# ---- per2axi_rsp_channel ----
==> per2axi_rsp_channel/layer_met1.png <==
Bar = 20 um. Supply wires on this layer in gray.
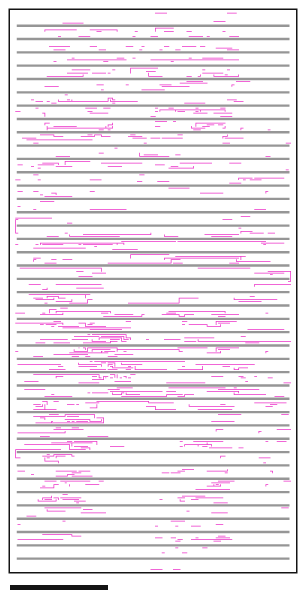

## config.mk

```make
export PLATFORM = sky130hd
export DESIGN_NAME = per2axi_rsp_channel
export DESIGN_NICKNAME = d
export VERILOG_FILES = /design/src/rtl/per2axi_rsp_channel.sv
export SDC_FILE = /design/constraint.sdc
export NUM_CORES = 1
export LEC_CHECK = 0
export CORE_ASPECT_RATIO = 2
export CORE_UTILIZATION = 32
export CTS_BUF_LIST = sky130_fd_sc_hd__clkbuf_8 sky130_fd_sc_hd__clkbuf_16
export CTS_CLUSTER_SIZE = 40
export DETAILED_ROUTE_END_ITERATION = 16
export GPL_TIMING_DRIVEN = 0
export PLACE_DENSITY = 0.87
export SLEW_MARGIN = 20
export SYNTH_ARGS = -nofsm -noshare
export SYNTH_HDL_FRONTEND = slang
export SYNTH_SLANG_ARGS = --single-unit
export TNS_END_PERCENT = 20
```

## constraint.sdc

```tcl
create_clock -name clk_i -period 3 [get_ports clk_i]
set_input_delay 0.9 -clock clk_i [delete_from_list [all_inputs] [get_ports clk_i]]
set_output_delay 0.9 -clock clk_i [all_outputs]
set_load 0.01 [all_outputs]
```

## src/rtl/per2axi_rsp_channel.sv

```systemverilog
`default_nettype none
// ============================================================================
// Module   : per2axi_rsp_channel
// Summary  : AXI R/B beats to one-hot peripheral responses; the atomic R/B
//            merge is built only when PER2AXI_RSP_ATOP_EN is defined.
// Revision : 1.0
// ============================================================================
module per2axi_rsp_channel #(
   parameter int PER_ID_WIDTH   = 5,
   parameter int AXI_ADDR_WIDTH = 32,
   parameter int AXI_DATA_WIDTH = 64,
   parameter int AXI_USER_WIDTH = 6,
   parameter int AXI_ID_WIDTH   = 3
) (
   input  logic                      clk_i,
   input  logic                      rst_ni,
   output logic                      per_slave_r_valid_o,
   output logic                      per_slave_r_opc_o,
   output logic [PER_ID_WIDTH-1:0]   per_slave_r_id_o,
   output logic [31:0]               per_slave_r_rdata_o,
   input  logic                      trans_req_i,
   input  logic [AXI_ID_WIDTH-1:0]   trans_id_i,
   input  logic [AXI_ADDR_WIDTH-1:0] trans_add_i,
   input  logic                      atop_req_i,
   input  logic [AXI_ID_WIDTH-1:0]   atop_id_i,
   input  logic [AXI_ADDR_WIDTH-1:0] atop_add_i,
   input  logic                      axi_master_r_valid_i,
   input  logic [AXI_DATA_WIDTH-1:0] axi_master_r_data_i,
   input  logic [1:0]                axi_master_r_resp_i,
   input  logic                      axi_master_r_last_i,
   input  logic [AXI_ID_WIDTH-1:0]   axi_master_r_id_i,
   input  logic [AXI_USER_WIDTH-1:0] axi_master_r_user_i,
   output logic                      axi_master_r_ready_o,
   input  logic                      axi_master_b_valid_i,
   input  logic [1:0]                axi_master_b_resp_i,
   input  logic [AXI_ID_WIDTH-1:0]   axi_master_b_id_i,
   input  logic [AXI_USER_WIDTH-1:0] axi_master_b_user_i,
   output logic                      axi_master_b_ready_o
);

   localparam int c_NUM_IDS = 2**AXI_ID_WIDTH;

   logic [c_NUM_IDS-1:0]    r_lane;
   logic                    r_rsp_valid;
   logic                    r_rsp_opc;
   logic [PER_ID_WIDTH-1:0] r_rsp_id;
   logic [31:0]             r_rsp_rdata;

   logic                    w_r_hs;
   logic                    w_b_hs;
   logic [AXI_ID_WIDTH-1:0] w_hs_id;
   logic [31:0]             w_lane_data;
   logic                    w_beat_err;
   logic                    w_rsp_valid;
   logic                    w_rsp_opc;
   logic [31:0]             w_rsp_data;
   logic [PER_ID_WIDTH-1:0] w_rsp_id;
   logic                    w_unused;

`ifdef PER2AXI_RSP_ATOP_EN
   logic [c_NUM_IDS-1:0] r_atop_pend;
   logic [c_NUM_IDS-1:0] r_r_seen;
   logic [c_NUM_IDS-1:0] r_b_seen;
   logic [c_NUM_IDS-1:0] r_err;
   logic [31:0]          r_data [c_NUM_IDS];
   logic                 w_first_beat;
   logic                 w_last_beat;

   assign w_unused = ^{axi_master_r_last_i, axi_master_r_user_i, axi_master_b_user_i,
                       trans_add_i, atop_add_i};
`else
   assign w_unused = ^{axi_master_r_last_i, axi_master_r_user_i, axi_master_b_user_i,
                       trans_add_i, atop_req_i, atop_id_i, atop_add_i};
`endif

   // R always wins; B is only taken in a cycle without an R beat.
   assign axi_master_r_ready_o = 1'b1;
   assign axi_master_b_ready_o = ~axi_master_r_valid_i;

   always_comb begin
      w_r_hs      = axi_master_r_valid_i;
      w_b_hs      = axi_master_b_valid_i & ~axi_master_r_valid_i;
      w_hs_id     = w_r_hs ? axi_master_r_id_i : axi_master_b_id_i;
      w_lane_data = r_lane[axi_master_r_id_i] ? axi_master_r_data_i[63:32]
                                              : axi_master_r_data_i[31:0];
      w_beat_err  = w_r_hs ? axi_master_r_resp_i[1] : axi_master_b_resp_i[1];
      w_rsp_valid = w_r_hs | w_b_hs;
      w_rsp_opc   = w_beat_err;
      w_rsp_data  = w_r_hs ? w_lane_data : {31'b0, axi_master_b_resp_i != 2'b01};
`ifdef PER2AXI_RSP_ATOP_EN
      w_first_beat = 1'b0;
      w_last_beat  = 1'b0;
      if (w_rsp_valid && r_atop_pend[w_hs_id]) begin
         if ((w_r_hs && r_b_seen[w_hs_id]) || (w_b_hs && r_r_seen[w_hs_id])) begin
            w_last_beat = 1'b1;
            w_rsp_opc   = r_err[w_hs_id] | w_beat_err;
            w_rsp_data  = w_r_hs ? w_lane_data : r_data[w_hs_id];
         end else begin
            w_first_beat = 1'b1;
            w_rsp_valid  = 1'b0;
         end
      end
`endif
   end

   // One-hot ID; AXI IDs beyond PER_ID_WIDTH map to all zeros.
   for (genvar gi = 0; gi < PER_ID_WIDTH; gi++) begin : g_id_oh
      assign w_rsp_id[gi] = (32'(w_hs_id) == gi);
   end

   always_ff @(posedge clk_i or negedge rst_ni) begin
      if (!rst_ni) begin
         r_lane <= '0;
      end else begin
         if (trans_req_i) r_lane[trans_id_i] <= trans_add_i[2];
`ifdef PER2AXI_RSP_ATOP_EN
         if (atop_req_i)  r_lane[atop_id_i]  <= atop_add_i[2];
`endif
      end
   end

`ifdef PER2AXI_RSP_ATOP_EN
   always_ff @(posedge clk_i or negedge rst_ni) begin
      if (!rst_ni) begin
         r_atop_pend <= '0;
         r_r_seen    <= '0;
         r_b_seen    <= '0;
         r_err       <= '0;
      end else begin
         if (w_first_beat) begin
            if (w_r_hs) r_r_seen[w_hs_id] <= 1'b1;
            else        r_b_seen[w_hs_id] <= 1'b1;
            r_err[w_hs_id] <= r_err[w_hs_id] | w_beat_err;
         end
         if (w_last_beat) begin
            r_atop_pend[w_hs_id] <= 1'b0;
            r_r_seen[w_hs_id]    <= 1'b0;
            r_b_seen[w_hs_id]    <= 1'b0;
            r_err[w_hs_id]       <= 1'b0;
         end
         // A new atomic on the ID re-arms its entry after any completion above.
         if (atop_req_i) begin
            r_atop_pend[atop_id_i] <= 1'b1;
            r_r_seen[atop_id_i]    <= 1'b0;
            r_b_seen[atop_id_i]    <= 1'b0;
            r_err[atop_id_i]       <= 1'b0;
         end
      end
   end

   always_ff @(posedge clk_i) begin
      if (w_first_beat && w_r_hs) r_data[w_hs_id] <= w_lane_data;
   end
`endif

   always_ff @(posedge clk_i or negedge rst_ni) begin
      if (!rst_ni) begin
         r_rsp_valid <= 1'b0;
         r_rsp_opc   <= 1'b0;
         r_rsp_id    <= '0;
         r_rsp_rdata <= '0;
      end else begin
         r_rsp_valid <= w_rsp_valid;
         r_rsp_opc   <= w_rsp_valid & w_rsp_opc;
         r_rsp_id    <= w_rsp_valid ? w_rsp_id : '0;
         r_rsp_rdata <= w_rsp_valid ? w_rsp_data : '0;
      end
   end

   assign per_slave_r_valid_o = r_rsp_valid;
   assign per_slave_r_opc_o   = r_rsp_opc;
   assign per_slave_r_id_o    = r_rsp_id;
   assign per_slave_r_rdata_o = r_rsp_rdata;

endmodule
`default_nettype wire
```

# ---- decode_stage_pipe ----
--- config.mk ---
export PLATFORM = sky130hd
export DESIGN_NAME = decode_stage_pipe
export DESIGN_NICKNAME = d
export VERILOG_FILES = /design/src/rtl/decode_stage_pipe.sv
export SDC_FILE = /design/constraint.sdc
export NUM_CORES = 1
export LEC_CHECK = 0
export CORE_AREA = 2 2 177 179
export DETAILED_ROUTE_END_ITERATION = 8
export DIE_AREA = 0 0 179 181
export PLACE_DENSITY = 0.75
export SYNTH_ARGS = -nofsm -noshare
export SYNTH_HDL_FRONTEND = slang
export SYNTH_SLANG_ARGS = --single-unit
--- constraint.sdc ---
create_clock -name clk -period 11.05 [get_ports clk]
set_input_delay 2.21 -clock clk [delete_from_list [all_inputs] [get_ports clk]]
set_output_delay 2.21 -clock clk [all_outputs]
set_load 0.02 [all_outputs]
--- src/rtl/decode_stage_pipe.sv ---
// Instruction-decode stage with an integrated ID/EX pipeline register.
// Reads a write-first register file, assembles two-word (opcode + immediate)
// instructions, stalls fetch on load-use hazards and honours flush from branch
// resolution. The EX bundle is tagged with ex_valid; bubbles zero every field.
module decode_stage_pipe #(
  parameter int unsigned DATA_W  = 16,
  parameter int unsigned INSTR_W = 16,
  parameter int unsigned PC_W    = 32,
  parameter int unsigned N_REGS  = 8,
  parameter int unsigned CTRL_W  = 32,
  parameter int unsigned RS1_LSB = 8,
  parameter int unsigned RS2_LSB = 5,
  localparam int unsigned AW     = (N_REGS > 1) ? $clog2(N_REGS) : 1
) (
  input  logic              clk,
  input  logic              reset,
  input  logic              in_valid,
  input  logic [INSTR_W-1:0] instruction,
  input  logic [PC_W-1:0]   pc,
  input  logic [CTRL_W-1:0] ctrl_bundle,
  input  logic              ctrl_uses_rs1,
  input  logic              ctrl_uses_rs2,
  input  logic              ctrl_two_word,
  input  logic              ctrl_mem_read,
  input  logic              flush,
  input  logic              wb_we,
  input  logic [AW-1:0]     wb_addr,
  input  logic [DATA_W-1:0] wb_data,
  output logic              stall_out,
  output logic              ex_valid,
  output logic [CTRL_W-1:0] ex_ctrl,
  output logic              ex_mem_read,
  output logic [DATA_W-1:0] ex_rdata1,
  output logic [DATA_W-1:0] ex_rdata2,
  output logic [DATA_W-1:0] ex_imm,
  output logic [PC_W-1:0]   ex_pc,
  output logic [AW-1:0]     ex_rd,
  output logic [AW-1:0]     ex_rs1,
  output logic [AW-1:0]     ex_rs2,
  output logic [3:0]        ex_shamt
);

  typedef enum logic [0:0] {StOp, StImm} state_e;

  state_e              state_q;
  logic [DATA_W-1:0]   rf_q [N_REGS];

  // Only the parts of the opcode word that EX needs are held across the gap.
  logic [PC_W-1:0]     hold_pc_q;
  logic [CTRL_W-1:0]   hold_ctrl_q;
  logic                hold_mem_read_q;
  logic [AW-1:0]       hold_rs1_q;
  logic [AW-1:0]       hold_rs2_q;
  logic [3:0]          hold_shamt_q;

  logic [AW-1:0]       in_rs1;
  logic [AW-1:0]       in_rs2;
  logic [AW-1:0]       rd_addr1;
  logic [AW-1:0]       rd_addr2;
  logic [DATA_W-1:0]   rdata1;
  logic [DATA_W-1:0]   rdata2;
  logic [DATA_W-1:0]   imm_sext;
  logic                load_use;

  assign in_rs1   = instruction[RS1_LSB +: AW];
  assign in_rs2   = instruction[RS2_LSB +: AW];
  assign imm_sext = DATA_W'($signed(instruction));

  // Operand read: latched fields while waiting for the immediate, so a
  // writeback landing in the gap is still observed; write-first forwarding.
  always_comb begin
    rd_addr1 = (state_q == StImm) ? hold_rs1_q : in_rs1;
    rd_addr2 = (state_q == StImm) ? hold_rs2_q : in_rs2;
    rdata1   = (wb_we && (wb_addr == rd_addr1)) ? wb_data : rf_q[rd_addr1];
    rdata2   = (wb_we && (wb_addr == rd_addr2)) ? wb_data : rf_q[rd_addr2];
  end

  // Load-use hazard against the load currently in EX; first words of
  // two-word ops never stall because EX holds a bubble when they complete.
  assign load_use = (state_q == StOp) && in_valid && !ctrl_two_word &&
                    ex_valid && ex_mem_read &&
                    ((ctrl_uses_rs1 && (in_rs1 == ex_rd)) ||
                     (ctrl_uses_rs2 && (in_rs2 == ex_rd)));

  assign stall_out = load_use && !flush && !reset;

  // Register file: cleared on reset, written on every clock when wb_we.
  always_ff @(posedge clk or posedge reset) begin
    if (reset) begin
      for (int unsigned i = 0; i < N_REGS; i++) begin
        rf_q[i] <= '0;
      end
    end else if (wb_we) begin
      rf_q[wb_addr] <= wb_data;
    end
  end

  // Decode FSM, two-word hold register and ID/EX pipeline register.
  always_ff @(posedge clk or posedge reset) begin
    if (reset) begin
      state_q         <= StOp;
      hold_pc_q       <= '0;
      hold_ctrl_q     <= '0;
      hold_mem_read_q <= 1'b0;
      hold_rs1_q      <= '0;
      hold_rs2_q      <= '0;
      hold_shamt_q    <= '0;
      ex_valid        <= 1'b0;
      ex_ctrl         <= '0;
      ex_mem_read     <= 1'b0;
      ex_rdata1       <= '0;
      ex_rdata2       <= '0;
      ex_imm          <= '0;
      ex_pc           <= '0;
      ex_rd           <= '0;
      ex_rs1          <= '0;
      ex_rs2          <= '0;
      ex_shamt        <= '0;
    end else begin
      // Bubble unless a complete instruction issues below.
      ex_valid    <= 1'b0;
      ex_ctrl     <= '0;
      ex_mem_read <= 1'b0;
      ex_rdata1   <= '0;
      ex_rdata2   <= '0;
      ex_imm      <= '0;
      ex_pc       <= '0;
      ex_rd       <= '0;
      ex_rs1      <= '0;
      ex_rs2      <= '0;
      ex_shamt    <= '0;
      if (flush) begin
        state_q         <= StOp;
        hold_pc_q       <= '0;
        hold_ctrl_q     <= '0;
        hold_mem_read_q <= 1'b0;
        hold_rs1_q      <= '0;
        hold_rs2_q      <= '0;
        hold_shamt_q    <= '0;
      end else begin
        unique case (state_q)
          StOp: begin
            if (in_valid && !load_use) begin
              if (ctrl_two_word) begin
                hold_pc_q       <= pc;
                hold_ctrl_q     <= ctrl_bundle;
                hold_mem_read_q <= ctrl_mem_read;
                hold_rs1_q      <= in_rs1;
                hold_rs2_q      <= in_rs2;
                hold_shamt_q    <= instruction[3:0];
                state_q         <= StImm;
              end else begin
                ex_valid    <= 1'b1;
                ex_ctrl     <= ctrl_bundle;
                ex_mem_read <= ctrl_mem_read;
                ex_rdata1   <= rdata1;
                ex_rdata2   <= rdata2;
                ex_pc       <= pc;
                ex_rd       <= in_rs1;
                ex_rs1      <= in_rs1;
                ex_rs2      <= in_rs2;
                ex_shamt    <= instruction[3:0];
              end
            end
          end
          StImm: begin
            if (in_valid) begin
              ex_valid    <= 1'b1;
              ex_ctrl     <= hold_ctrl_q;
              ex_mem_read <= hold_mem_read_q;
              ex_rdata1   <= rdata1;
              ex_rdata2   <= rdata2;
              ex_imm      <= imm_sext;
              ex_pc       <= hold_pc_q;
              ex_rd       <= hold_rs1_q;
              ex_rs1      <= hold_rs1_q;
              ex_rs2      <= hold_rs2_q;
              ex_shamt    <= hold_shamt_q;
              state_q     <= StOp;
            end
          end
          default: state_q <= StOp;
        endcase
      end
    end
  end

endmodule
# ---- counter_pwm_compare ----
==> src/rtl/counter_pwm_pkg.sv <==
// Shared types and constants for the counter PWM compare block.
// Imported by the top and the per-channel compare stage.
package counter_pwm_pkg;

  localparam int CNT_W = 8;
  localparam logic [CNT_W-1:0] CNT_MAX = 8'hFF;

  typedef logic [CNT_W-1:0] duty_t;

  function automatic int ch_idx_w(input int n);
    return (n > 1) ? $clog2(n) : 1;
  endfunction

endpackage

==> src/rtl/pwm_channel.sv <==
// One PWM channel: duty handshake, shadow/active duty,
// registered pwm output and match strobe.
module pwm_channel
  import counter_pwm_pkg::*;
#(
  parameter int WIDTH = CNT_W
) (
  input  logic             clk,
  input  logic             reset,
  input  logic [WIDTH-1:0] count,
  input  logic [WIDTH-1:0] count_q,
  input  logic             wrap,
  input  logic             enable,
  input  logic             duty_valid,
  input  logic [WIDTH-1:0] duty_data,
  output logic             duty_ready,
  output logic             pwm_out,
  output logic             match_pulse,
  output logic             match_next
);

  logic [WIDTH-1:0] shadow;
  logic [WIDTH-1:0] active;
  logic [WIDTH-1:0] active_next;
  logic             pending;
  logic             xfer;
  logic             load;
  logic             pwm_next;

  assign xfer        = wrap & pending;
  assign load        = duty_valid & duty_ready;
  assign duty_ready  = ~pending & ~reset;

  // Compare against the duty that will be active this cycle,
  // so a new duty governs count 0 of the new period.
  assign active_next = xfer ? shadow : active;

  assign pwm_next    = enable & (count < active_next);
  assign match_next  = enable & (count == active_next)
                     & (count != count_q);

  always_ff @(posedge clk) begin
    if (reset) begin
      shadow      <= '0;
      active      <= '0;
      pending     <= 1'b0;
      pwm_out     <= 1'b0;
      match_pulse <= 1'b0;
    end else begin
      pwm_out     <= pwm_next;
      match_pulse <= match_next;
      // load and xfer are exclusive: load needs
      // pending low, xfer needs it high.
      if (xfer) begin
        active  <= shadow;
        pending <= 1'b0;
      end
      if (load) begin
        shadow  <= duty_data;
        pending <= 1'b1;
      end
    end
  end

endmodule

==> src/rtl/counter_pwm_compare.sv <==
// PWM compare stage fed by the free-running counter bus:
// wrap detection, wrap strobe, sticky irq and channel array.
module counter_pwm_compare
  import counter_pwm_pkg::*;
#(
  parameter int WIDTH  = CNT_W,
  parameter int NUM_CH = 2
) (
  input  logic                    clk,
  input  logic                    reset,
  input  logic [WIDTH-1:0]        count,
  input  logic                    enable,
  input  logic [NUM_CH-1:0]       duty_valid,
  input  logic [NUM_CH*WIDTH-1:0] duty_data,
  output logic [NUM_CH-1:0]       duty_ready,
  output logic [NUM_CH-1:0]       pwm_out,
  output logic [NUM_CH-1:0]       match_pulse,
  output logic                    wrap_pulse,
  output logic                    irq,
  input  logic                    irq_clr
);

  logic [WIDTH-1:0]  count_q;
  logic              wrap;
  logic              wrap_next;
  logic [NUM_CH-1:0] match_next;

  // Any decrease is a wrap, so skipped codes still wrap.
  assign wrap      = count < count_q;
  assign wrap_next = enable & wrap;

  for (genvar i = 0; i < NUM_CH; i++) begin : g_ch
    pwm_channel #(
      .WIDTH(WIDTH)
    ) u_ch (
      .clk        (clk),
      .reset      (reset),
      .count      (count),
      .count_q    (count_q),
      .wrap       (wrap),
      .enable     (enable),
      .duty_valid (duty_valid[i]),
      .duty_data  (duty_data[i*WIDTH +: WIDTH]),
      .duty_ready (duty_ready[i]),
      .pwm_out    (pwm_out[i]),
      .match_pulse(match_pulse[i]),
      .match_next (match_next[i])
    );
  end

  always_ff @(posedge clk) begin
    if (reset) begin
      count_q    <= '0;
      wrap_pulse <= 1'b0;
      irq        <= 1'b0;
    end else begin
      count_q    <= count;
      wrap_pulse <= wrap_next;
      // A new strobe beats a simultaneous clear.
      if (|match_next | wrap_next)
        irq <= 1'b1;
      else if (irq_clr)
        irq <= 1'b0;
    end
  end

endmodule
==> config.mk <==
export PLATFORM = sky130hd
export DESIGN_NAME = counter_pwm_compare
export DESIGN_NICKNAME = d
export VERILOG_FILES = /design/src/rtl/counter_pwm_pkg.sv /design/src/rtl/pwm_channel.sv /design/src/rtl/counter_pwm_compare.sv
export SDC_FILE = /design/constraint.sdc
export NUM_CORES = 1
export LEC_CHECK = 0
export ABC_CLOCK_PERIOD_IN_PS = 5800
export CORE_ASPECT_RATIO = 1.2
export CORE_MARGIN = 8
export CORE_UTILIZATION = 57
export DETAILED_ROUTE_END_ITERATION = 10
export GPL_TIMING_DRIVEN = 0
export PLACE_DENSITY = 0.84
export SYNTH_ARGS = -nofsm -noshare
export SYNTH_HDL_FRONTEND = slang
export SYNTH_SLANG_ARGS = --single-unit
==> constraint.sdc <==
create_clock -name clk -period 5.8 [get_ports clk]
set_input_delay 1.74 -clock clk [delete_from_list [all_inputs] [get_ports clk]]
set_output_delay 1.74 -clock clk [all_outputs]
set_load 0.005 [all_outputs]
==> decode_stage_pipe/logic_types.png <==
Bar = 50 um.
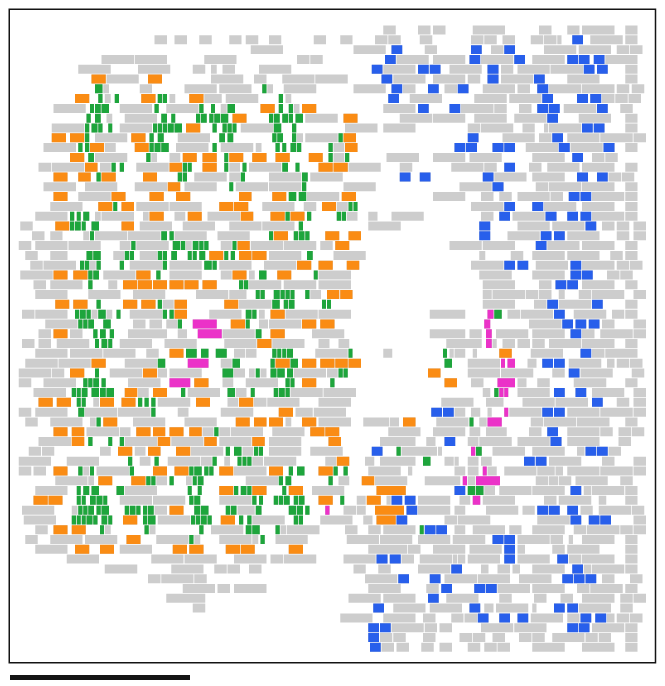
[nand cells] green | cells: 339 | most used: nand2_1
[mux cells] orange | cells: 169 | most used: mux2_2
[nor cells] magenta | cells: 21 | most used: nor2_1
[non-inverting ao/oa cells] blue | cells: 145 | most used: a22o_1
multi-input combinational area share: 31.5%
number of standard cells in the final layout excluding fillers: 1830

==> decode_stage_pipe/congestion.png <==
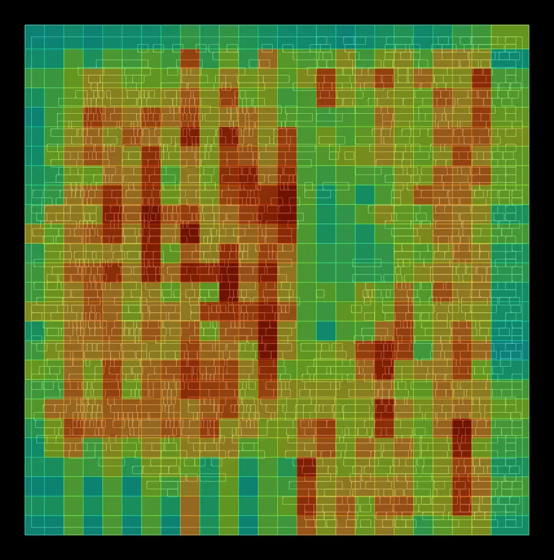
met1 track utilization from global routing: 34.7%
final core utilization: 59.8%
GR Layer Usage met2: 39.2%
wire length per cell: 22.4 um

==> GITHUB_STEP_SUMMARY, decode_stage_pipe <==
### Yosys + OpenROAD results

| Metric | Value |
|---|---|
| OpenROAD warning count | `28` |
| Commonest cells in the synthesized netlist | `328 x sky130_fd_sc_hd__dfrtp_1, 230 x sky130_fd_sc_hd__nand2_1, 144 x sky130_fd_sc_hd__a22o_1` |
| Layout fillers | `about 2400` |
| FP Core Util | `47.4%` |
| Well-Tap Cells | `about 400` |
| Adder share | `0%` |
| Total routed wire length on the met1 layer | `about 17 mm` |
| Most area-consuming cells after synthesis | `sky130_fd_sc_hd__dfrtp_1 57%, sky130_fd_sc_hd__mux2_2 10%, sky130_fd_sc_hd__a22o_1 8.8%, sky130_fd_sc_hd__nand2_1 6.0%, sky130_fd_sc_hd__mux2i_1 2.6%` |
| Critical path fanouts, max | `8` |
| Vias after detailed routing | `11000` |
| Root buffer selected by CTS | `sky130_fd_sc_hd__clkbuf_16` |
| Worst-Margin Slew | `1.29 ns` |
| Number of port buffers | `235` |
| Number of antenna violations at the first check in global routing | `2` |
| Result of the run | `finished, final reports clean` |
| Clock transition at the registers of the reported paths | `0.06 ns` |
| Total placed instance area | `17000 um2` |
| Top-area cell share | `57.1%` |
| Most frequently placed logic cells in the final layout | `328 x sky130_fd_sc_hd__dfrtp_1, 235 x sky130_fd_sc_hd__clkdlybuf4s50_1, 230 x sky130_fd_sc_hd__nand2_1` |
| Inverters | `9` |
| TritonCTS Buffers | `36` |
| Cell type with the highest aggregate area in the netlist | `sky130_fd_sc_hd__dfrtp_1` |
| Worst hold-check slack | `roughly 0.48 ns` |
| First drt pass iteration count | `6` |
| Critical path type | `in2out` |
| Number of max-cap violations | `0` |
| Placed cells | `1766` |
| Buffer-and-inverter tally for the worst setup path | `2` |
| Share of the synthesized netlist area taken by xor and xnor gates | `0.731%` |
| Number of clock buffer instances in the layout | `50` |
| Antenna cell count | `2` |
| Combinational Area | `5720 um2` |
| Ports placed on the boundary | `236` |
==> decode_stage_pipe: sequential cells by signal (all words and copies together) (netlist names) <==
name             count
rf_q               128
ex_ctrl             32
ex_pc               32
hold_ctrl_q         32
hold_pc_q           32
ex_imm              16
ex_rdata1           16
ex_rdata2           16
ex_shamt             4
hold_shamt_q         4
ex_rs1               3
ex_rs2               3
hold_rs1_q           3
hold_rs2_q           3
ex_mem_read          1
ex_valid             1
hold_mem_read_q      1
state_q              1
==> decode_stage_pipe: path summary, 6_finish.rpt <==
kind	start	end	slack [ns]	cells past startpoint
max	instruction[6]	stall_out	4.30	6
min	hold_pc_q[2]	ex_pc[2]	0.48	1
max reg2reg	state_q	ex_rdata1[5]	7.51	7
min reg2reg	hold_pc_q[2]	ex_pc[2]	0.48	1
max in group asynchronous	reset	rf_q[90]	6.58	4
min in group asynchronous	reset	ex_ctrl[5]	2.34	2
==> decode_stage_pipe: power by group <==
group	internal [mW]	switching [mW]
registers	1.33	0.0936
logic	0.231	0.257
clock network	0.735	0.475
total	2.30	0.826
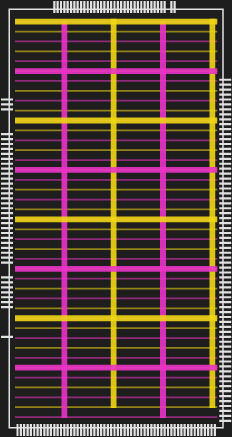
(per2axi_rsp_channel/power_grid.png)
Pins as bars on the die edge.
[VSS] magenta
[VDD] yellow
met5 straps: 8
signal pins: 204

About per2axi_rsp_channel/layer_met1.png:
longest straight run: 18.9 um
wire length on this layer: 1770 um
share of all routed wire: 34%
main direction: horizontal
nets with wire on the layer: 310
vias after detailed routing: 1750
met1 track utilization from global routing: 16.1%
final WL: 5.19 mm

==> GITHUB_STEP_SUMMARY, per2axi_rsp_channel <==
### Yosys + OpenROAD results

| Metric | Value |
|---|---|
| Sum of overflow across all layers after global routing | `0` |
| Inverters | `3` |
| Violation count after the first detailed-route iteration | `24` |
| Antenna Nets Post-Route | `0` |
| Post-synth regs | `47` |
| Final setup skew | `0.00249 ns` |
| Final tally of max-slew violations | `0` |
| Ports placed on the boundary | `204` |
| Adder share | `0%` |
| RSZ-0062 raised after global routing | `false` |
| Critical path data required time | `about 2.1 ns` |
| CTS H-Tree Depth | `2` |
| Number of clock buffer instances in the layout | `6` |
| FFs w/ async S/R, synth | `100%` |
| Distinct lib cells used | `27` |
| Fraction of standard cell area that is sequential | `33.2%` |
| Mi-comb count | `111` |
| FP Core Util | `33.6%` |
| Registers | `47` |
| Pwr dens | `546 nW/um2` |
| Critical path type | `in2out` |
| Minimum clock period after layout | `2.97 ns` |
| Number of cells on the worst reg-to-reg path | `5` |
| Wire length per cell | `13.6 um` |
| Number of max-cap violations | `0` |
| Result of the run | `finished, final reports clean` |
| Area of the die | `6700 um2` |
| Top delay family on crit path | `buffers and inverters` |
| Synthesized area per cell | `roughly 12 um2` |
| First drt pass iteration count | `4` |
| FF-to-FF setup slack | `1.15 ns` |
| Logic depth of the worst setup path including buffers | `3` |
## per2axi_rsp_channel: flip-flops by register name, summed over array words and instances, names as in the netlist
name	cells
per_slave_r_valid_o	1
per_slave_r_rdata_o	32
per_slave_r_opc_o	1
per_slave_r_id_o	5
r_lane	8
## per2axi_rsp_channel: power by group
part	switching, mW	total, mW	internal [mW]
combinational	0.227	0.563	0.336
sequential	0.0247	0.737	0.712
clock	0.221	0.635	0.414
total	0.473	1.94	1.46
## per2axi_rsp_channel: what timing repair did
action | 4_1_cts | 5_1_grt
resized | 1 | 0
setup endpoints to repair | 1 | 0
setup buffers | 1 | 0
hold endpoints to repair | 0 | 0
## per2axi_rsp_channel: metrics by stage
stage	std cells	instance area [um2]	hold slack [ns]	utilization, %	total power [mW]
final	383	3540	0.506	58.5	1.94
after global routing	383	3540	0.513	58.5	2.03
after CTS	383	3540	0.505	58.5	1.96
after detailed placement	375	3360	0.490	55.6	1.32
after global placement	374	3350	0.482	55.3	1.30
after floorplan	169	2030	0.474	-	1.02
==> counter_pwm_compare/congestion.png <==
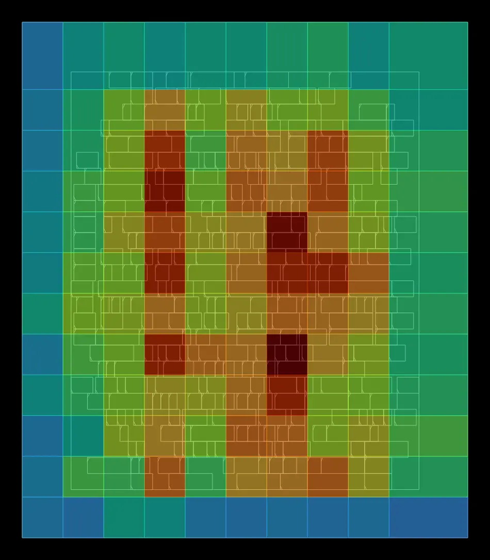
Tot GR Track Use: 17.8%
met1 track utilization from global routing: 19.5%
global-route layer with the greatest usage: met2
GR Layer Usage met2: 30.4%
Global Route met3 Usage: 4.72%

==> GITHUB_STEP_SUMMARY, counter_pwm_compare <==
### Yosys + OpenROAD results

| Metric | Value |
|---|---|
| Result of the run | `finished, final reports clean` |
| CTS H-Tree Depth | `2` |
| Number of max-cap violations | `0` |
| Pwr dens | `246 nW/um2` |
| Number of antenna violations at the first check in global routing | `0` |
| Via count of the first global-routing pass | `between 1500 and 2000` |
| Ports placed on the boundary | `38` |
| Endpoint class of the critical path | `primary output` |
| Number of cells on the worst reg-to-reg path | `14` |
| Met2 wire length | `2.60 mm` |
| Synthesized area per cell | `9.18 um2` |
| Minimum clock period after layout | `about 5.5 ns` |
| Total power draw | `734 uW` |
| Combinational Area | `1270 um2` |
| Post-synthesis sequential area ratio | `39.8%` |
| Top-area cell share | `~40%` |
==> counter_pwm_compare: worst max-delay path by stage <==
| stage | end | slack (ns) | cells after the start |
|---|---|---|---|
| floorplan | g_ch[0].u_ch.pwm_out | 1.56 | 13 |
| global placement | duty_ready[0] | 0.36 | 6 |
| detailed placement | duty_ready[0] | 0.35 | 6 |
| CTS | duty_ready[0] | 0.33 | 6 |
| global route | duty_ready[0] | 0.22 | 6 |
| finish | duty_ready[0] | 0.35 | 6 |
==> counter_pwm_compare: cell type report <==
cell class                      count  area share [%]
Inverter                           16            2.01
Clock inverter                      1            1.01
Timing Repair Buffer               37            12.4
Sequential cell                    48            32.2
Multi-Input combinational cell    180            42.5
Tap cell                           56            2.35
Clock buffer                        7            3.23
Buffer                             19            4.24
==> counter_pwm_compare: logic make-up (layout without fill, tap and decap cells) <==
kind of cell,count (synthesis),count (layout),share of synthesized area [%]
muxes,10,10,4.15
and+or+nand+nor,88,88,21.8
AOI/OAI and AO/OA,58,58,14.1
adders and majority gates,24,24,12.4
DFF,48,48,39.8
buffers and inverters,35,80,7.72

# ---- mem_byte_seq ----
==> mem_byte_seq/layer_met3.png <==
Bar = 50 um. Cells faint in the background.
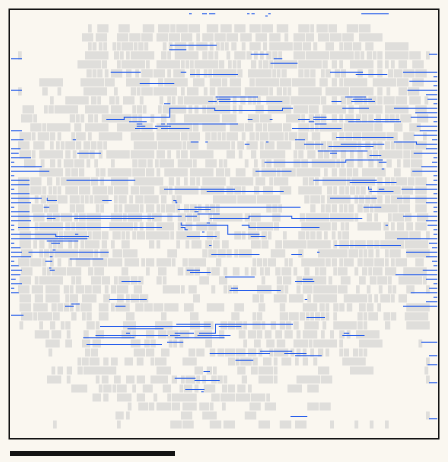

$ cat config.mk
export PLATFORM = sky130hd
export DESIGN_NAME = mem_byte_seq
export DESIGN_NICKNAME = d
export VERILOG_FILES = /design/src/rtl/mem_byte_seq.sv
export SDC_FILE = /design/constraint.sdc
export NUM_CORES = 1
export LEC_CHECK = 0
export ABC_AREA = 0
export CAP_MARGIN = 20
export CORE_MARGIN = 2
export CORE_UTILIZATION = 50
export CTS_CLUSTER_DIAMETER = 120
export DETAILED_ROUTE_END_ITERATION = 7
export PLACE_DENSITY = 0.9
export SYNTH_ARGS = -nofsm -noshare
export SYNTH_HDL_FRONTEND = slang
export SYNTH_SLANG_ARGS = --single-unit
$ cat constraint.sdc
create_clock -name clk -period 4.5 [get_ports clk]
set_clock_uncertainty 0.05 [all_clocks]
set_input_delay 0.9 -clock clk [delete_from_list [all_inputs] [get_ports clk]]
set_output_delay 0.9 -clock clk [all_outputs]
set_load 0.05 [all_outputs]
$ cat src/rtl/mem_byte_seq.sv
// Byte-serial load/store sequencer: splits byte/half/word requests into single-byte RAM cycles, little-endian.
// Latency: accept at T0, RAM cycles T0+1..T0+N, resp_valid from T0+N+1 (precheck fault: from T0+1).
// Backpressure: resp held stable until resp_ready; req_ready only in IDLE. Macro MEM_BYTE_SEQ_MISALIGN_EN drops alignment checks.
module mem_byte_seq #(
  parameter int unsigned ram_width     = 12,
  parameter bit          ZERO_ON_FAULT = 1'b1
) (
  input  logic        clk,
  input  logic        rst_n,
  input  logic        req_valid,
  output logic        req_ready,
  input  logic        req_we,
  input  logic [1:0]  req_len,
  input  logic        req_signed,
  input  logic [31:0] req_addr,
  input  logic [31:0] req_wdata,
  output logic        resp_valid,
  input  logic        resp_ready,
  output logic [31:0] resp_rdata,
  output logic        resp_fault,
  output logic        mem_rw,
  output logic [31:0] mem_addr,
  output logic [31:0] mem_write,
  input  logic [31:0] mem_read,
  input  logic        mem_exception
);

  typedef enum logic [1:0] {IDLE, XFER, RESP} state_t;

  // Highest legal byte address, kept in 33 bits so it compares against the unwrapped end address
  localparam logic [32:0] ADDR_MAX = (33'd1 << ram_width) - 33'd1;

  state_t      state_q, state_d;
  logic        we_q, signed_q, fault_q;
  logic [1:0]  len_q, idx_q, last_idx;
  logic [31:0] addr_q, wdata_q, acc_q;
  logic [7:0]  wbyte;
  logic [31:0] load_val;

  logic [2:0]  req_n;
  logic [32:0] req_end;
  logic        misalign;
  logic        pre_fault;

  // Only the low RAM data byte carries information
  logic        mem_read_unused;
  assign mem_read_unused = ^mem_read[31:8];

  // Precheck on the incoming request: illegal length, alignment, range (end address in 33 bits)
  always_comb begin
    req_n = 3'd1;
    case (req_len)
      2'b01:   req_n = 3'd2;
      2'b10:   req_n = 3'd4;
      default: req_n = 3'd1;
    endcase
    req_end = {1'b0, req_addr} + {30'b0, req_n} - 33'd1;
`ifdef MEM_BYTE_SEQ_MISALIGN_EN
    misalign = 1'b0;
`else
    misalign = ((req_len == 2'b01) && req_addr[0]) ||
               ((req_len == 2'b10) && (req_addr[1:0] != 2'b00));
`endif
    pre_fault = (req_len == 2'b11) || misalign || (req_end > ADDR_MAX);
  end

  // Index of the final byte of the latched transfer and the store byte for this cycle
  always_comb begin
    last_idx = 2'd0;
    case (len_q)
      2'b01:   last_idx = 2'd1;
      2'b10:   last_idx = 2'd3;
      default: last_idx = 2'd0;
    endcase
    wbyte = wdata_q[7:0];
    case (idx_q)
      2'd1:    wbyte = wdata_q[15:8];
      2'd2:    wbyte = wdata_q[23:16];
      2'd3:    wbyte = wdata_q[31:24];
      default: wbyte = wdata_q[7:0];
    endcase
  end

  // State register
  always_ff @(posedge clk) begin
    if (!rst_n) state_q <= IDLE;
    else        state_q <= state_d;
  end

  // Next state and RAM/handshake outputs; write strobe is masked while reset is asserted
  always_comb begin
    state_d    = state_q;
    req_ready  = 1'b0;
    resp_valid = 1'b0;
    mem_rw     = 1'b0;
    mem_addr   = 32'd0;
    mem_write  = 32'd0;
    case (state_q)
      IDLE: begin
        req_ready = 1'b1;
        if (req_valid) state_d = pre_fault ? RESP : XFER;
      end
      XFER: begin
        mem_addr  = addr_q + {30'b0, idx_q};
        mem_write = {24'b0, wbyte};
        mem_rw    = rst_n & we_q & ~mem_exception;
        if (mem_exception || (idx_q == last_idx)) state_d = RESP;
      end
      RESP: begin
        resp_valid = 1'b1;
        if (resp_ready) state_d = IDLE;
      end
      default: state_d = IDLE;
    endcase
  end

  // Request latch, byte index and load-data accumulator
  always_ff @(posedge clk) begin
    if (!rst_n) begin
      we_q     <= 1'b0;
      signed_q <= 1'b0;
      len_q    <= 2'b00;
      addr_q   <= 32'd0;
      wdata_q  <= 32'd0;
      acc_q    <= 32'd0;
      idx_q    <= 2'd0;
      fault_q  <= 1'b0;
    end else begin
      case (state_q)
        IDLE: begin
          if (req_valid) begin
            we_q     <= req_we;
            signed_q <= req_signed;
            len_q    <= req_len;
            addr_q   <= req_addr;
            wdata_q  <= req_wdata;
            acc_q    <= 32'd0;
            idx_q    <= 2'd0;
            fault_q  <= pre_fault;
          end
        end
        XFER: begin
          if (mem_exception) begin
            fault_q <= 1'b1;
          end else begin
            if (!we_q) acc_q[{idx_q, 3'b000} +: 8] <= mem_read[7:0];
            idx_q <= idx_q + 2'd1;
          end
        end
        default: ;
      endcase
    end
  end

  // Response data: extend the accumulated load, zero for stores and (optionally) for faults
  always_comb begin
    case (len_q)
      2'b00:   load_val = {{24{signed_q & acc_q[7]}}, acc_q[7:0]};
      2'b01:   load_val = {{16{signed_q & acc_q[15]}}, acc_q[15:0]};
      default: load_val = acc_q;
    endcase
    resp_rdata = 32'd0;
    resp_fault = 1'b0;
    if (state_q == RESP) begin
      resp_fault = fault_q;
      if (!we_q && !(fault_q && ZERO_ON_FAULT)) resp_rdata = load_val;
    end
  end

endmodule

# ---- rr_stream_mux_2x1 ----
### config.mk
export PLATFORM = sky130hd
export DESIGN_NAME = rr_stream_mux_2x1
export DESIGN_NICKNAME = d
export VERILOG_FILES = /design/src/rtl/stream_mux_pkg.sv /design/src/rtl/rr_grant_2.sv /design/src/rtl/rr_stream_mux_2x1.sv
export SDC_FILE = /design/constraint.sdc
export NUM_CORES = 1
export LEC_CHECK = 0
export CAP_MARGIN = 40
export CORE_MARGIN = 2
export CORE_UTILIZATION = 35
export CTS_CLUSTER_SIZE = 40
export DETAILED_ROUTE_END_ITERATION = 10
export MAX_ROUTING_LAYER = met4
export PLACE_DENSITY_LB_ADDON = 0.08
export SYNTH_ARGS = -nofsm -noshare
export SYNTH_HDL_FRONTEND = slang
export SYNTH_HIERARCHICAL = 1
export SYNTH_SLANG_ARGS = --single-unit
export TNS_END_PERCENT = 5
### constraint.sdc
create_clock -name clk -period 1.8 [get_ports clk]
set_input_delay 0.36 -clock clk [delete_from_list [all_inputs] [get_ports clk]]
set_output_delay 0.36 -clock clk [all_outputs]
set_load 0.01 [all_outputs]
### src/rtl/stream_mux_pkg.sv
// Constants shared between the round-robin merger and the downstream 2x1 mux consumers.
package stream_mux_pkg;

   localparam logic SEL_A = 1'b0;
   localparam logic SEL_B = 1'b1;

   localparam int unsigned DEFAULT_WIDTH = 8;

endpackage

### src/rtl/rr_grant_2.sv
// Two-requester round-robin arbiter; a tie goes to the requester that did not win last.
module rr_grant_2
   import stream_mux_pkg::*;
(
   input  logic       clk,
   input  logic       rst,
   input  logic [1:0] req,
   input  logic       advance,
   output logic [1:0] gnt
);

   logic r_last_grant;

   always_comb begin
      gnt = 2'b00;
      case (req)
         2'b01:   gnt = 2'b01;
         2'b10:   gnt = 2'b10;
         2'b11:   gnt = (r_last_grant == SEL_B) ? 2'b01 : 2'b10;
         default: gnt = 2'b00;
      endcase
   end

   // Priority rotates only when a granted word is actually transferred.
   always_ff @(posedge clk) begin
      if (rst) begin
         r_last_grant <= SEL_B;
      end else if (advance) begin
         r_last_grant <= gnt[1] ? SEL_B : SEL_A;
      end
   end

endmodule

### src/rtl/rr_stream_mux_2x1.sv
// Fair 2:1 stream merger with a single registered output slot and one-cycle latency.
module rr_stream_mux_2x1
   import stream_mux_pkg::*;
#(
   parameter int unsigned WIDTH = DEFAULT_WIDTH
) (
   input  logic             clk,
   input  logic             rst,
   input  logic             a_valid,
   input  logic [WIDTH-1:0] a_data,
   output logic             a_ready,
   input  logic             b_valid,
   input  logic [WIDTH-1:0] b_data,
   output logic             b_ready,
   output logic             out_valid,
   output logic [WIDTH-1:0] out_data,
   output logic             out_sel,
   input  logic             out_ready
);

   logic             r_out_valid;
   logic [WIDTH-1:0] r_out_data;
   logic             r_out_sel;

   logic [1:0]       w_gnt;
   logic             w_can_accept;
   logic             w_xfer;
   logic             w_sel;
   logic [WIDTH-1:0] w_data;

   assign w_can_accept = !r_out_valid || out_ready;
   // Masking with rst keeps both readies low while reset is held.
   assign w_xfer       = w_can_accept && (w_gnt != 2'b00) && !rst;

   rr_grant_2 u_grant (
      .clk     (clk),
      .rst     (rst),
      .req     ({b_valid, a_valid}),
      .advance (w_xfer),
      .gnt     (w_gnt)
   );

   assign w_sel  = w_gnt[1] ? SEL_B : SEL_A;
   assign w_data = (w_sel == SEL_B) ? b_data : a_data;

   always_comb begin
      a_ready = w_can_accept && w_gnt[0] && !rst;
      b_ready = w_can_accept && w_gnt[1] && !rst;
   end

   always_ff @(posedge clk) begin
      if (rst) begin
         r_out_valid <= 1'b0;
         r_out_data  <= '0;
         r_out_sel   <= SEL_A;
      end else if (w_xfer) begin
         r_out_valid <= 1'b1;
         r_out_data  <= w_data;
         r_out_sel   <= w_sel;
      end else if (out_ready) begin
         r_out_valid <= 1'b0;
      end
   end

   assign out_valid = r_out_valid;
   assign out_data  = r_out_data;
   assign out_sel   = r_out_sel;

endmodule


==> gallery <==
Met1 routing.
image #1
Bar = 10 um. Supply wires on this layer in gray.
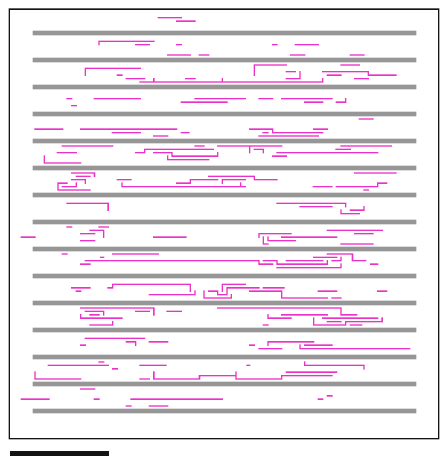
image #2
Bar = 50 um. Supply wires on this layer in gray.
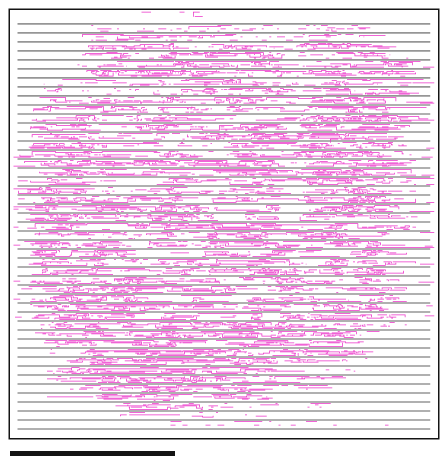
Image #1 is rr_stream_mux_2x1.
Image #2 is mem_byte_seq.

==> mem_byte_seq/congestion.png <==
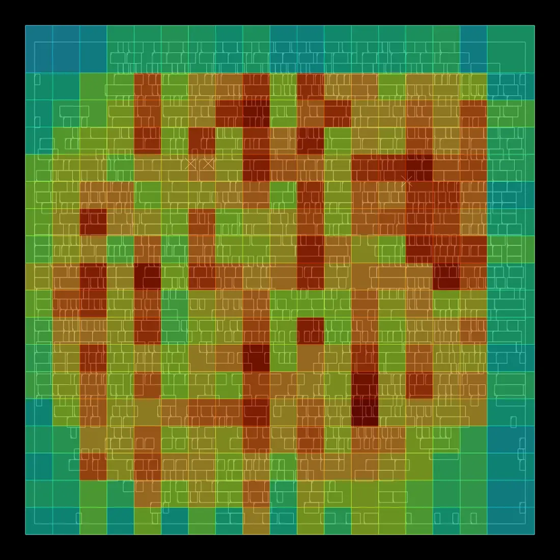
global-route layer with the greatest usage: met2
wire length per cell: 16.2 um
final core utilization: 65.4%

Notes on mem_byte_seq/layer_met3.png above:
longest straight run: 51.3 um
main direction: horizontal
vias after detailed routing: 8290
Global Route met3 Usage: 5.20%

==> GITHUB_STEP_SUMMARY, mem_byte_seq <==
### Yosys + OpenROAD results

| Metric | Value |
|---|---|
| Internal | `~1.7 mW` |
| Post-synth tally of flip-flops with integrated enable | `0` |
| Worst-Margin Slew | `0.923 ns` |
| Result of the run | `complete, but fails checks` |
| Post-Place Setup Slack | `-0.283 ns` |
| Number of max-cap violations | `0` |
| Total routed wire length on the met1 layer | `10.1 mm` |
| Gates resized, CTS repair | `0` |
| FF-to-FF setup slack | `1.59 ns` |
| Worst slew margin relative to its limit | `38.3%` |
| Violated checks | `design-rule violations` |
| Number of standard cells in the final layout excluding fillers | `about 1500` |
| Met3 WL | `1.75 mm` |
| Registers | `105` |
| Number of remaining DRC errors | `3` |
| Sum of net half-perimeters after detailed placement | `18.1 mm` |
| Min-Delay Path Class | `reg2reg` |
| Leading cell kind | `multi-input combinational cells` |
| # Cells Yosys | `between 1000 and 1500` |
| Post-synth design cell area | `7850 um2` |
## mem_byte_seq: kinds of logic (layout without fill, tap and decap cells)
logic type,count (synthesis),in the layout,share of synthesized area [%]
flip-flops,105,105,26.8
AND/OR/NAND/NOR,445,445,26.0
multiplexers,5,5,0.653
buffers and inverters,154,276,9.91
adder cells (fa/ha/maj),52,52,8.48
XOR/XNOR,31,31,3.46
AND-OR/OR-AND,302,302,24.7
other,1,24,0.0478
## mem_byte_seq: worst max-delay path: stages (launching register included)
cell,delay (ns)
sky130_fd_sc_hd__dfxtp_2,0.39
sky130_fd_sc_hd__ha_1,0.30
sky130_fd_sc_hd__a21o_1,0.15
sky130_fd_sc_hd__nand4_1,0.25
sky130_fd_sc_hd__nor3_2,0.27
sky130_fd_sc_hd__and3_2,0.29
sky130_fd_sc_hd__nand2b_1,0.12
sky130_fd_sc_hd__nor2_1,0.22
sky130_fd_sc_hd__nand3_1,0.22
sky130_fd_sc_hd__or3_1,0.38
sky130_fd_sc_hd__a21oi_1,0.25
sky130_fd_sc_hd__buf_12,0.17
==> rr_stream_mux_2x1/congestion.png <==
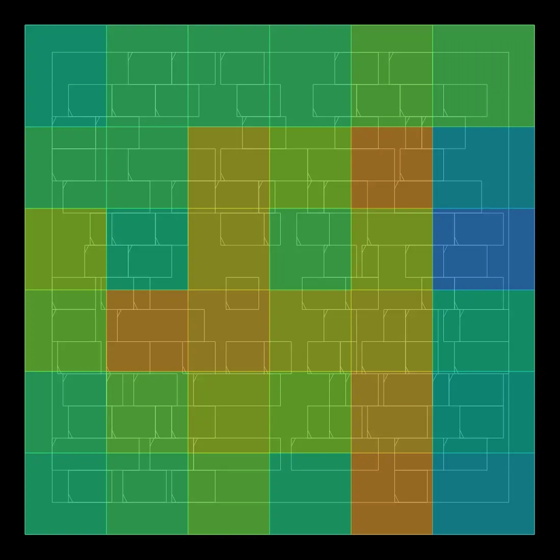
Tot GR Track Use: 14.8%
GR Layer Usage met2: 21.8%

==> GITHUB_STEP_SUMMARY, rr_stream_mux_2x1 <==
### Yosys + OpenROAD results

| Metric | Value |
|---|---|
| Result of the run | `finished, final reports clean` |
| Gates resized, CTS repair | `9` |
| Global Route met3 Usage | `6.81%` |
| Capture endpoint of the worst hold path | `out_data[6]` |
| Nets at Floorplan | `73` |
| Width of the die | `43.1 um` |
| Combinational cell fraction of total power | `a little under a third` |
| Post-synthesis sequential area ratio | `a little over 40%` |
| Standby leakage power | `0.445 nW` |
| TritonCTS Buffers | `3` |
| Hold Path Origin | `out_data[6]` |
| FP Core Util | `36.4%` |
| RSZ-0062 raised after global routing | `false` |
| Ports placed on the boundary | `33` |
| Number of antenna violations at the first check in global routing | `0` |
[rr_stream_mux_2x1: through the flow]
stage / setup slack (ns) / util (%) / total power, mW / std cells
after global routing: 0.0582 / 66.7 / 0.711 / 113
final: 0.0808 / 66.7 / 0.674 / 113
after detailed placement: -0.403 / 63.1 / 0.500 / 108
after global placement: -0.337 / 63.1 / 0.498 / 108
after CTS: -0.00473 / 66.1 / 0.679 / 113
after floorplan: 0.438 / - / 0.377 / 52
[rr_stream_mux_2x1: critical path, cell delays in order]
cell and delay [ns]:
sky130_fd_sc_hd__clkdlybuf4s50_1 0.46, sky130_fd_sc_hd__nand2b_4 0.14, sky130_fd_sc_hd__and3_4 0.19, sky130_fd_sc_hd__clkdlybuf4s15_2 0.21
[rr_stream_mux_2x1: registers in the layout, indices dropped and copies added, names as in the netlist]
name,cells
u_grant/r_last_grant,1
out_data,8
out_sel,1
out_valid,1
[rr_stream_mux_2x1: power groups by stage]
stage	sequential [mW]	clock, mW	combinational, mW
finish	0.286	0.176	0.213
global route	0.290	0.191	0.230
CTS	0.286	0.179	0.214
detailed placement	0.291	0	0.210
global placement	0.291	0	0.208
floorplan	0.302	0	0.0749

# ---- l2r_controller ----
==> l2r_controller/layer_met3.png <==
Bar = 10 um. Cells faint in the background.
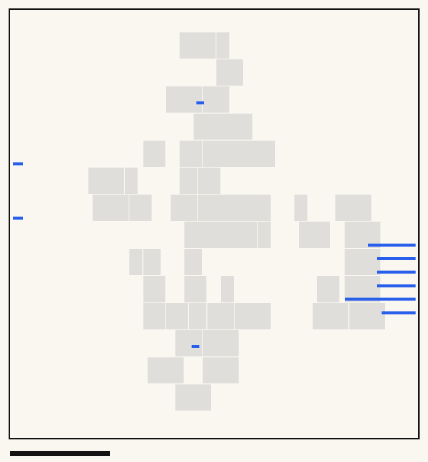

<file path="src/rtl/l2r_pkg.sv">
// Shared encodings for the left-to-right exponentiation controller:
// state codes, C-mux selects and counter-mux selects.
package l2r_pkg;

   localparam int unsigned L2R_K = 16;

   typedef enum logic [2:0] {
      ST_IDLE = 3'd0,
      ST_LOAD = 3'd1,
      ST_SQR  = 3'd2,
      ST_MUL  = 3'd3,
      ST_NEXT = 3'd4,
      ST_CHK  = 3'd5,
      ST_DONE = 3'd6
   } l2r_state_t;

   localparam logic [1:0] SC_ONE    = 2'b00;
   localparam logic [1:0] SC_SQR    = 2'b01;
   localparam logic [1:0] SC_MUL    = 2'b10;

   localparam logic       SCOUN_K   = 1'b0;
   localparam logic       SCOUN_DEC = 1'b1;

endpackage

</file>
<file path="src/rtl/l2r_controller.sv">
// Moore sequencer for the L2R exponentiation datapath (C = A^B, MSB first).
// Optional feature: define L2R_ABORT_EN to add the abort input.
module l2r_controller
   import l2r_pkg::*;
#(
   parameter int unsigned K = L2R_K
) (
   input  logic       clk,
   input  logic       rst,
   input  logic       start_in,
   input  logic       equals,
   input  logic       regBk,
   output logic       LoadA,
   output logic       LoadB,
   output logic       ShiftB,
   output logic       LoadC,
   output logic       LoadCoun,
   output logic       S_Coun,
   output logic [1:0] S_C,
   output logic       busy,
   output logic       done
`ifdef L2R_ABORT_EN
   ,
   input  logic       abort
`endif
);

   // K only has to agree with the datapath width; the controller itself is width-independent.
   if (K < 1) begin : g_bad_k
      $error("l2r_controller: K must be at least 1");
   end

   l2r_state_t state, state_nxt;
   logic       abort_now;

`ifdef L2R_ABORT_EN
   assign abort_now = abort && busy;
`else
   assign abort_now = 1'b0;
`endif

   // NOTE: state registers use non-blocking assignment so every flop samples pre-edge values.
   always_ff @(posedge clk) begin
      if (!rst) state <= ST_IDLE;
      else      state <= state_nxt;
   end

   // NOTE: every always_comb output gets a default first, otherwise a missed branch infers a latch.
   always_comb begin
      state_nxt = state;
      unique case (state)
         ST_IDLE: if (start_in) state_nxt = ST_LOAD;
         ST_LOAD: state_nxt = ST_SQR;
         ST_SQR:  state_nxt = regBk ? ST_MUL : ST_NEXT;
         ST_MUL:  state_nxt = ST_NEXT;
         ST_NEXT: state_nxt = ST_CHK;
         ST_CHK:  state_nxt = equals ? ST_DONE : ST_SQR;
         ST_DONE: state_nxt = ST_IDLE;
         default: state_nxt = ST_IDLE;
      endcase
      if (abort_now) state_nxt = ST_IDLE;
   end

   assign busy = (state != ST_IDLE) && (state != ST_DONE);

   always_comb begin
      LoadA    = 1'b0;
      LoadB    = 1'b0;
      ShiftB   = 1'b0;
      LoadC    = 1'b0;
      LoadCoun = 1'b0;
      S_Coun   = SCOUN_K;
      S_C      = SC_ONE;
      done     = 1'b0;
      unique case (state)
         ST_LOAD: begin
            LoadA    = 1'b1;
            LoadB    = 1'b1;
            LoadC    = 1'b1;
            LoadCoun = 1'b1;
         end
         ST_SQR: begin
            LoadC = 1'b1;
            S_C   = SC_SQR;
         end
         ST_MUL: begin
            LoadC = 1'b1;
            S_C   = SC_MUL;
         end
         ST_NEXT: begin
            ShiftB   = 1'b1;
            LoadCoun = 1'b1;
            S_Coun   = SCOUN_DEC;
         end
         ST_DONE: done = 1'b1;
         default: ;
      endcase
      // An abort must not let the datapath commit anything in the cycle it is raised.
      if (abort_now) begin
         LoadA    = 1'b0;
         LoadB    = 1'b0;
         ShiftB   = 1'b0;
         LoadC    = 1'b0;
         LoadCoun = 1'b0;
         S_Coun   = SCOUN_K;
         S_C      = SC_ONE;
      end
   end

endmodule

</file>
<file path="config.mk">
export PLATFORM = sky130hd
export DESIGN_NAME = l2r_controller
export DESIGN_NICKNAME = d
export VERILOG_FILES = /design/src/rtl/l2r_pkg.sv /design/src/rtl/l2r_controller.sv
export SDC_FILE = /design/constraint.sdc
export NUM_CORES = 1
export LEC_CHECK = 0
export CAP_MARGIN = 30
export CORE_AREA = 2 2 39 41
export DETAILED_ROUTE_END_ITERATION = 10
export DIE_AREA = 0 0 41 43
export SLEW_MARGIN = 20
export SYNTH_ARGS = -nofsm -noshare
export SYNTH_HDL_FRONTEND = slang
export SYNTH_SLANG_ARGS = --single-unit
</file>
<file path="constraint.sdc">
create_clock -name clk -period 2.7 [get_ports clk]
set_clock_uncertainty 0.1 [all_clocks]
set_input_delay 0.405 -clock clk [delete_from_list [all_inputs] [get_ports clk]]
set_output_delay 0.405 -clock clk [all_outputs]
set_load 0.05 [all_outputs]
</file>
# ---- rplybs_pwrup_seq_flat ----
[config.mk]
export PLATFORM = sky130hd
export DESIGN_NAME = rplybs_pwrup_seq_flat
export DESIGN_NICKNAME = d
export VERILOG_FILES = /design/src/rtl/rplybs_pwrup_seq_if.sv /design/src/rtl/rplybs_pwrup_seq.sv /design/src/flat_wrapper.sv
export SDC_FILE = /design/constraint.sdc
export NUM_CORES = 1
export LEC_CHECK = 0
export CAP_MARGIN = 20
export CORE_MARGIN = 5
export CORE_UTILIZATION = 49
export DETAILED_ROUTE_END_ITERATION = 10
export PLACE_DENSITY_LB_ADDON = 0.2
export SYNTH_ARGS = -nofsm -noshare
export SYNTH_HDL_FRONTEND = slang
export SYNTH_SLANG_ARGS = --single-unit
[constraint.sdc]
create_clock -name clk -period 2.05 [get_ports clk]
set_clock_uncertainty 0.1 [all_clocks]
set_input_delay 0.41 -clock clk [delete_from_list [all_inputs] [get_ports clk]]
set_output_delay 0.41 -clock clk [all_outputs]
set_load 0.01 [all_outputs]
[src/rtl/rplybs_pwrup_seq_if.sv]
// Control/status bundle between the bias power-up sequencer and its surroundings.
interface rplybs_pwrup_seq_if;
    logic       en;
    logic       bias_ok;
    logic       pwrup_n;
    logic       startup;
    logic [5:0] ibp_en;
    logic       ready;
    logic       fault;

    modport master (
        output en, bias_ok,
        input  pwrup_n, startup, ibp_en, ready, fault
    );

    modport slave (
        input  en, bias_ok,
        output pwrup_n, startup, ibp_en, ready, fault
    );
endinterface

[src/rtl/rplybs_pwrup_seq.sv]
// Bias power-up sequencer: start-up kick, BIAS_OK settle qualification,
// staged IBP output ramp, and fault handling for the PMOS mirror bank.
module rplybs_pwrup_seq #(
    parameter int unsigned STARTUP_CYC = 16,
    parameter int unsigned SETTLE_CYC  = 64,
    parameter int unsigned STEP_CYC    = 8,
    parameter int unsigned TIMEOUT_CYC = 1024
) (
    input  logic               clk,
    input  logic               rst,
    rplybs_pwrup_seq_if.slave  bus
);

    typedef enum logic [2:0] {
        S_OFF,
        S_START,
        S_SETTLE,
        S_RAMP,
        S_ON,
        S_FLT
    } state_t;

    localparam logic [15:0] START_LAST   = 16'(STARTUP_CYC - 1);
    localparam logic [15:0] SETTLE_LAST  = 16'(SETTLE_CYC - 1);
    localparam logic [15:0] STEP_LAST    = 16'(STEP_CYC - 1);
    localparam logic [15:0] TIMEOUT_LAST = 16'(TIMEOUT_CYC - 1);

    state_t      state;
    logic        bias_ok_p0;
    logic        bok_s;
    logic [15:0] phase_cnt;
    logic [15:0] ok_cnt;
    logic [15:0] dwell_cnt;
    logic [5:0]  ramp_mask;
    logic        settle_hit;
    logic        timeout_hit;

    function automatic logic [15:0] sat_inc(input logic [15:0] v);
        return (v == 16'hFFFF) ? v : v + 16'd1;
    endfunction

    // Both compare against the count before this edge, so "LAST" means the edge that completes the run.
    assign settle_hit  = bok_s && (ok_cnt >= SETTLE_LAST);
    assign timeout_hit = (dwell_cnt >= TIMEOUT_LAST);

    always_ff @(posedge clk) begin
        if (rst) begin
            state       <= S_OFF;
            bias_ok_p0  <= 1'b0;
            bok_s       <= 1'b0;
            phase_cnt   <= '0;
            ok_cnt      <= '0;
            dwell_cnt   <= '0;
            ramp_mask   <= '0;
            bus.pwrup_n <= 1'b1;
            bus.startup <= 1'b0;
            bus.ibp_en  <= '0;
            bus.ready   <= 1'b0;
            bus.fault   <= 1'b0;
        end else begin
            bias_ok_p0 <= bus.bias_ok;
            bok_s      <= bias_ok_p0;

            // Outputs are a registered decode of the current state, one cycle behind it.
            bus.pwrup_n <= (state == S_OFF) || (state == S_FLT);
            bus.startup <= (state == S_START);
            bus.ibp_en  <= (state == S_RAMP) ? ramp_mask :
                           ((state == S_ON) ? 6'h3f : 6'h00);
            bus.ready   <= (state == S_ON);
            bus.fault   <= (state == S_FLT);

            // Dropping EN is also the only way out of FLT, so one branch covers both.
            if (!bus.en) begin
                state     <= S_OFF;
                phase_cnt <= '0;
                ok_cnt    <= '0;
                dwell_cnt <= '0;
                ramp_mask <= '0;
            end else begin
                case (state)
                    S_OFF: begin
                        state     <= S_START;
                        phase_cnt <= '0;
                    end
                    S_START: begin
                        if (phase_cnt >= START_LAST) begin
                            state     <= S_SETTLE;
                            phase_cnt <= '0;
                            ok_cnt    <= '0;
                            dwell_cnt <= '0;
                        end else begin
                            phase_cnt <= sat_inc(phase_cnt);
                        end
                    end
                    S_SETTLE: begin
                        if (settle_hit) begin
                            state     <= S_RAMP;
                            ramp_mask <= 6'b000001;
                            phase_cnt <= '0;
                            ok_cnt    <= '0;
                            dwell_cnt <= '0;
                        end else if (timeout_hit) begin
                            state     <= S_FLT;
                            ok_cnt    <= '0;
                            dwell_cnt <= '0;
                        end else begin
                            ok_cnt    <= bok_s ? sat_inc(ok_cnt) : 16'd0;
                            dwell_cnt <= sat_inc(dwell_cnt);
                        end
                    end
                    S_RAMP: begin
                        if (!bok_s) begin
                            state     <= S_FLT;
                            phase_cnt <= '0;
                            ramp_mask <= '0;
                        end else if (phase_cnt >= STEP_LAST) begin
                            phase_cnt <= '0;
                            if (ramp_mask[5]) begin
                                state <= S_ON;
                            end else begin
                                ramp_mask <= {ramp_mask[4:0], 1'b1};
                            end
                        end else begin
                            phase_cnt <= sat_inc(phase_cnt);
                        end
                    end
                    S_ON: begin
                        if (!bok_s) begin
                            state     <= S_FLT;
                            ramp_mask <= '0;
                        end
                    end
                    S_FLT: begin
                        state <= S_FLT;
                    end
                    default: begin
                        state <= S_OFF;
                    end
                endcase
            end
        end
    end

endmodule

[src/flat_wrapper.sv]
// flat-port wrapper written by rule: the top's interface ports become plain ports
module rplybs_pwrup_seq_flat 
#(
    parameter int unsigned STARTUP_CYC = 16,
    parameter int unsigned SETTLE_CYC  = 64,
    parameter int unsigned STEP_CYC    = 8,
    parameter int unsigned TIMEOUT_CYC = 1024
)
  (clk, rst, bus_en, bus_bias_ok, bus_pwrup_n, bus_startup, bus_ibp_en, bus_ready, bus_fault);
  rplybs_pwrup_seq_if bus_i ();
  input  logic clk;
  input  logic rst;
  input wire logic [$bits(bus_i.en)-1:0] bus_en;
  input wire logic [$bits(bus_i.bias_ok)-1:0] bus_bias_ok;
  output wire logic [$bits(bus_i.pwrup_n)-1:0] bus_pwrup_n;
  output wire logic [$bits(bus_i.startup)-1:0] bus_startup;
  output wire logic [$bits(bus_i.ibp_en)-1:0] bus_ibp_en;
  output wire logic [$bits(bus_i.ready)-1:0] bus_ready;
  output wire logic [$bits(bus_i.fault)-1:0] bus_fault;
  assign bus_i.en = bus_en;
  assign bus_i.bias_ok = bus_bias_ok;
  assign bus_pwrup_n = bus_i.pwrup_n;
  assign bus_startup = bus_i.startup;
  assign bus_ibp_en = bus_i.ibp_en;
  assign bus_ready = bus_i.ready;
  assign bus_fault = bus_i.fault;
  rplybs_pwrup_seq #(.STARTUP_CYC(STARTUP_CYC), .SETTLE_CYC(SETTLE_CYC), .STEP_CYC(STEP_CYC), .TIMEOUT_CYC(TIMEOUT_CYC)) u_core (.clk(clk), .rst(rst), .bus(bus_i));
endmodule
# ---- fifo_pop_stager ----
[src/rtl/fifo_pop_stager.sv]
// Pop-side staging buffer for the dual-read show-ahead FIFO: issues up to two
// pops per cycle into a registered 2-entry buffer and streams words out in order.
module fifo_pop_stager #(
    parameter int DWIDTH = 32,
    parameter int CNT_W  = 16
) (
    input  logic              clk,
    input  logic              rst,
    input  logic              empty,
    input  logic              almost_empty,
    input  logic [DWIDTH-1:0] pop_data0,
    input  logic [DWIDTH-1:0] pop_data1,
    output logic              pop0,
    output logic              pop1,
    output logic              out_valid,
    output logic [DWIDTH-1:0] out_data,
    input  logic              out_ready,
    input  logic              flush,
    output logic              idle,
    output logic [CNT_W-1:0]  pop_count
);

    logic [1:0]        occ_q, occ_d;
    logic [DWIDTH-1:0] buf0_q, buf0_d;
    logic [DWIDTH-1:0] buf1_q, buf1_d;
    logic [CNT_W-1:0]  cnt_q, cnt_d;

    logic       drain;
    logic [1:0] avail;
    logic [1:0] free;
    logic [1:0] n;
    logic [1:0] rem;

    // Pop decision; out_ready feeds pop0/pop1 combinationally so a draining
    // full buffer can refill in the same cycle.
    always_comb begin
        drain = (occ_q != 2'd0) & out_ready;
        if (empty)             avail = 2'd0;
        else if (almost_empty) avail = 2'd1;
        else                   avail = 2'd2;
        free = 2'd2 - occ_q + {1'b0, drain};
        if (rst || flush)      n = 2'd0;
        else if (free < avail) n = free;
        else                   n = avail;
        rem = occ_q - {1'b0, drain};
    end

    assign pop0 = (n != 2'd0);
    assign pop1 = (n == 2'd2);

    // Shift out the delivered head first, then append popped words behind
    // whatever is still staged.
    always_comb begin
        buf0_d = buf0_q;
        buf1_d = buf1_q;
        if (drain) buf0_d = buf1_q;
        case (rem)
            2'd0: begin
                if (n >= 2'd1) buf0_d = pop_data0;
                if (n == 2'd2) buf1_d = pop_data1;
            end
            2'd1: begin
                if (n >= 2'd1) buf1_d = pop_data0;
            end
            default: ;
        endcase
        occ_d = flush ? 2'd0 : (rem + n);
        cnt_d = cnt_q + CNT_W'(n);
    end

    always_ff @(posedge clk) begin
        if (rst) begin
            occ_q  <= 2'd0;
            buf0_q <= '0;
            buf1_q <= '0;
            cnt_q  <= '0;
        end else begin
            occ_q  <= occ_d;
            buf0_q <= buf0_d;
            buf1_q <= buf1_d;
            cnt_q  <= cnt_d;
        end
    end

    assign out_valid = (occ_q != 2'd0);
    assign out_data  = buf0_q;
    assign idle      = (occ_q == 2'd0) & empty;
    assign pop_count = cnt_q;

endmodule

[config.mk]
export PLATFORM = sky130hd
export DESIGN_NAME = fifo_pop_stager
export DESIGN_NICKNAME = d
export VERILOG_FILES = /design/src/rtl/fifo_pop_stager.sv
export SDC_FILE = /design/constraint.sdc
export NUM_CORES = 1
export LEC_CHECK = 0
export CORE_MARGIN = 2
export CORE_UTILIZATION = 35
export CTS_CLUSTER_SIZE = 10
export DETAILED_ROUTE_END_ITERATION = 8
export GPL_TIMING_DRIVEN = 0
export PLACE_DENSITY = 0.72
export SYNTH_ARGS = -nofsm -noshare
export SYNTH_HDL_FRONTEND = slang
export SYNTH_SLANG_ARGS = --single-unit
[constraint.sdc]
create_clock -name clk -period 6.85 [get_ports clk]
set_input_delay 2.055 -clock clk [delete_from_list [all_inputs] [get_ports clk]]
set_output_delay 2.055 -clock clk [all_outputs]
set_load 0.03 [all_outputs]
# ---- traffic_light_controller_n ----
## src/rtl/light_package.sv

```systemverilog
// Shared lamp and phase types for the intersection controllers.
//   colors_e    : lamp drive code for one approach (red/yellow/green)
//   tlc_phase_e : controller phase (IDLE, GREEN, YELLOW, ALLRED)
//   lamp_color  : lamp code for one approach given the phase and whether
//                 that approach currently owns the phase
package light_package;

    localparam int COLOR_W = 2;

    typedef enum logic [COLOR_W-1:0] {
        COLOR_RED    = 2'd0,
        COLOR_YELLOW = 2'd1,
        COLOR_GREEN  = 2'd2
    } colors_e;

    typedef enum logic [1:0] {
        IDLE   = 2'd0,
        GREEN  = 2'd1,
        YELLOW = 2'd2,
        ALLRED = 2'd3
    } tlc_phase_e;

    // Only the owning approach may show a non-red aspect.
    function automatic colors_e lamp_color(input tlc_phase_e ph, input logic owner);
        colors_e c;
        c = COLOR_RED;
        if (owner == 1'b1) begin
            case (ph)
                GREEN:   c = COLOR_GREEN;
                YELLOW:  c = COLOR_YELLOW;
                default: c = COLOR_RED;
            endcase
        end else begin
            c = COLOR_RED;
        end
        return c;
    endfunction

endpackage

```

## src/rtl/tlc_rr_arbiter.sv

```systemverilog
// Combinational round-robin picker.
// Scans ptr+1, ptr+2, ... (mod NUM_DIR) and returns the first requester.
//   req   : per-approach request vector
//   ptr   : last granted approach (lowest priority on this pick)
//   valid : at least one request present
//   grant : winning approach index (equals ptr when valid is low)
module tlc_rr_arbiter #(
    parameter int NUM_DIR = 3
) (
    input  logic [NUM_DIR-1:0]         req,
    input  logic [$clog2(NUM_DIR)-1:0] ptr,
    output logic                       valid,
    output logic [$clog2(NUM_DIR)-1:0] grant
);

    localparam int DIR_W = $clog2(NUM_DIR);

    logic hit_s;

    // Priority scan starting just after the previous winner.
    always_comb begin
        valid = 1'b0;
        grant = ptr;
        hit_s = 1'b0;
        for (int i = 1; i <= NUM_DIR; i++) begin
            hit_s = ~valid & req[DIR_W'((int'(ptr) + i) % NUM_DIR)];
            grant = hit_s ? DIR_W'((int'(ptr) + i) % NUM_DIR) : grant;
            valid = valid | hit_s;
        end
    end

endmodule

```

## src/rtl/traffic_light_controller_n.sv

```systemverilog
// Parametrised N-approach traffic light controller.
// One phase FSM plus an owning-direction register; next green chosen by
// round-robin over the approaches currently requesting.
// Optional macro TLC_PREEMPT_EN adds emergency pre-emption inputs.
// Ports:
//   clk          : clock
//   reset_n      : synchronous active-low reset
//   sensor       : per-approach traffic present (bit d = approach d)
//   preempt_req  : (TLC_PREEMPT_EN only) emergency pre-emption request
//   preempt_dir  : (TLC_PREEMPT_EN only) approach to pre-empt to
//   light        : per-approach lamp code (colors_e), registered
//   active_dir   : approach owning green/yellow; last owner otherwise
//   phase        : current phase
module traffic_light_controller_n
    import light_package::*;
#(
    parameter int NUM_DIR    = 3,
    parameter int YELLOW_CYC = 2,
    parameter int ALLRED_CYC = 1,
    parameter int HOLD_CYC   = 5,
    parameter int MAX_CYC    = 10,
    parameter int CTR_W      = 8
) (
    input  logic                              clk,
    input  logic                              reset_n,
    input  logic [NUM_DIR-1:0]                sensor,
`ifdef TLC_PREEMPT_EN
    input  logic                              preempt_req,
    input  logic [$clog2(NUM_DIR)-1:0]        preempt_dir,
`endif
    output logic [NUM_DIR-1:0][COLOR_W-1:0]   light,
    output logic [$clog2(NUM_DIR)-1:0]        active_dir,
    output tlc_phase_e                        phase
);

    localparam int DIR_W = $clog2(NUM_DIR);

    tlc_phase_e                      phase_r,     phase_nxt_s;
    logic [DIR_W-1:0]                dir_r,       dir_nxt_s;
    logic [DIR_W-1:0]                rr_ptr_r,    rr_ptr_nxt_s;
    logic [CTR_W-1:0]                hold_ctr_r,  hold_ctr_nxt_s;
    logic [CTR_W-1:0]                max_ctr_r,   max_ctr_nxt_s;
    logic [CTR_W-1:0]                phase_ctr_r, phase_ctr_nxt_s;
    logic                            hold_run_r,  hold_run_nxt_s;
    logic                            max_run_r,   max_run_nxt_s;
    logic [NUM_DIR-1:0][COLOR_W-1:0] light_r,     light_nxt_s;

    logic                            rr_valid_s;
    logic [DIR_W-1:0]                rr_grant_s;
    logic                            pick_valid_s;
    logic [DIR_W-1:0]                pick_dir_s;
    logic [DIR_W-1:0]                pick_ptr_s;
    logic [NUM_DIR-1:0]              own_mask_s;
    logic                            hold_cond_s;
    logic                            max_cond_s;
    logic [CTR_W-1:0]                hold_inc_s;
    logic [CTR_W-1:0]                max_inc_s;
    logic                            green_exit_s;
`ifdef TLC_PREEMPT_EN
    logic                            pre_valid_s;
`endif

    function automatic logic [CTR_W-1:0] sat_inc(input logic [CTR_W-1:0] v);
        return (&v) ? v : v + CTR_W'(1);
    endfunction

    tlc_rr_arbiter #(
        .NUM_DIR (NUM_DIR)
    ) u_rr_arbiter (
        .req   (sensor),
        .ptr   (rr_ptr_r),
        .valid (rr_valid_s),
        .grant (rr_grant_s)
    );

    // Green-phase run conditions: a flag, once set, keeps its counter running.
    assign own_mask_s   = {{(NUM_DIR-1){1'b0}}, 1'b1} << dir_r;
    assign hold_cond_s  = hold_run_r | ~sensor[dir_r];
    assign max_cond_s   = max_run_r | (|(sensor & ~own_mask_s));
    assign hold_inc_s   = hold_cond_s ? sat_inc(hold_ctr_r) : hold_ctr_r;
    assign max_inc_s    = max_cond_s  ? sat_inc(max_ctr_r)  : max_ctr_r;
    assign green_exit_s = (hold_cond_s && (hold_inc_s == CTR_W'(HOLD_CYC))) ||
                          (max_cond_s  && (max_inc_s  == CTR_W'(MAX_CYC)));

`ifdef TLC_PREEMPT_EN
    // Pre-emption overrides the round-robin pick but leaves rr_ptr alone.
    assign pre_valid_s  = preempt_req && (int'(preempt_dir) < NUM_DIR);
    assign pick_valid_s = pre_valid_s | rr_valid_s;
    assign pick_dir_s   = pre_valid_s ? preempt_dir : rr_grant_s;
    assign pick_ptr_s   = pre_valid_s ? rr_ptr_r    : rr_grant_s;
`else
    assign pick_valid_s = rr_valid_s;
    assign pick_dir_s   = rr_grant_s;
    assign pick_ptr_s   = rr_grant_s;
`endif

    // Next-state logic for the phase FSM, counters and round-robin pointer.
    always_comb begin
        phase_nxt_s     = phase_r;
        dir_nxt_s       = dir_r;
        rr_ptr_nxt_s    = rr_ptr_r;
        hold_ctr_nxt_s  = hold_ctr_r;
        max_ctr_nxt_s   = max_ctr_r;
        phase_ctr_nxt_s = phase_ctr_r;
        hold_run_nxt_s  = hold_run_r;
        max_run_nxt_s   = max_run_r;
        case (phase_r)
            IDLE: begin
                if (pick_valid_s) begin
                    phase_nxt_s    = GREEN;
                    dir_nxt_s      = pick_dir_s;
                    rr_ptr_nxt_s   = pick_ptr_s;
                    hold_ctr_nxt_s = {CTR_W{1'b0}};
                    max_ctr_nxt_s  = {CTR_W{1'b0}};
                    hold_run_nxt_s = 1'b0;
                    max_run_nxt_s  = 1'b0;
                end else begin
                    phase_nxt_s    = IDLE;
                end
            end
            GREEN: begin
`ifdef TLC_PREEMPT_EN
                if (pre_valid_s && (preempt_dir != dir_r)) begin
                    phase_nxt_s     = YELLOW;
                    phase_ctr_nxt_s = {CTR_W{1'b0}};
                end else if (pre_valid_s) begin
                    hold_ctr_nxt_s  = {CTR_W{1'b0}};
                    max_ctr_nxt_s   = {CTR_W{1'b0}};
                    hold_run_nxt_s  = 1'b0;
                    max_run_nxt_s   = 1'b0;
                end else
`endif
                begin
                    hold_ctr_nxt_s = hold_inc_s;
                    max_ctr_nxt_s  = max_inc_s;
                    hold_run_nxt_s = hold_cond_s;
                    max_run_nxt_s  = max_cond_s;
                    if (green_exit_s) begin
                        phase_nxt_s     = YELLOW;
                        phase_ctr_nxt_s = {CTR_W{1'b0}};
                    end else begin
                        phase_nxt_s     = GREEN;
                    end
                end
            end
            YELLOW: begin
                if (phase_ctr_r == CTR_W'(YELLOW_CYC - 1)) begin
                    phase_nxt_s     = ALLRED;
                    phase_ctr_nxt_s = {CTR_W{1'b0}};
                end else begin
                    phase_ctr_nxt_s = sat_inc(phase_ctr_r);
                end
            end
            ALLRED: begin
                if (phase_ctr_r == CTR_W'(ALLRED_CYC - 1)) begin
                    phase_ctr_nxt_s = {CTR_W{1'b0}};
                    if (pick_valid_s) begin
                        phase_nxt_s    = GREEN;
                        dir_nxt_s      = pick_dir_s;
                        rr_ptr_nxt_s   = pick_ptr_s;
                        hold_ctr_nxt_s = {CTR_W{1'b0}};
                        max_ctr_nxt_s  = {CTR_W{1'b0}};
                        hold_run_nxt_s = 1'b0;
                        max_run_nxt_s  = 1'b0;
                    end else begin
                        phase_nxt_s    = IDLE;
                    end
                end else begin
                    phase_ctr_nxt_s = sat_inc(phase_ctr_r);
                end
            end
            default: begin
                phase_nxt_s     = IDLE;
                phase_ctr_nxt_s = {CTR_W{1'b0}};
            end
        endcase
    end

    // Lamp codes are decoded from the next state so they register with it.
    always_comb begin
        light_nxt_s = {NUM_DIR{COLOR_RED}};
        for (int d = 0; d < NUM_DIR; d++) begin
            light_nxt_s[d] = lamp_color(phase_nxt_s, (DIR_W'(d) == dir_nxt_s));
        end
    end

    // State register with synchronous active-low reset.
    always_ff @(posedge clk) begin
        if (!reset_n) begin
            phase_r     <= IDLE;
            dir_r       <= {DIR_W{1'b0}};
            rr_ptr_r    <= DIR_W'(NUM_DIR - 1);
            hold_ctr_r  <= {CTR_W{1'b0}};
            max_ctr_r   <= {CTR_W{1'b0}};
            phase_ctr_r <= {CTR_W{1'b0}};
            hold_run_r  <= 1'b0;
            max_run_r   <= 1'b0;
            light_r     <= {NUM_DIR{COLOR_RED}};
        end else begin
            phase_r     <= phase_nxt_s;
            dir_r       <= dir_nxt_s;
            rr_ptr_r    <= rr_ptr_nxt_s;
            hold_ctr_r  <= hold_ctr_nxt_s;
            max_ctr_r   <= max_ctr_nxt_s;
            phase_ctr_r <= phase_ctr_nxt_s;
            hold_run_r  <= hold_run_nxt_s;
            max_run_r   <= max_run_nxt_s;
            light_r     <= light_nxt_s;
        end
    end

    assign light      = light_r;
    assign active_dir = dir_r;
    assign phase      = phase_r;

endmodule

```

## config.mk

```make
export PLATFORM = sky130hd
export DESIGN_NAME = traffic_light_controller_n
export DESIGN_NICKNAME = d
export VERILOG_FILES = /design/src/rtl/light_package.sv /design/src/rtl/tlc_rr_arbiter.sv /design/src/rtl/traffic_light_controller_n.sv
export SDC_FILE = /design/constraint.sdc
export NUM_CORES = 1
export LEC_CHECK = 0
export CAP_MARGIN = 25
export CORE_UTILIZATION = 50
export DETAILED_ROUTE_END_ITERATION = 8
export GPL_ROUTABILITY_DRIVEN = 1
export PLACE_DENSITY = 0.68
export SYNTH_ARGS = -nofsm -noshare
export SYNTH_HDL_FRONTEND = slang
export SYNTH_SLANG_ARGS = --single-unit
```

## constraint.sdc

```tcl
create_clock -name clk -period 4.9 [get_ports clk]
set_input_delay 1.225 -clock clk [delete_from_list [all_inputs] [get_ports clk]]
set_output_delay 1.225 -clock clk [all_outputs]
set_load 0.005 [all_outputs]
```


==> gallery <==
Met1 routing.
Plate I
Bar = 10 um. Supply wires on this layer in gray.
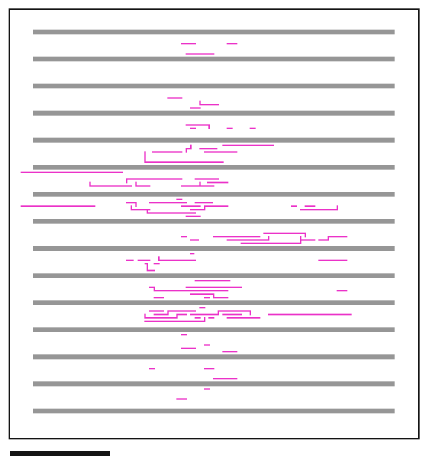
Plate II
Bar = 20 um. Supply wires on this layer in gray.
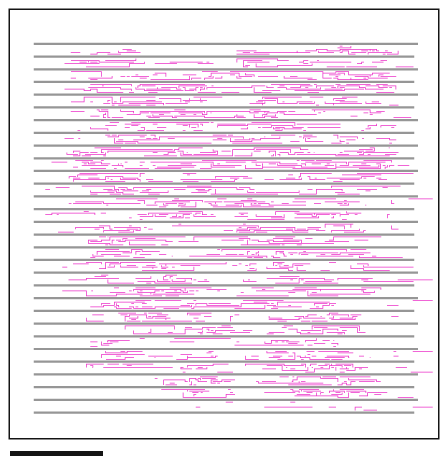
Plate III
Bar = 20 um. Supply wires on this layer in gray.
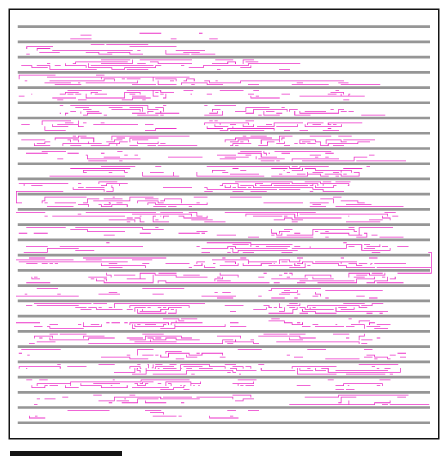
Plate IV
Bar = 20 um. Supply wires on this layer in gray.
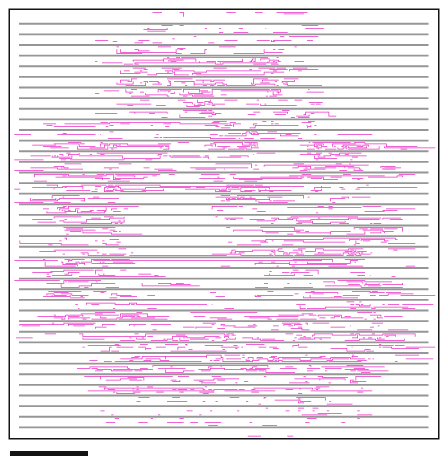
- rplybs_pwrup_seq_flat = Plate II
- traffic_light_controller_n = Plate III
- fifo_pop_stager = Plate IV
- l2r_controller = Plate I

==> fifo_pop_stager/logic_types.png <==
Bar = 20 um.
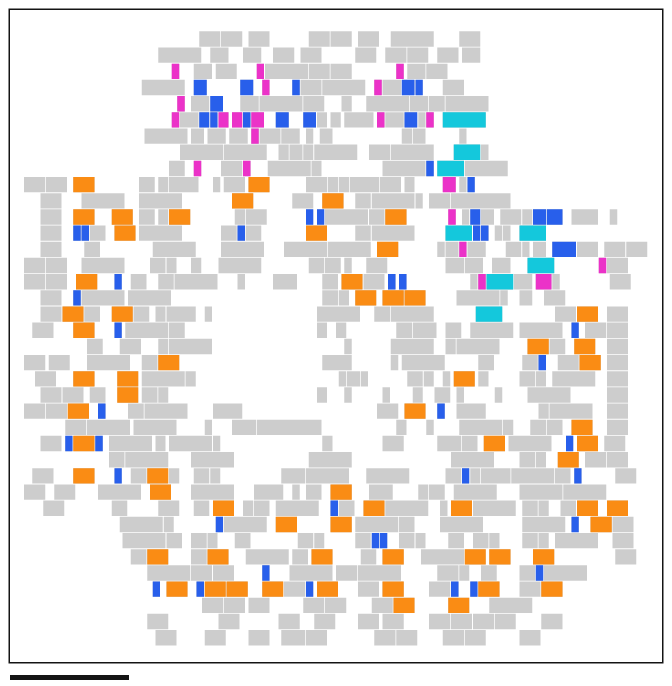
[nor cells] magenta | cells: 21 | most used: nor2_1
[mux cells] orange | cells: 64 | most used: mux2i_1
[nand cells] blue | cells: 52 | most used: nand2_1 | where: spread over the die
[fa/ha/maj cells] cyan | cells: 8 | most used: ha_1
number of standard cells in the final layout excluding fillers: 684
multi-input combinational area share: 37.1%

==> fifo_pop_stager/detail.png <==
Bar = 10 um. Region (62, 7) to (102, 47) um. Cells in gray, sequential cells in the stronger gray; small squares are vias.
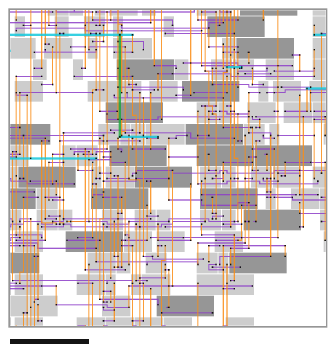
[metal 4] green
[metal 2] orange
[metal 3] cyan
[metal 1] purple
most frequent: dfxtp_1 (19), mux2i_1 (17)
sequential cells in the window: 19
cells with their middle in the window: 91
netlist names of flops here include: out_data (10), buf1_q (9)

==> GITHUB_STEP_SUMMARY, fifo_pop_stager <==
### Yosys + OpenROAD results

| Metric | Value |
|---|---|
| Result of the run | `finished, final reports clean` |
| Number of remaining DRC errors | `0` |
| Vias after detailed routing | `around 3500` |
| Achievable frequency | `152 MHz` |
| Most area-consuming cells after synthesis | `sky130_fd_sc_hd__dfxtp_1 42%, sky130_fd_sc_hd__mux2i_1 16%, sky130_fd_sc_hd__a211oi_1 6.2%, sky130_fd_sc_hd__o31ai_1 6.2%, sky130_fd_sc_hd__a21oi_1 4.6%` |
| Number of max-cap violations | `0` |
| Registers | `82` |
| FP Core Util | `~36%` |
| Maximum vdd drop | `between 0.09 and 0.1 mV` |
| Min-Delay Path Class | `reg2reg` |
| OpenROAD warning count | `28` |
| Gates resized, CTS repair | `1` |
| # Cells Yosys | `409` |
| Worst path most repeated cell | `sky130_fd_sc_hd__ha_1` |
| Layout fillers | `around 1100` |
| Most common cell after layout, fill and taps aside | `sky130_fd_sc_hd__clkdlybuf4s50_1` |
| Combinational Area | `roughly 2000 um2` |
| Number of antenna violations at the first check in global routing | `0` |
| Clock-cell share of area | `3.41%` |
| Share of the synthesized netlist area taken by xor and xnor gates | `3.14%` |
| Clock insertion delay at the later pin of the skew report | `about 0.36 ns` |
| Ports placed on the boundary | `122` |
| Pwr dens | `206 nW/um2` |
| Standby leakage power | `2.31 nW` |
| Largest family of logic cells by area | `AND-OR/OR-AND gates` |
| Endpoint class of the critical path | `primary output` |
| Nets at Floorplan | `487` |
| Final core utilization | `50.4%` |
-- fifo_pop_stager: layer usage --
metal  vias up  wire, um  track usage, %
met1      1651      4750            23.8
met2        92      5520            32.3
met4         0       266            8.50
li1       1748         -               -
met3        19       481            2.85
met5         -         0               0
-- fifo_pop_stager: final timing paths --
check	slack (ns)	depth (start not counted)	to	start
min	0.50	2	pop_count[15]	pop_count[15]
max reg2reg	2.77	17	pop_count[14]	occ_q[1]
min reg2reg	0.50	2	pop_count[15]	pop_count[15]
max	0.26	10	pop0	out_ready
-- fifo_pop_stager: metrics by stage --
step | power [mW] | cell area (um2) | hold slack (ns)
2_1_floorplan | 0.681 | 3900 | 0.494
6_report | 1.12 | 5460 | 0.500
3_5_place_dp | 0.795 | 5280 | 0.491
4_1_cts | 1.13 | 5460 | 0.501
5_1_grt | 1.18 | 5460 | 0.527
3_3_place_gp | 0.789 | 5280 | 0.477
-- fifo_pop_stager: report_power, final --
part | internal (mW) | switching (mW)
registers | 0.503 | 0.0156
logic | 0.121 | 0.141
clock network | 0.167 | 0.176
-- fifo_pop_stager: state kept, by name, indices dropped and copies added, names as in the netlist --
name / flops
buf1_q: 32
occ_q: 2
out_data: 32
pop_count: 16
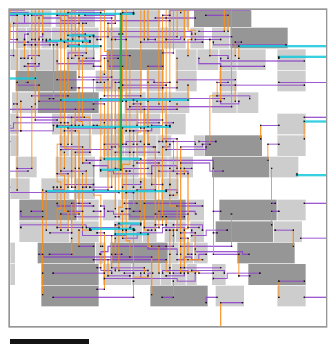
(rplybs_pwrup_seq_flat/detail.png)
Bar = 10 um. Region (49, 3) to (89, 43) um. Cells in gray, sequential cells in the stronger gray; small squares are vias.
[metal 1] purple
[metal 4] green
[metal 3] cyan
[metal 2] orange
netlist names of flops here include: u_core.bus.ibp_en (6), u_core.ramp_mask (6), u_core.state (3)
cells with their middle in the window: 106
sequential cells in the window: 18
most frequent: dfxtp_1 (16), buf_4 (15)

==> rplybs_pwrup_seq_flat/logic_types.png <==
Bar = 20 um.
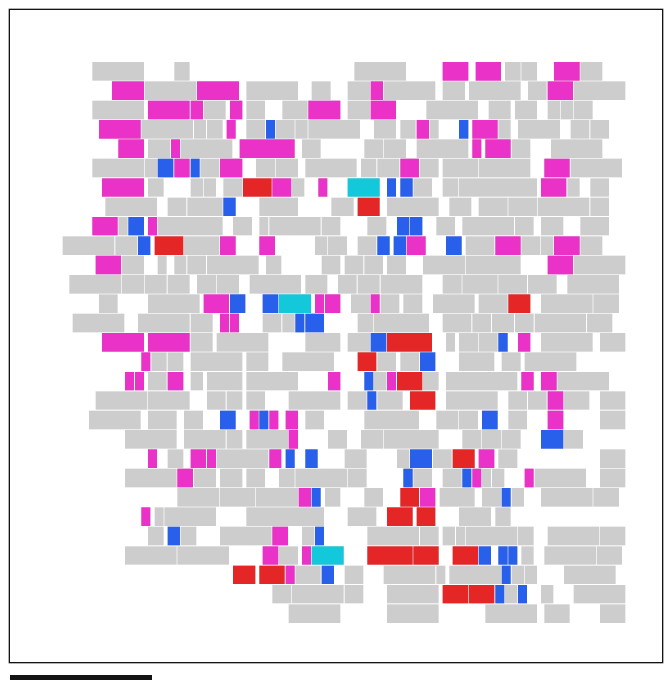
[fa/ha/maj cells] cyan | cells: 3 | most used: ha_1
[nand cells] blue | cells: 43 | most used: nand2_1
[nor cells] magenta | cells: 76 | most used: nor2_1
[non-inverting ao/oa cells] red | cells: 19 | most used: a32o_1

==> GITHUB_STEP_SUMMARY, rplybs_pwrup_seq_flat <==
### Yosys + OpenROAD results

| Metric | Value |
|---|---|
| Final setup violation count | `55` |
| Cell-by-cell trace of the critical path | `or4_4 -> or4_4 -> o31a_4 -> a31oi_1 -> nor2_1` |
| Endpoint class of the critical path | `register` |
| Violation count after the first detailed-route iteration | `166` |
| Global Route met3 Usage | `3.39%` |
| Area of the die | `8380 um2` |
| Antenna Nets Post-Route | `0` |
| Critical path data required time | `~2.2 ns` |
| TritonCTS Buffers | `9` |
| PnR worst setup slack | `-0.194 ns` |
| Setup total negative slack | `-5.31 ns` |
| Placed cells | `482` |
| YS warnings | `0` |
| Total number of placement rows | `29` |
| Tot GR Track Use | `19.7%` |
| FF-to-FF setup slack | `-0.19 ns` |
| Number of max-cap violations | `0` |
| Maximum clock insertion buffer count | `2` |
| Layout fillers | `480` |
| Via count of the first global-routing pass | `between 2000 and 3000` |
| Post-synthesis sequential area ratio | `42.4%` |
| Violated checks | `negative setup slack` |
| Result of the run | `complete, but fails checks` |
| Adder share | `1.15%` |
[rplybs_pwrup_seq_flat: power breakdown]
group / internal, mW / switching (mW) / total, mW
Sequential: 1.35 / 0.00938 / 1.36
Clock: 0.683 / 0.538 / 1.22
Combinational: 0.126 / 0.172 / 0.298
Total: 2.16 / 0.719 / 2.88
[rplybs_pwrup_seq_flat: flip-flops by register name, indices dropped and copies added (netlist names)]
register and cells:
u_core.bias_ok_p0 1, u_core.bok_s 1, u_core.bus.fault 1, u_core.bus.ibp_en 6, u_core.bus.pwrup_n 1, u_core.bus.ready 1
u_core.bus.startup 1, u_core.dwell_cnt 16, u_core.ok_cnt 16, u_core.phase_cnt 16, u_core.ramp_mask 6, u_core.state 3
[rplybs_pwrup_seq_flat: path summary, 6_finish.rpt]
kind	startpoint	to	cells after the start
worst min register to register	u_core.phase_cnt[13]	u_core.phase_cnt[13]	2
worst min-delay path	u_core.phase_cnt[13]	u_core.phase_cnt[13]	2
worst max register to register	u_core.ok_cnt[11]	u_core.phase_cnt[11]	5
worst max-delay path	u_core.ok_cnt[11]	u_core.phase_cnt[11]	5
==> l2r_controller/congestion.png <==
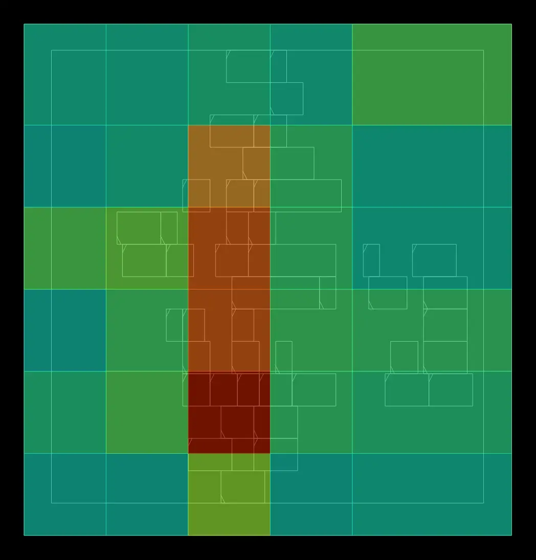
GR Layer Usage met2: 10.3%
global-route layer with the greatest usage: met2

Notes on l2r_controller/layer_met3.png above:
wire length on this layer: 26.9 um
share of all routed wire: 5.3%

==> GITHUB_STEP_SUMMARY, l2r_controller <==
### Yosys + OpenROAD results

| Metric | Value |
|---|---|
| Worst hold-check slack | `0.474 ns` |
| Commonest cells in the synthesized netlist | `3 x sky130_fd_sc_hd__dfxtp_1, 3 x sky130_fd_sc_hd__nand2b_1, 3 x sky130_fd_sc_hd__nor2_1, 3 x sky130_fd_sc_hd__o21ai_0` |
| Placed cells | `56` |
| Largest Register | `state` |
| Placer congestion estimate | `0.750` |
| First-pass GRT wire length | `between 800 and 900 um` |
| Achievable frequency | `between 400 and 500 MHz` |
| Setup total negative slack | `0 ns` |
| Critical path data required time | `2.19 ns` |
| Registers | `3` |
| Portion of netlist area occupied by mux cells | `0%` |
| Number of antenna violations at the first check in global routing | `0` |
| Clock-cell share of area | `6.71%` |
| Post-synthesis sequential area ratio | `between 20 and 25%` |
| Mi-comb count | `21` |
| Post-synth tally of flip-flops with integrated enable | `0` |
| Number of instances on the worst hold path | `1` |
| Post-synth design cell area | `roughly 240 um2` |
| Via density per instance | `4.03` |
| Clock insertion delay at the later pin of the skew report | `0.24 ns` |
| Internal | `149 uW` |
| Final tally of max-slew violations | `0` |
| Result of the run | `finished, final reports clean` |
| Seq. cell area | `roughly 60 um2` |
| First drt pass iteration count | `3` |
| Sum of net half-perimeters after detailed placement | `between 300 and 400 um` |
| Largest family of logic cells by area | `simple AND/OR/NAND/NOR gates` |
## l2r_controller: power by group through the flow
stage | clock [mW] | sequential (mW) | combinational [mW]
3_5_place_dp | 0 | 0.0595 | 0.121
5_1_grt | 0.0894 | 0.0605 | 0.128
3_3_place_gp | 0 | 0.0596 | 0.121
6_report | 0.0813 | 0.0587 | 0.120
4_1_cts | 0.0845 | 0.0588 | 0.121
2_1_floorplan | 0 | 0.0532 | 0.0947
## l2r_controller: routing by layer
metal  share of wire [%]  up-vias  GRT usage, %
met3                 5.1        2          1.57
met2                  49       10          10.3
li1                    -      126             -
met1                  41      104          8.74
met5                   0        -             0
met4                 4.7        0          10.0
## l2r_controller: worst max-delay path: stages (launching register included)
cell                              delay, ns
sky130_fd_sc_hd__dfxtp_1               0.46
sky130_fd_sc_hd__inv_1                 0.13
sky130_fd_sc_hd__nor3_2                0.21
sky130_fd_sc_hd__or2_1                 0.13
sky130_fd_sc_hd__clkdlybuf4s50_1       0.79
## l2r_controller: logic make-up (layout without fill, tap and decap cells)
family	Yosys count	after routing
flip-flops	3	3
buffers and inverters	6	20
AND-OR/OR-AND	6	6
AND/OR/NAND/NOR	15	15
==> traffic_light_controller_n/layer_met3.png <==
Bar = 20 um. Cells faint in the background.
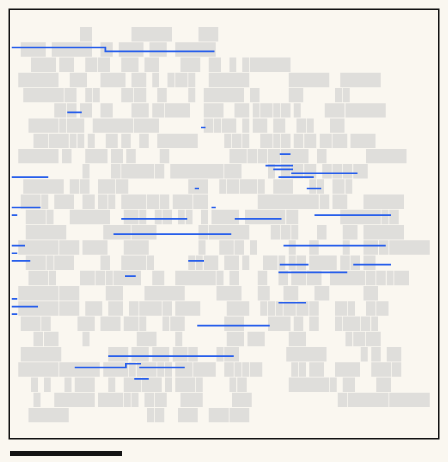
main direction: horizontal
wire length on this layer: 253 um

==> GITHUB_STEP_SUMMARY, traffic_light_controller_n <==
### Yosys + OpenROAD results

| Metric | Value |
|---|---|
| Clk sink count | `38` |
| Sum of net half-perimeters after detailed placement | `about 4.5 mm` |
| PnR worst setup slack | `~1.2 ns` |
| Result of the run | `finished, final reports clean` |
| Root buffer selected by CTS | `sky130_fd_sc_hd__clkbuf_8` |
| Hold Path Origin | `max_run_r` |
| Achievable frequency | `268 MHz` |
| Critical path capture point | `phase_ctr_r[7]` |
| Finished Cell Area | `around 3000 um2` |
| Post-synthesis sequential area ratio | `27.5%` |
| Clock-cell share of area | `3.67%` |
| Number of port buffers | `14` |
| Number of remaining DRC errors | `0` |
| Number of standard cells in the final layout excluding fillers | `420` |
| First-pass GRT wire length | `10.8 mm` |
| Via density per instance | `6.04` |
| Cell-by-cell trace of the critical path | `clkdlybuf4s50_1 -> mux2_2 -> a21o_1 -> a31oi_1 -> mux2i_1 -> o22a_2 -> a21oi_4 -> a221oi_2` |
| Placer congestion estimate | `~0.85` |
==> traffic_light_controller_n: worst max-delay path, delay by kind of cell <==
family	cells	cell delay (ns)
AND-OR/OR-AND	5	1.26
multiplexers	2	0.82
buffers and inverters	1	0.63
==> traffic_light_controller_n: cell families (layout without fill, tap and decap cells) <==
family	Yosys count	after routing	share of synthesized area [%]
buffers and inverters	38	41	7.68
adder cells (fa/ha/maj)	11	11	4.97
flip-flops	38	38	27.5
AND-OR/OR-AND	116	116	30.2
AND/OR/NAND/NOR	134	134	25.9
multiplexers	10	10	3.80
==> traffic_light_controller_n: where the power goes <==
group | internal, mW | switching (mW) | leakage (nW)
Combinational | 0.257 | 0.379 | 0.705
Sequential | 0.343 | 0.0425 | 0.308
Clock | 0.150 | 0.118 | 0.0579
Total | 0.750 | 0.540 | 1.07
==> traffic_light_controller_n: layer usage <==
layer	vias to the layer above	global-route usage (%)	part of all wire (%)
li1	1287	-	-
met1	1181	28.5	47
met2	57	37.6	47
met3	11	3.83	4.0
met4	0	8.27	1.6
met5	-	0	0

# ---- memory_arbiter_router ----
==> memory_arbiter_router/congestion.png <==
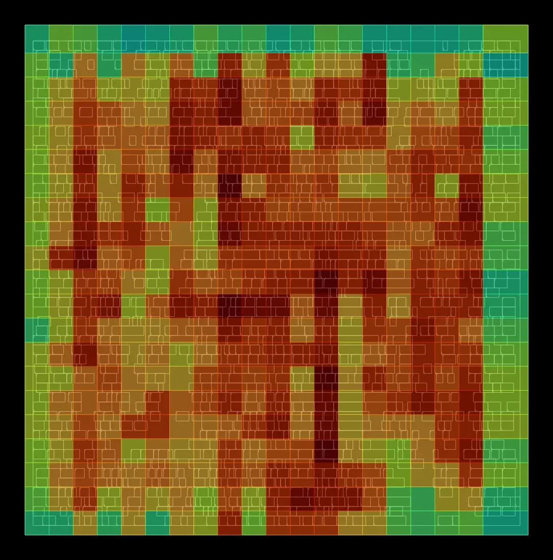

File: src/rtl/memory_arbiter_router_pkg.sv
// Shared constants for the GBC memory interconnect: arbitration modes,
// the default region map, and small sizing helpers.
package memory_arbiter_router_pkg;

  // Arbitration modes
  localparam int unsigned ARB_FIXED = 0;
  localparam int unsigned ARB_RR    = 1;

  // Default slave ordering (slave index = enum value)
  typedef enum logic [2:0] {
    SlvRom  = 3'd0,
    SlvVram = 3'd1,
    SlvEram = 3'd2,
    SlvWram = 3'd3,
    SlvOam  = 3'd4,
    SlvHram = 3'd5
  } slave_e;

  // Region windows, [LO, HI). Echo RAM and the FEA0-FEFF hole stay unmapped.
  localparam logic [15:0] ROM_LO  = 16'h0000;
  localparam logic [15:0] ROM_HI  = 16'h8000;
  localparam logic [15:0] VRAM_LO = 16'h8000;
  localparam logic [15:0] VRAM_HI = 16'hA000;
  localparam logic [15:0] ERAM_LO = 16'hA000;
  localparam logic [15:0] ERAM_HI = 16'hC000;
  localparam logic [15:0] WRAM_LO = 16'hC000;
  localparam logic [15:0] WRAM_HI = 16'hE000;
  localparam logic [15:0] OAM_LO  = 16'hFE00;
  localparam logic [15:0] OAM_HI  = 16'hFEA0;
  localparam logic [15:0] HRAM_LO = 16'hFF00;
  localparam logic [15:0] HRAM_HI = 16'hFFFF;

  // Packed window vectors, slice s (LSB first) belongs to slave s
  localparam logic [95:0] DEF_SLAVE_LO = {HRAM_LO, OAM_LO, WRAM_LO, ERAM_LO, VRAM_LO, ROM_LO};
  localparam logic [95:0] DEF_SLAVE_HI = {HRAM_HI, OAM_HI, WRAM_HI, ERAM_HI, VRAM_HI, ROM_HI};

  // Index width that stays legal for a single-entry range
  function automatic int unsigned idx_w(input int unsigned n);
    return (n > 1) ? $clog2(n) : 1;
  endfunction

endpackage

File: src/rtl/memory_arbiter_router_mem_slave_arbiter.sv
// Per-slave arbiter: one-hot grant from a request vector, fixed priority or
// round-robin with a registered pointer.
module memory_arbiter_router_mem_slave_arbiter
  import memory_arbiter_router_pkg::*;
#(
  parameter int unsigned NUM_MASTERS = 4,
  parameter int unsigned ARB_MODE    = ARB_FIXED
) (
  input  logic                   I_CLK,
  input  logic                   I_RESET_L,
  input  logic [NUM_MASTERS-1:0] I_REQ,
  output logic [NUM_MASTERS-1:0] O_GNT
);

  localparam int unsigned PTR_W = idx_w(NUM_MASTERS);

  logic [PTR_W-1:0] ptr_q, ptr_d;

  // Pick the first requester at or after the pointer (pointer is 0 in fixed mode)
  always_comb begin
    int unsigned idx;
    logic        found;
    O_GNT = '0;
    ptr_d = ptr_q;
    found = 1'b0;
    idx   = 0;
    for (int unsigned i = 0; i < NUM_MASTERS; i++) begin
      idx = (ARB_MODE == ARB_RR) ? (32'(ptr_q) + i) : i;
      if (idx >= NUM_MASTERS) idx = idx - NUM_MASTERS;
      if (!found && I_REQ[PTR_W'(idx)]) begin
        found              = 1'b1;
        O_GNT[PTR_W'(idx)] = 1'b1;
        if (ARB_MODE == ARB_RR) begin
          ptr_d = (idx + 1 == NUM_MASTERS) ? '0 : PTR_W'(idx + 1);
        end
      end
    end
  end

  // Round-robin pointer register
  always_ff @(posedge I_CLK or negedge I_RESET_L) begin
    if (!I_RESET_L) ptr_q <= '0;
    else            ptr_q <= ptr_d;
  end

endmodule

File: src/rtl/memory_arbiter_router.sv
// N-master / M-slave memory interconnect: address decode, per-slave
// arbitration, pipelined read return, and sticky error reporting.
module memory_arbiter_router
  import memory_arbiter_router_pkg::*;
#(
  parameter int unsigned NUM_MASTERS  = 4,
  parameter int unsigned NUM_SLAVES   = 6,
  parameter int unsigned ADDR_W       = 16,
  parameter int unsigned DATA_W       = 8,
  parameter int unsigned READ_LATENCY = 1,
  parameter int unsigned ARB_MODE     = ARB_FIXED,
  parameter logic [NUM_SLAVES*ADDR_W-1:0] SLAVE_LO = DEF_SLAVE_LO,
  parameter logic [NUM_SLAVES*ADDR_W-1:0] SLAVE_HI = DEF_SLAVE_HI,
  parameter int unsigned CNT_W        = 8
) (
  input  logic                          I_CLK,
  input  logic                          I_RESET_L,
  input  logic [NUM_MASTERS*ADDR_W-1:0] I_M_ADDR,
  input  logic [NUM_MASTERS*DATA_W-1:0] I_M_WDATA,
  input  logic [NUM_MASTERS-1:0]        I_M_WE_L,
  input  logic [NUM_MASTERS-1:0]        I_M_RE_L,
  output logic [NUM_MASTERS-1:0]        O_M_GNT,
  output logic [NUM_MASTERS*DATA_W-1:0] O_M_RDATA,
  output logic [NUM_MASTERS-1:0]        O_M_RVALID,
  output logic [NUM_SLAVES*ADDR_W-1:0]  O_S_ADDR,
  output logic [NUM_SLAVES*DATA_W-1:0]  O_S_WDATA,
  output logic [NUM_SLAVES-1:0]         O_S_WE_L,
  output logic [NUM_SLAVES-1:0]         O_S_RE_L,
  input  logic [NUM_SLAVES*DATA_W-1:0]  I_S_RDATA,
  input  logic                          I_ERR_CLR,
  output logic [NUM_MASTERS-1:0]        O_UNMAPPED_ERROR,
  output logic                          O_CONFLICT_ERROR,
  output logic [CNT_W-1:0]              O_CONFLICT_COUNT
);

  localparam int unsigned SIDX_W = idx_w(NUM_SLAVES);
  localparam int unsigned LAST   = READ_LATENCY - 1;

  logic [NUM_MASTERS-1:0] m_req, m_wr, m_rd, m_hit, m_unmapped, m_rd_acc;
  logic [SIDX_W-1:0]      m_sel [NUM_MASTERS];
  logic [NUM_MASTERS-1:0] s_req [NUM_SLAVES];
  logic [NUM_MASTERS-1:0] s_gnt [NUM_SLAVES];

  logic                   tag_v_q [NUM_MASTERS][READ_LATENCY];
  logic                   tag_u_q [NUM_MASTERS][READ_LATENCY];
  logic [SIDX_W-1:0]      tag_s_q [NUM_MASTERS][READ_LATENCY];

  logic [NUM_MASTERS-1:0] unmapped_q;
  logic                   conflict_q, conflict_now;
  logic [CNT_W-1:0]       count_q, count_d;

  // Request classification and address decode; lowest matching slave wins
  always_comb begin
    for (int unsigned m = 0; m < NUM_MASTERS; m++) begin
      m_wr[m]  = !I_M_WE_L[m];
      m_rd[m]  = I_M_WE_L[m] && !I_M_RE_L[m];
      m_req[m] = m_wr[m] || m_rd[m];
      m_hit[m] = 1'b0;
      m_sel[m] = '0;
      for (int unsigned s = 0; s < NUM_SLAVES; s++) begin
        if (!m_hit[m] &&
            I_M_ADDR[m*ADDR_W +: ADDR_W] >= SLAVE_LO[s*ADDR_W +: ADDR_W] &&
            I_M_ADDR[m*ADDR_W +: ADDR_W] <  SLAVE_HI[s*ADDR_W +: ADDR_W]) begin
          m_hit[m] = 1'b1;
          m_sel[m] = SIDX_W'(s);
        end
      end
      m_unmapped[m] = m_req[m] && !m_hit[m];
    end
  end

  // Per-slave request vectors
  always_comb begin
    for (int unsigned s = 0; s < NUM_SLAVES; s++) begin
      s_req[s] = '0;
      for (int unsigned m = 0; m < NUM_MASTERS; m++) begin
        s_req[s][m] = m_req[m] && m_hit[m] && (m_sel[m] == SIDX_W'(s));
      end
    end
  end

  for (genvar s = 0; s < NUM_SLAVES; s++) begin : g_slave
    memory_arbiter_router_mem_slave_arbiter #(
      .NUM_MASTERS (NUM_MASTERS),
      .ARB_MODE    (ARB_MODE)
    ) u_arb (
      .I_CLK     (I_CLK),
      .I_RESET_L (I_RESET_L),
      .I_REQ     (s_req[s]),
      .O_GNT     (s_gnt[s])
    );
  end

  // Master grants: idle and unmapped masters are never stalled
  always_comb begin
    O_M_GNT = '1;
    for (int unsigned m = 0; m < NUM_MASTERS; m++) begin
      for (int unsigned s = 0; s < NUM_SLAVES; s++) begin
        if (m_req[m] && m_hit[m] && (m_sel[m] == SIDX_W'(s))) O_M_GNT[m] = s_gnt[s][m];
      end
      m_rd_acc[m] = m_rd[m] && O_M_GNT[m];
    end
  end

  // Slave side: the winner drives the port, otherwise idle
  always_comb begin
    O_S_ADDR  = '0;
    O_S_WDATA = '0;
    O_S_WE_L  = '1;
    O_S_RE_L  = '1;
    for (int unsigned s = 0; s < NUM_SLAVES; s++) begin
      for (int unsigned m = 0; m < NUM_MASTERS; m++) begin
        if (s_gnt[s][m]) begin
          O_S_ADDR[s*ADDR_W +: ADDR_W]  = I_M_ADDR[m*ADDR_W +: ADDR_W];
          O_S_WDATA[s*DATA_W +: DATA_W] = I_M_WDATA[m*DATA_W +: DATA_W];
          O_S_WE_L[s]                   = !m_wr[m];
          O_S_RE_L[s]                   = m_wr[m];
        end
      end
    end
  end

  // Read tag pipelines; reset flushes in-flight reads so they never return
  always_ff @(posedge I_CLK or negedge I_RESET_L) begin
    if (!I_RESET_L) begin
      for (int unsigned m = 0; m < NUM_MASTERS; m++) begin
        for (int unsigned k = 0; k < READ_LATENCY; k++) begin
          tag_v_q[m][k] <= 1'b0;
          tag_u_q[m][k] <= 1'b0;
          tag_s_q[m][k] <= '0;
        end
      end
    end else begin
      for (int unsigned m = 0; m < NUM_MASTERS; m++) begin
        tag_v_q[m][0] <= m_rd_acc[m];
        tag_u_q[m][0] <= !m_hit[m];
        tag_s_q[m][0] <= m_sel[m];
        for (int unsigned k = 1; k < READ_LATENCY; k++) begin
          tag_v_q[m][k] <= tag_v_q[m][k-1];
          tag_u_q[m][k] <= tag_u_q[m][k-1];
          tag_s_q[m][k] <= tag_s_q[m][k-1];
        end
      end
    end
  end

  // Read return: slave data at the pipe tail, all-ones for unmapped reads
  always_comb begin
    O_M_RVALID = '0;
    O_M_RDATA  = '0;
    for (int unsigned m = 0; m < NUM_MASTERS; m++) begin
      if (tag_v_q[m][LAST]) begin
        O_M_RVALID[m] = 1'b1;
        if (tag_u_q[m][LAST]) begin
          O_M_RDATA[m*DATA_W +: DATA_W] = '1;
        end else begin
          for (int unsigned s = 0; s < NUM_SLAVES; s++) begin
            if (tag_s_q[m][LAST] == SIDX_W'(s)) begin
              O_M_RDATA[m*DATA_W +: DATA_W] = I_S_RDATA[s*DATA_W +: DATA_W];
            end
          end
        end
      end
    end
  end

  // Conflict detect (>=2 requesters on a slave) and counter next state;
  // a new conflict beats a coincident clear
  always_comb begin
    conflict_now = 1'b0;
    for (int unsigned s = 0; s < NUM_SLAVES; s++) begin
      if ((s_req[s] & (s_req[s] - NUM_MASTERS'(1))) != '0) conflict_now = 1'b1;
    end
    count_d = I_ERR_CLR ? '0 : count_q;
    if (conflict_now && (count_d != '1)) count_d = count_d + CNT_W'(1);
  end

  // Sticky error flags and saturating conflict counter
  always_ff @(posedge I_CLK or negedge I_RESET_L) begin
    if (!I_RESET_L) begin
      unmapped_q <= '0;
      conflict_q <= 1'b0;
      count_q    <= '0;
    end else begin
      unmapped_q <= (I_ERR_CLR ? '0 : unmapped_q) | m_unmapped;
      conflict_q <= (I_ERR_CLR ? 1'b0 : conflict_q) | conflict_now;
      count_q    <= count_d;
    end
  end

  assign O_UNMAPPED_ERROR = unmapped_q;
  assign O_CONFLICT_ERROR = conflict_q;
  assign O_CONFLICT_COUNT = count_q;

endmodule

File: config.mk
export PLATFORM = sky130hd
export DESIGN_NAME = memory_arbiter_router
export DESIGN_NICKNAME = d
export VERILOG_FILES = /design/src/rtl/memory_arbiter_router_pkg.sv /design/src/rtl/memory_arbiter_router_mem_slave_arbiter.sv /design/src/rtl/memory_arbiter_router.sv
export SDC_FILE = /design/constraint.sdc
export NUM_CORES = 1
export LEC_CHECK = 0
export CAP_MARGIN = 15
export CORE_AREA = 2 2 142 144
export DETAILED_ROUTE_END_ITERATION = 12
export DIE_AREA = 0 0 144 146
export PLACE_DENSITY = 0.86
export SETUP_SLACK_MARGIN = 0.05
export SYNTH_ARGS = -nofsm -noshare
export SYNTH_HDL_FRONTEND = slang
export SYNTH_SLANG_ARGS = --single-unit
File: constraint.sdc
create_clock -name I_CLK -period 3.4 [get_ports I_CLK]
set_clock_uncertainty 0.05 [all_clocks]
set_input_delay 0.68 -clock I_CLK [delete_from_list [all_inputs] [get_ports I_CLK]]
set_output_delay 0.68 -clock I_CLK [all_outputs]
set_load 0.01 [all_outputs]
# ---- issue_reg_read ----
**src/rtl/issue_reg_read.sv**
```systemverilog
// Issue-to-execute register-read stage: one holding slot that gathers operands
// from a synchronous RF with same-cycle writeback bypass and stall capture.
module issue_reg_read #(
  parameter int unsigned PREG_NUM  = 64,
  parameter int unsigned DATA_W    = 32,
  parameter int unsigned PAYLOAD_W = 64,
  parameter int unsigned WB_PORTS  = 2,
  localparam int unsigned PREG_W   = $clog2(PREG_NUM)
) (
  input  logic                               clk,
  input  logic                               rst_n,
  input  logic                               flush_i,
  input  logic                               in_valid_i,
  output logic                               in_ready_o,
  input  logic                               in_src0_valid_i,
  input  logic                               in_src1_valid_i,
  input  logic [PREG_W-1:0]                  in_psrc0_i,
  input  logic [PREG_W-1:0]                  in_psrc1_i,
  input  logic [PAYLOAD_W-1:0]               in_payload_i,
  output logic [PREG_W-1:0]                  rf_raddr0_o,
  output logic [PREG_W-1:0]                  rf_raddr1_o,
  input  logic [DATA_W-1:0]                  rf_rdata0_i,
  input  logic [DATA_W-1:0]                  rf_rdata1_i,
  input  logic [WB_PORTS-1:0]                wb_valid_i,
  input  logic [WB_PORTS-1:0][PREG_W-1:0]    wb_preg_i,
  input  logic [WB_PORTS-1:0][DATA_W-1:0]    wb_data_i,
  output logic                               out_valid_o,
  input  logic                               out_ready_i,
  output logic [DATA_W-1:0]                  out_src0_o,
  output logic [DATA_W-1:0]                  out_src1_o,
  output logic [PAYLOAD_W-1:0]               out_payload_o
);

  localparam int unsigned WB_IW = (WB_PORTS > 1) ? $clog2(WB_PORTS) : 1;

  logic                 r1_valid,   r1_valid_d;
  logic [PAYLOAD_W-1:0] r1_payload, r1_payload_d;
  logic                 r1_use0,    r1_use0_d,  r1_use1,  r1_use1_d;
  logic                 r1_hit0,    r1_hit0_d,  r1_hit1,  r1_hit1_d;
  logic [DATA_W-1:0]    r1_byp0,    r1_byp0_d,  r1_byp1,  r1_byp1_d;
  logic                 r1_cap,     r1_cap_d;
  logic [DATA_W-1:0]    r1_capd0,   r1_capd0_d, r1_capd1, r1_capd1_d;

  logic                 accept, handshake;
  logic [DATA_W:0]      lk0, lk1;
  logic [DATA_W-1:0]    sel0, sel1;

  // RF reads pre-write data, so an accept-cycle writeback must be caught here;
  // the lowest-numbered matching port wins.
  function automatic logic [DATA_W:0] wb_lookup(input logic [PREG_W-1:0] p,
                                                input logic [WB_PORTS-1:0] v,
                                                input logic [WB_PORTS-1:0][PREG_W-1:0] pr,
                                                input logic [WB_PORTS-1:0][DATA_W-1:0] d);
    logic [DATA_W:0]  r;
    logic [WB_IW-1:0] idx;
    r = '0;
    for (int k = int'(WB_PORTS) - 1; k >= 0; k--) begin
      idx = WB_IW'(k);
      if (v[idx] && (pr[idx] == p)) r = {1'b1, d[idx]};
    end
    return r;
  endfunction

  function automatic logic [DATA_W-1:0] pick(input logic use_src, input logic cap,
                                             input logic hit, input logic [DATA_W-1:0] capd,
                                             input logic [DATA_W-1:0] byp,
                                             input logic [DATA_W-1:0] rd);
    if (!use_src) return '0;
    if (cap)      return capd;
    if (hit)      return byp;
    return rd;
  endfunction

  assign in_ready_o  = ~r1_valid | out_ready_i;
  assign rf_raddr0_o = in_psrc0_i;
  assign rf_raddr1_o = in_psrc1_i;
  assign accept      = in_valid_i & in_ready_o;
  assign handshake   = r1_valid & out_ready_i;

  always_comb begin
    lk0  = wb_lookup(in_psrc0_i, wb_valid_i, wb_preg_i, wb_data_i);
    lk1  = wb_lookup(in_psrc1_i, wb_valid_i, wb_preg_i, wb_data_i);
    sel0 = pick(r1_use0, r1_cap, r1_hit0, r1_capd0, r1_byp0, rf_rdata0_i);
    sel1 = pick(r1_use1, r1_cap, r1_hit1, r1_capd1, r1_byp1, rf_rdata1_i);
  end

  // Next-state for the holding slot: flush > accept > drain > first-cycle capture.
  always_comb begin
    r1_valid_d   = r1_valid;
    r1_payload_d = r1_payload;
    r1_use0_d    = r1_use0;
    r1_use1_d    = r1_use1;
    r1_hit0_d    = r1_hit0;
    r1_hit1_d    = r1_hit1;
    r1_byp0_d    = r1_byp0;
    r1_byp1_d    = r1_byp1;
    r1_cap_d     = r1_cap;
    r1_capd0_d   = r1_capd0;
    r1_capd1_d   = r1_capd1;
    if (flush_i) begin
      r1_valid_d = 1'b0;
    end else if (accept) begin
      r1_valid_d   = 1'b1;
      r1_payload_d = in_payload_i;
      r1_use0_d    = in_src0_valid_i & (in_psrc0_i != '0);
      r1_use1_d    = in_src1_valid_i & (in_psrc1_i != '0);
      r1_hit0_d    = r1_use0_d & lk0[DATA_W];
      r1_hit1_d    = r1_use1_d & lk1[DATA_W];
      r1_byp0_d    = lk0[DATA_W-1:0];
      r1_byp1_d    = lk1[DATA_W-1:0];
      r1_cap_d     = 1'b0;
    end else if (handshake) begin
      r1_valid_d = 1'b0;
    end else if (r1_valid && !r1_cap) begin
      r1_cap_d   = 1'b1;
      r1_capd0_d = sel0;
      r1_capd1_d = sel1;
    end
  end

  always_ff @(posedge clk or negedge rst_n) begin
    if (!rst_n) begin
      r1_valid   <= 1'b0;
      r1_payload <= '0;
      r1_use0    <= 1'b0;
      r1_use1    <= 1'b0;
      r1_hit0    <= 1'b0;
      r1_hit1    <= 1'b0;
      r1_byp0    <= '0;
      r1_byp1    <= '0;
      r1_cap     <= 1'b0;
      r1_capd0   <= '0;
      r1_capd1   <= '0;
    end else begin
      r1_valid   <= r1_valid_d;
      r1_payload <= r1_payload_d;
      r1_use0    <= r1_use0_d;
      r1_use1    <= r1_use1_d;
      r1_hit0    <= r1_hit0_d;
      r1_hit1    <= r1_hit1_d;
      r1_byp0    <= r1_byp0_d;
      r1_byp1    <= r1_byp1_d;
      r1_cap     <= r1_cap_d;
      r1_capd0   <= r1_capd0_d;
      r1_capd1   <= r1_capd1_d;
    end
  end

  assign out_valid_o   = r1_valid;
  assign out_src0_o    = r1_valid ? sel0 : '0;
  assign out_src1_o    = r1_valid ? sel1 : '0;
  assign out_payload_o = r1_valid ? r1_payload : '0;

endmodule

```
**config.mk**
```make
export PLATFORM = sky130hd
export DESIGN_NAME = issue_reg_read
export DESIGN_NICKNAME = d
export VERILOG_FILES = /design/src/rtl/issue_reg_read.sv
export SDC_FILE = /design/constraint.sdc
export NUM_CORES = 1
export LEC_CHECK = 0
export CORE_ASPECT_RATIO = 0.7
export CORE_MARGIN = 2
export CORE_UTILIZATION = 40
export DETAILED_ROUTE_END_ITERATION = 12
export PLACE_DENSITY = 0.84
export SLEW_MARGIN = 30
export SYNTH_ARGS = -nofsm -noshare
export SYNTH_HDL_FRONTEND = slang
export SYNTH_SLANG_ARGS = --single-unit
```
**constraint.sdc**
```tcl
create_clock -name clk -period 1.5 [get_ports clk]
set_input_delay 0.3 -clock clk [delete_from_list [all_inputs] [get_ports clk]]
set_output_delay 0.3 -clock clk [all_outputs]
set_load 0.05 [all_outputs]
```

==> notes/layouts.md <==
Pictures saved along the way, in no particular order.

Gate families picked out.
Bar = 50 um.
(a)
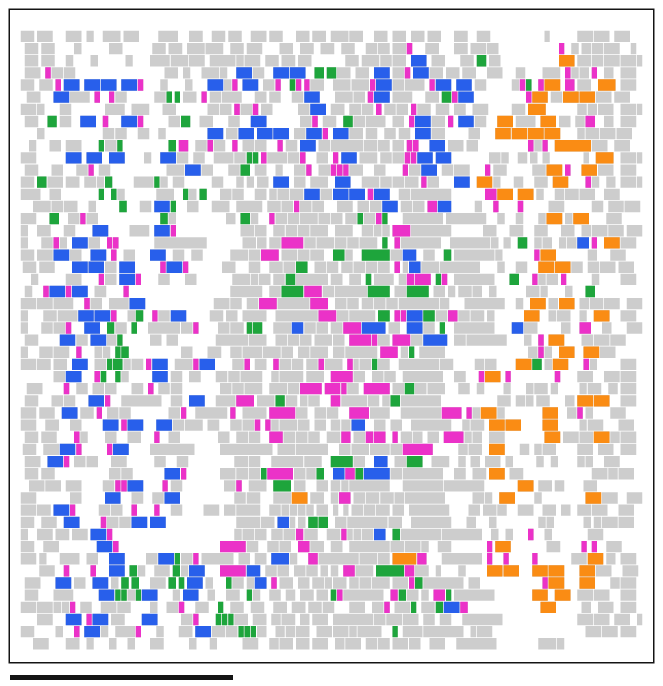
(b)
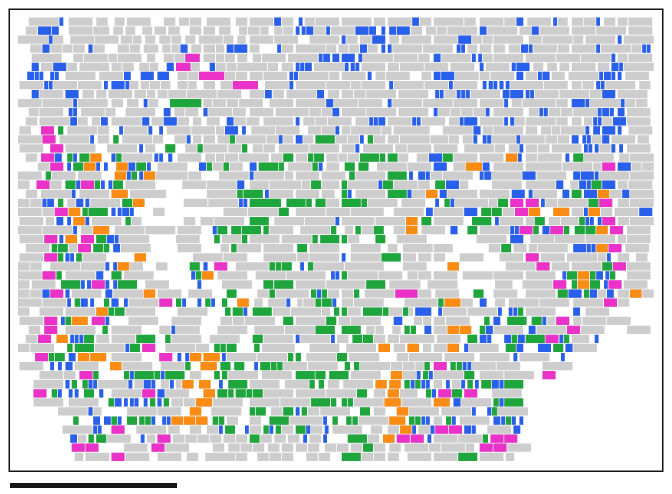
| from | picture |
|---|---|
| issue_reg_read | (b) |
| memory_arbiter_router | (a) |
- largest die: (b)

==> memory_arbiter_router/layer_met3.png <==
Bar = 50 um. Cells faint in the background.
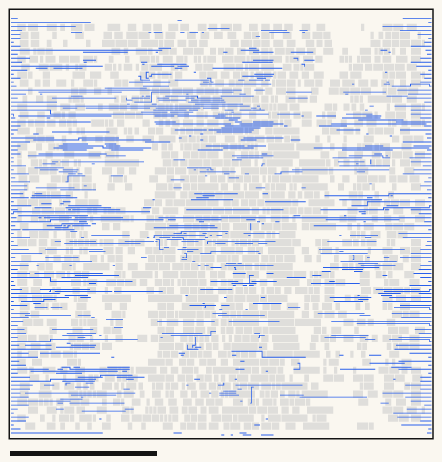
longest straight run: 92.8 um
nets with wire on the layer: 486
main direction: horizontal
share of all routed wire: 12%

Notes on memory_arbiter_router/congestion.png above:
global-route layer with the greatest usage: met2
Tot GR Track Use: 40.5%
met1 track utilization from global routing: 46.6%
wire length per cell: 25.1 um
GR Layer Usage met2: 68.4%

==> GITHUB_STEP_SUMMARY, memory_arbiter_router <==
### Yosys + OpenROAD results

| Metric | Value |
|---|---|
| Result of the run | `complete, but fails checks` |
| Violated checks | `negative setup slack` |
| Gate count after technology mapping | `1024` |
| Sequential logic power | `467 uW` |
| Final setup violation count | `5` |
| Post-synth tally of flip-flops with integrated enable | `0` |
| Achievable frequency | `292 MHz` |
| CTS H-Tree Depth | `2` |
| Clk sink count | `33` |
| P_clk | `432 uW` |
| TritonCTS Buffers | `5` |
| Registers | `33` |
| Number of non-clock buffers | `628` |
| Final core utilization | `68.3%` |
| Met2 wire length | `21.4 mm` |
| Nets | `1700` |
| Width of the die | `approximately 140 um` |
| Synthesized area per cell | `6.97 um2` |
| Vias after detailed routing | `11800` |
| PnR worst setup slack | `-0.0258 ns` |
| Maximum number of pins on one net before global-route repair | `34` |
[memory_arbiter_router: flip-flops by register name, summed over array words and instances (netlist names)]
name / count
tag_u_q: 4
O_CONFLICT_COUNT: 8
tag_s_q: 12
tag_v_q: 4
O_UNMAPPED_ERROR: 4
O_CONFLICT_ERROR: 1
[memory_arbiter_router: worst paths after layout]
path,from,cells after the start,to
hold reg to reg,O_UNMAPPED_ERROR[2],1,O_UNMAPPED_ERROR[2]
setup reg to reg,O_CONFLICT_COUNT[1],8,O_CONFLICT_COUNT[5]
hold / removal,O_UNMAPPED_ERROR[2],1,O_UNMAPPED_ERROR[2]
max in group asynchronous,I_RESET_L,2,O_UNMAPPED_ERROR[0]
setup / recovery,I_M_ADDR[14],9,O_S_WDATA[9]
min in group asynchronous,I_RESET_L,2,O_CONFLICT_COUNT[7]
[memory_arbiter_router: repair_timing]
item | 4_1_cts | 5_1_grt
hold buffers | 0 | 0
gates cloned | 6 | 0
endpoints found under the setup margin | 158 | 135
pin swaps | 48 | 35
setup buffers | 39 | 9
resized | 492 | 98
[memory_arbiter_router: logic make-up after synthesis]
family	Yosys count
compound gates	409
xor+xnor	7
fa+ha+maj	2
buf+inv	129
flops	33
mux	65
other cells	2
simple gates	377
==> issue_reg_read/layer_met3.png <==
Bar = 50 um. Cells faint in the background.
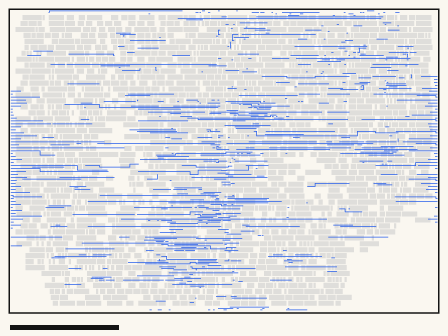
share of all routed wire: 9.8%
wire length on this layer: 5200 um
main direction: horizontal
Global Route met3 Usage: 8.49%
vias after detailed routing: 12300

==> issue_reg_read/congestion.png <==
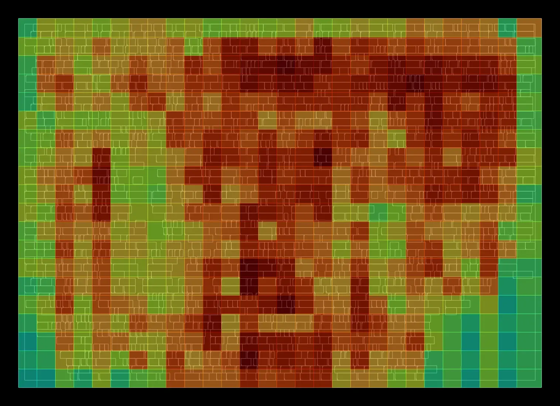
global-route layer with the greatest usage: met2
final core utilization: 81.3%
wire length per cell: 25.8 um
Tot GR Track Use: 32.7%
met1 track utilization from global routing: 43.2%

==> GITHUB_STEP_SUMMARY, issue_reg_read <==
### Yosys + OpenROAD results

| Metric | Value |
|---|---|
| Post-synth design cell area | `10300 um2` |
| Multi-input combinational area share | `31.9%` |
| Violated checks | `negative setup slack` |
| FF-to-FF setup slack | `-0.57 ns` |
| Final setup violation count | `326` |
| Total number of placement rows | `slightly below 50` |
| Result of the run | `complete, but fails checks` |
| Post-Place Setup Slack | `-0.855 ns` |
| PnR worst setup slack | `-0.658 ns` |
| Most area-consuming cells after synthesis | `sky130_fd_sc_hd__dfrtp_1 48%, sky130_fd_sc_hd__nand2_1 15%, sky130_fd_sc_hd__o21ai_0 8.3%, sky130_fd_sc_hd__mux2i_1 6.2%, sky130_fd_sc_hd__a32oi_1 5.5%` |
| Critical path type | `reg2out` |
| Final setup skew | `0.0217 ns` |
| Met2 wire length | `24.6 mm` |
| Post-cts hold-fix buffer tally | `1` |
| Number of remaining DRC errors | `0` |
| Met3 WL | `slightly above 5 mm` |
-- issue_reg_read: worst max-delay path: stages (launching register included) --
cell                      delay (ns)
sky130_fd_sc_hd__dfrtp_2        0.46
sky130_fd_sc_hd__buf_12         0.18
sky130_fd_sc_hd__mux2i_2        0.19
sky130_fd_sc_hd__o21ai_4        0.17
sky130_fd_sc_hd__nand2_2        0.09
sky130_fd_sc_hd__nor2_4         0.15
sky130_fd_sc_hd__buf_12         0.15
-- issue_reg_read: power by group --
| group | internal [mW] | switching, mW | total (mW) |
|---|---|---|---|
| clock | 2.71 | 2.42 | 5.14 |
| combinational | 2.86 | 3.11 | 5.97 |
| sequential | 5.89 | 0.438 | 6.33 |
| total | 11.5 | 5.98 | 17.4 |
-- issue_reg_read: stage by stage --
stage	hold slack (ns)	cell area, um2	TNS (ns)
finish	0.333	20700	-148.51
global route	0.349	20700	-164.72
CTS	0.340	18700	-114.47
detailed placement	0.260	16900	-111.11
global placement	0.254	16900	-103.97
floorplan	0.00441	11100	-47.36


==> notes/layouts.md <==
Pictures saved along the way, in no particular order.

Congestion heat map.
panel A
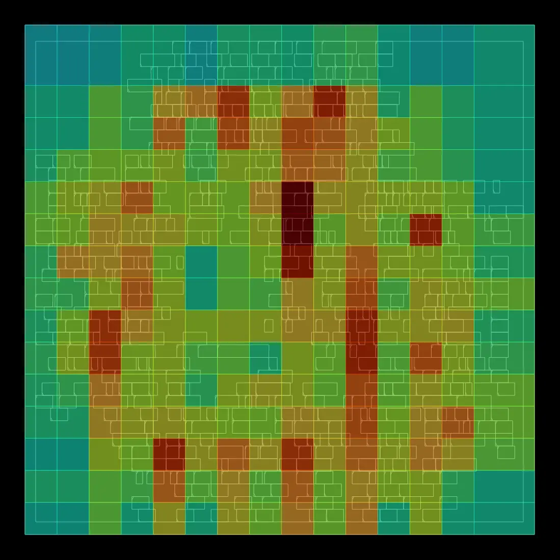
panel B
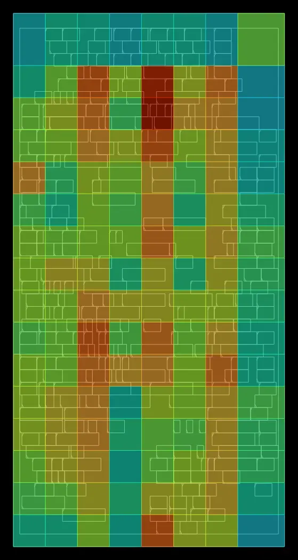
panel C
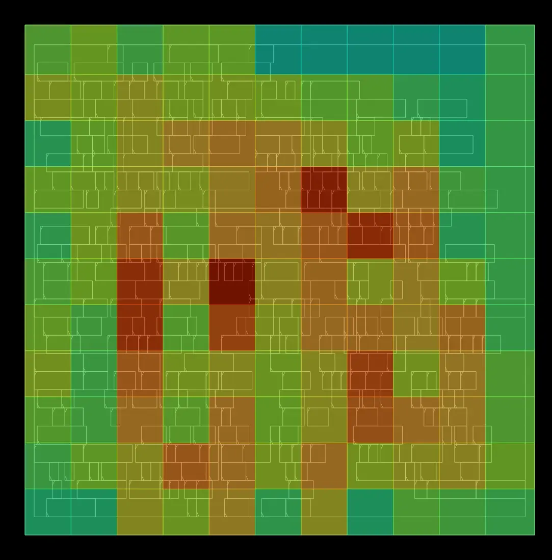
fifo_pop_stager is panel A.
per2axi_rsp_channel is panel B.
traffic_light_controller_n is panel C.
- lowest track usage: panel B


==> gallery <==
Met1 routing.
picture 1
Bar = 50 um. Supply wires on this layer in gray.
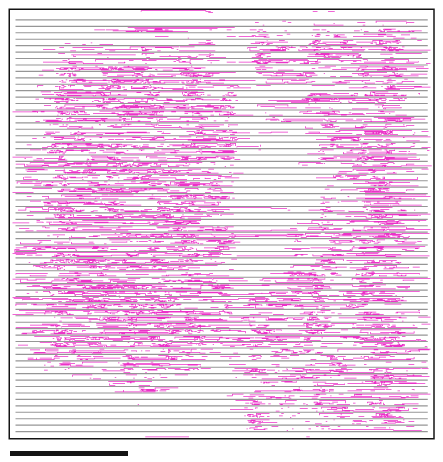
picture 2
Bar = 50 um. Supply wires on this layer in gray.
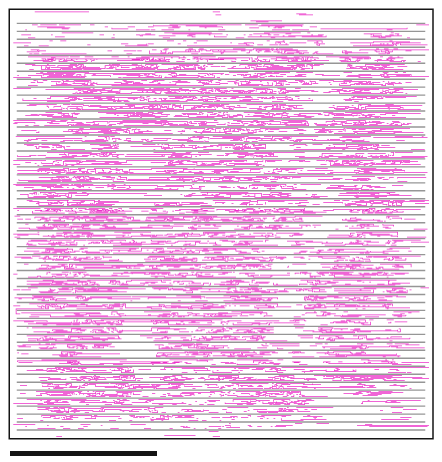
picture 3
Bar = 50 um. Supply wires on this layer in gray.
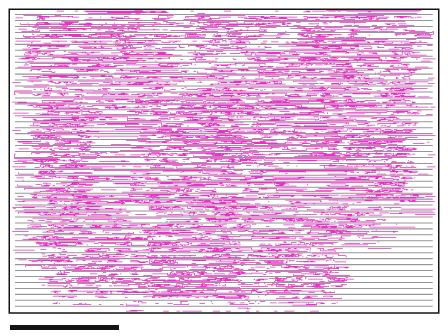
picture 4
Bar = 20 um. Supply wires on this layer in gray.
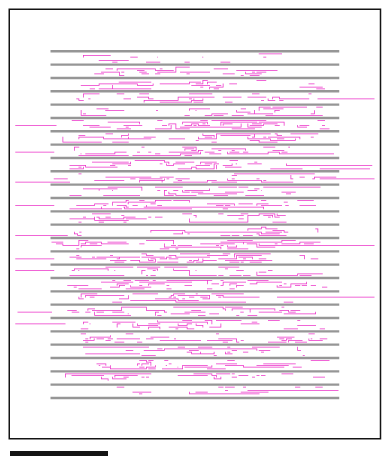
| from | picture |
|---|---|
| issue_reg_read | picture 3 |
| memory_arbiter_router | picture 2 |
| decode_stage_pipe | picture 1 |
| counter_pwm_compare | picture 4 |
Of these, smallest die: picture 4
Of these, largest die: picture 1

Power is estimated from default activity; no workload was simulated.
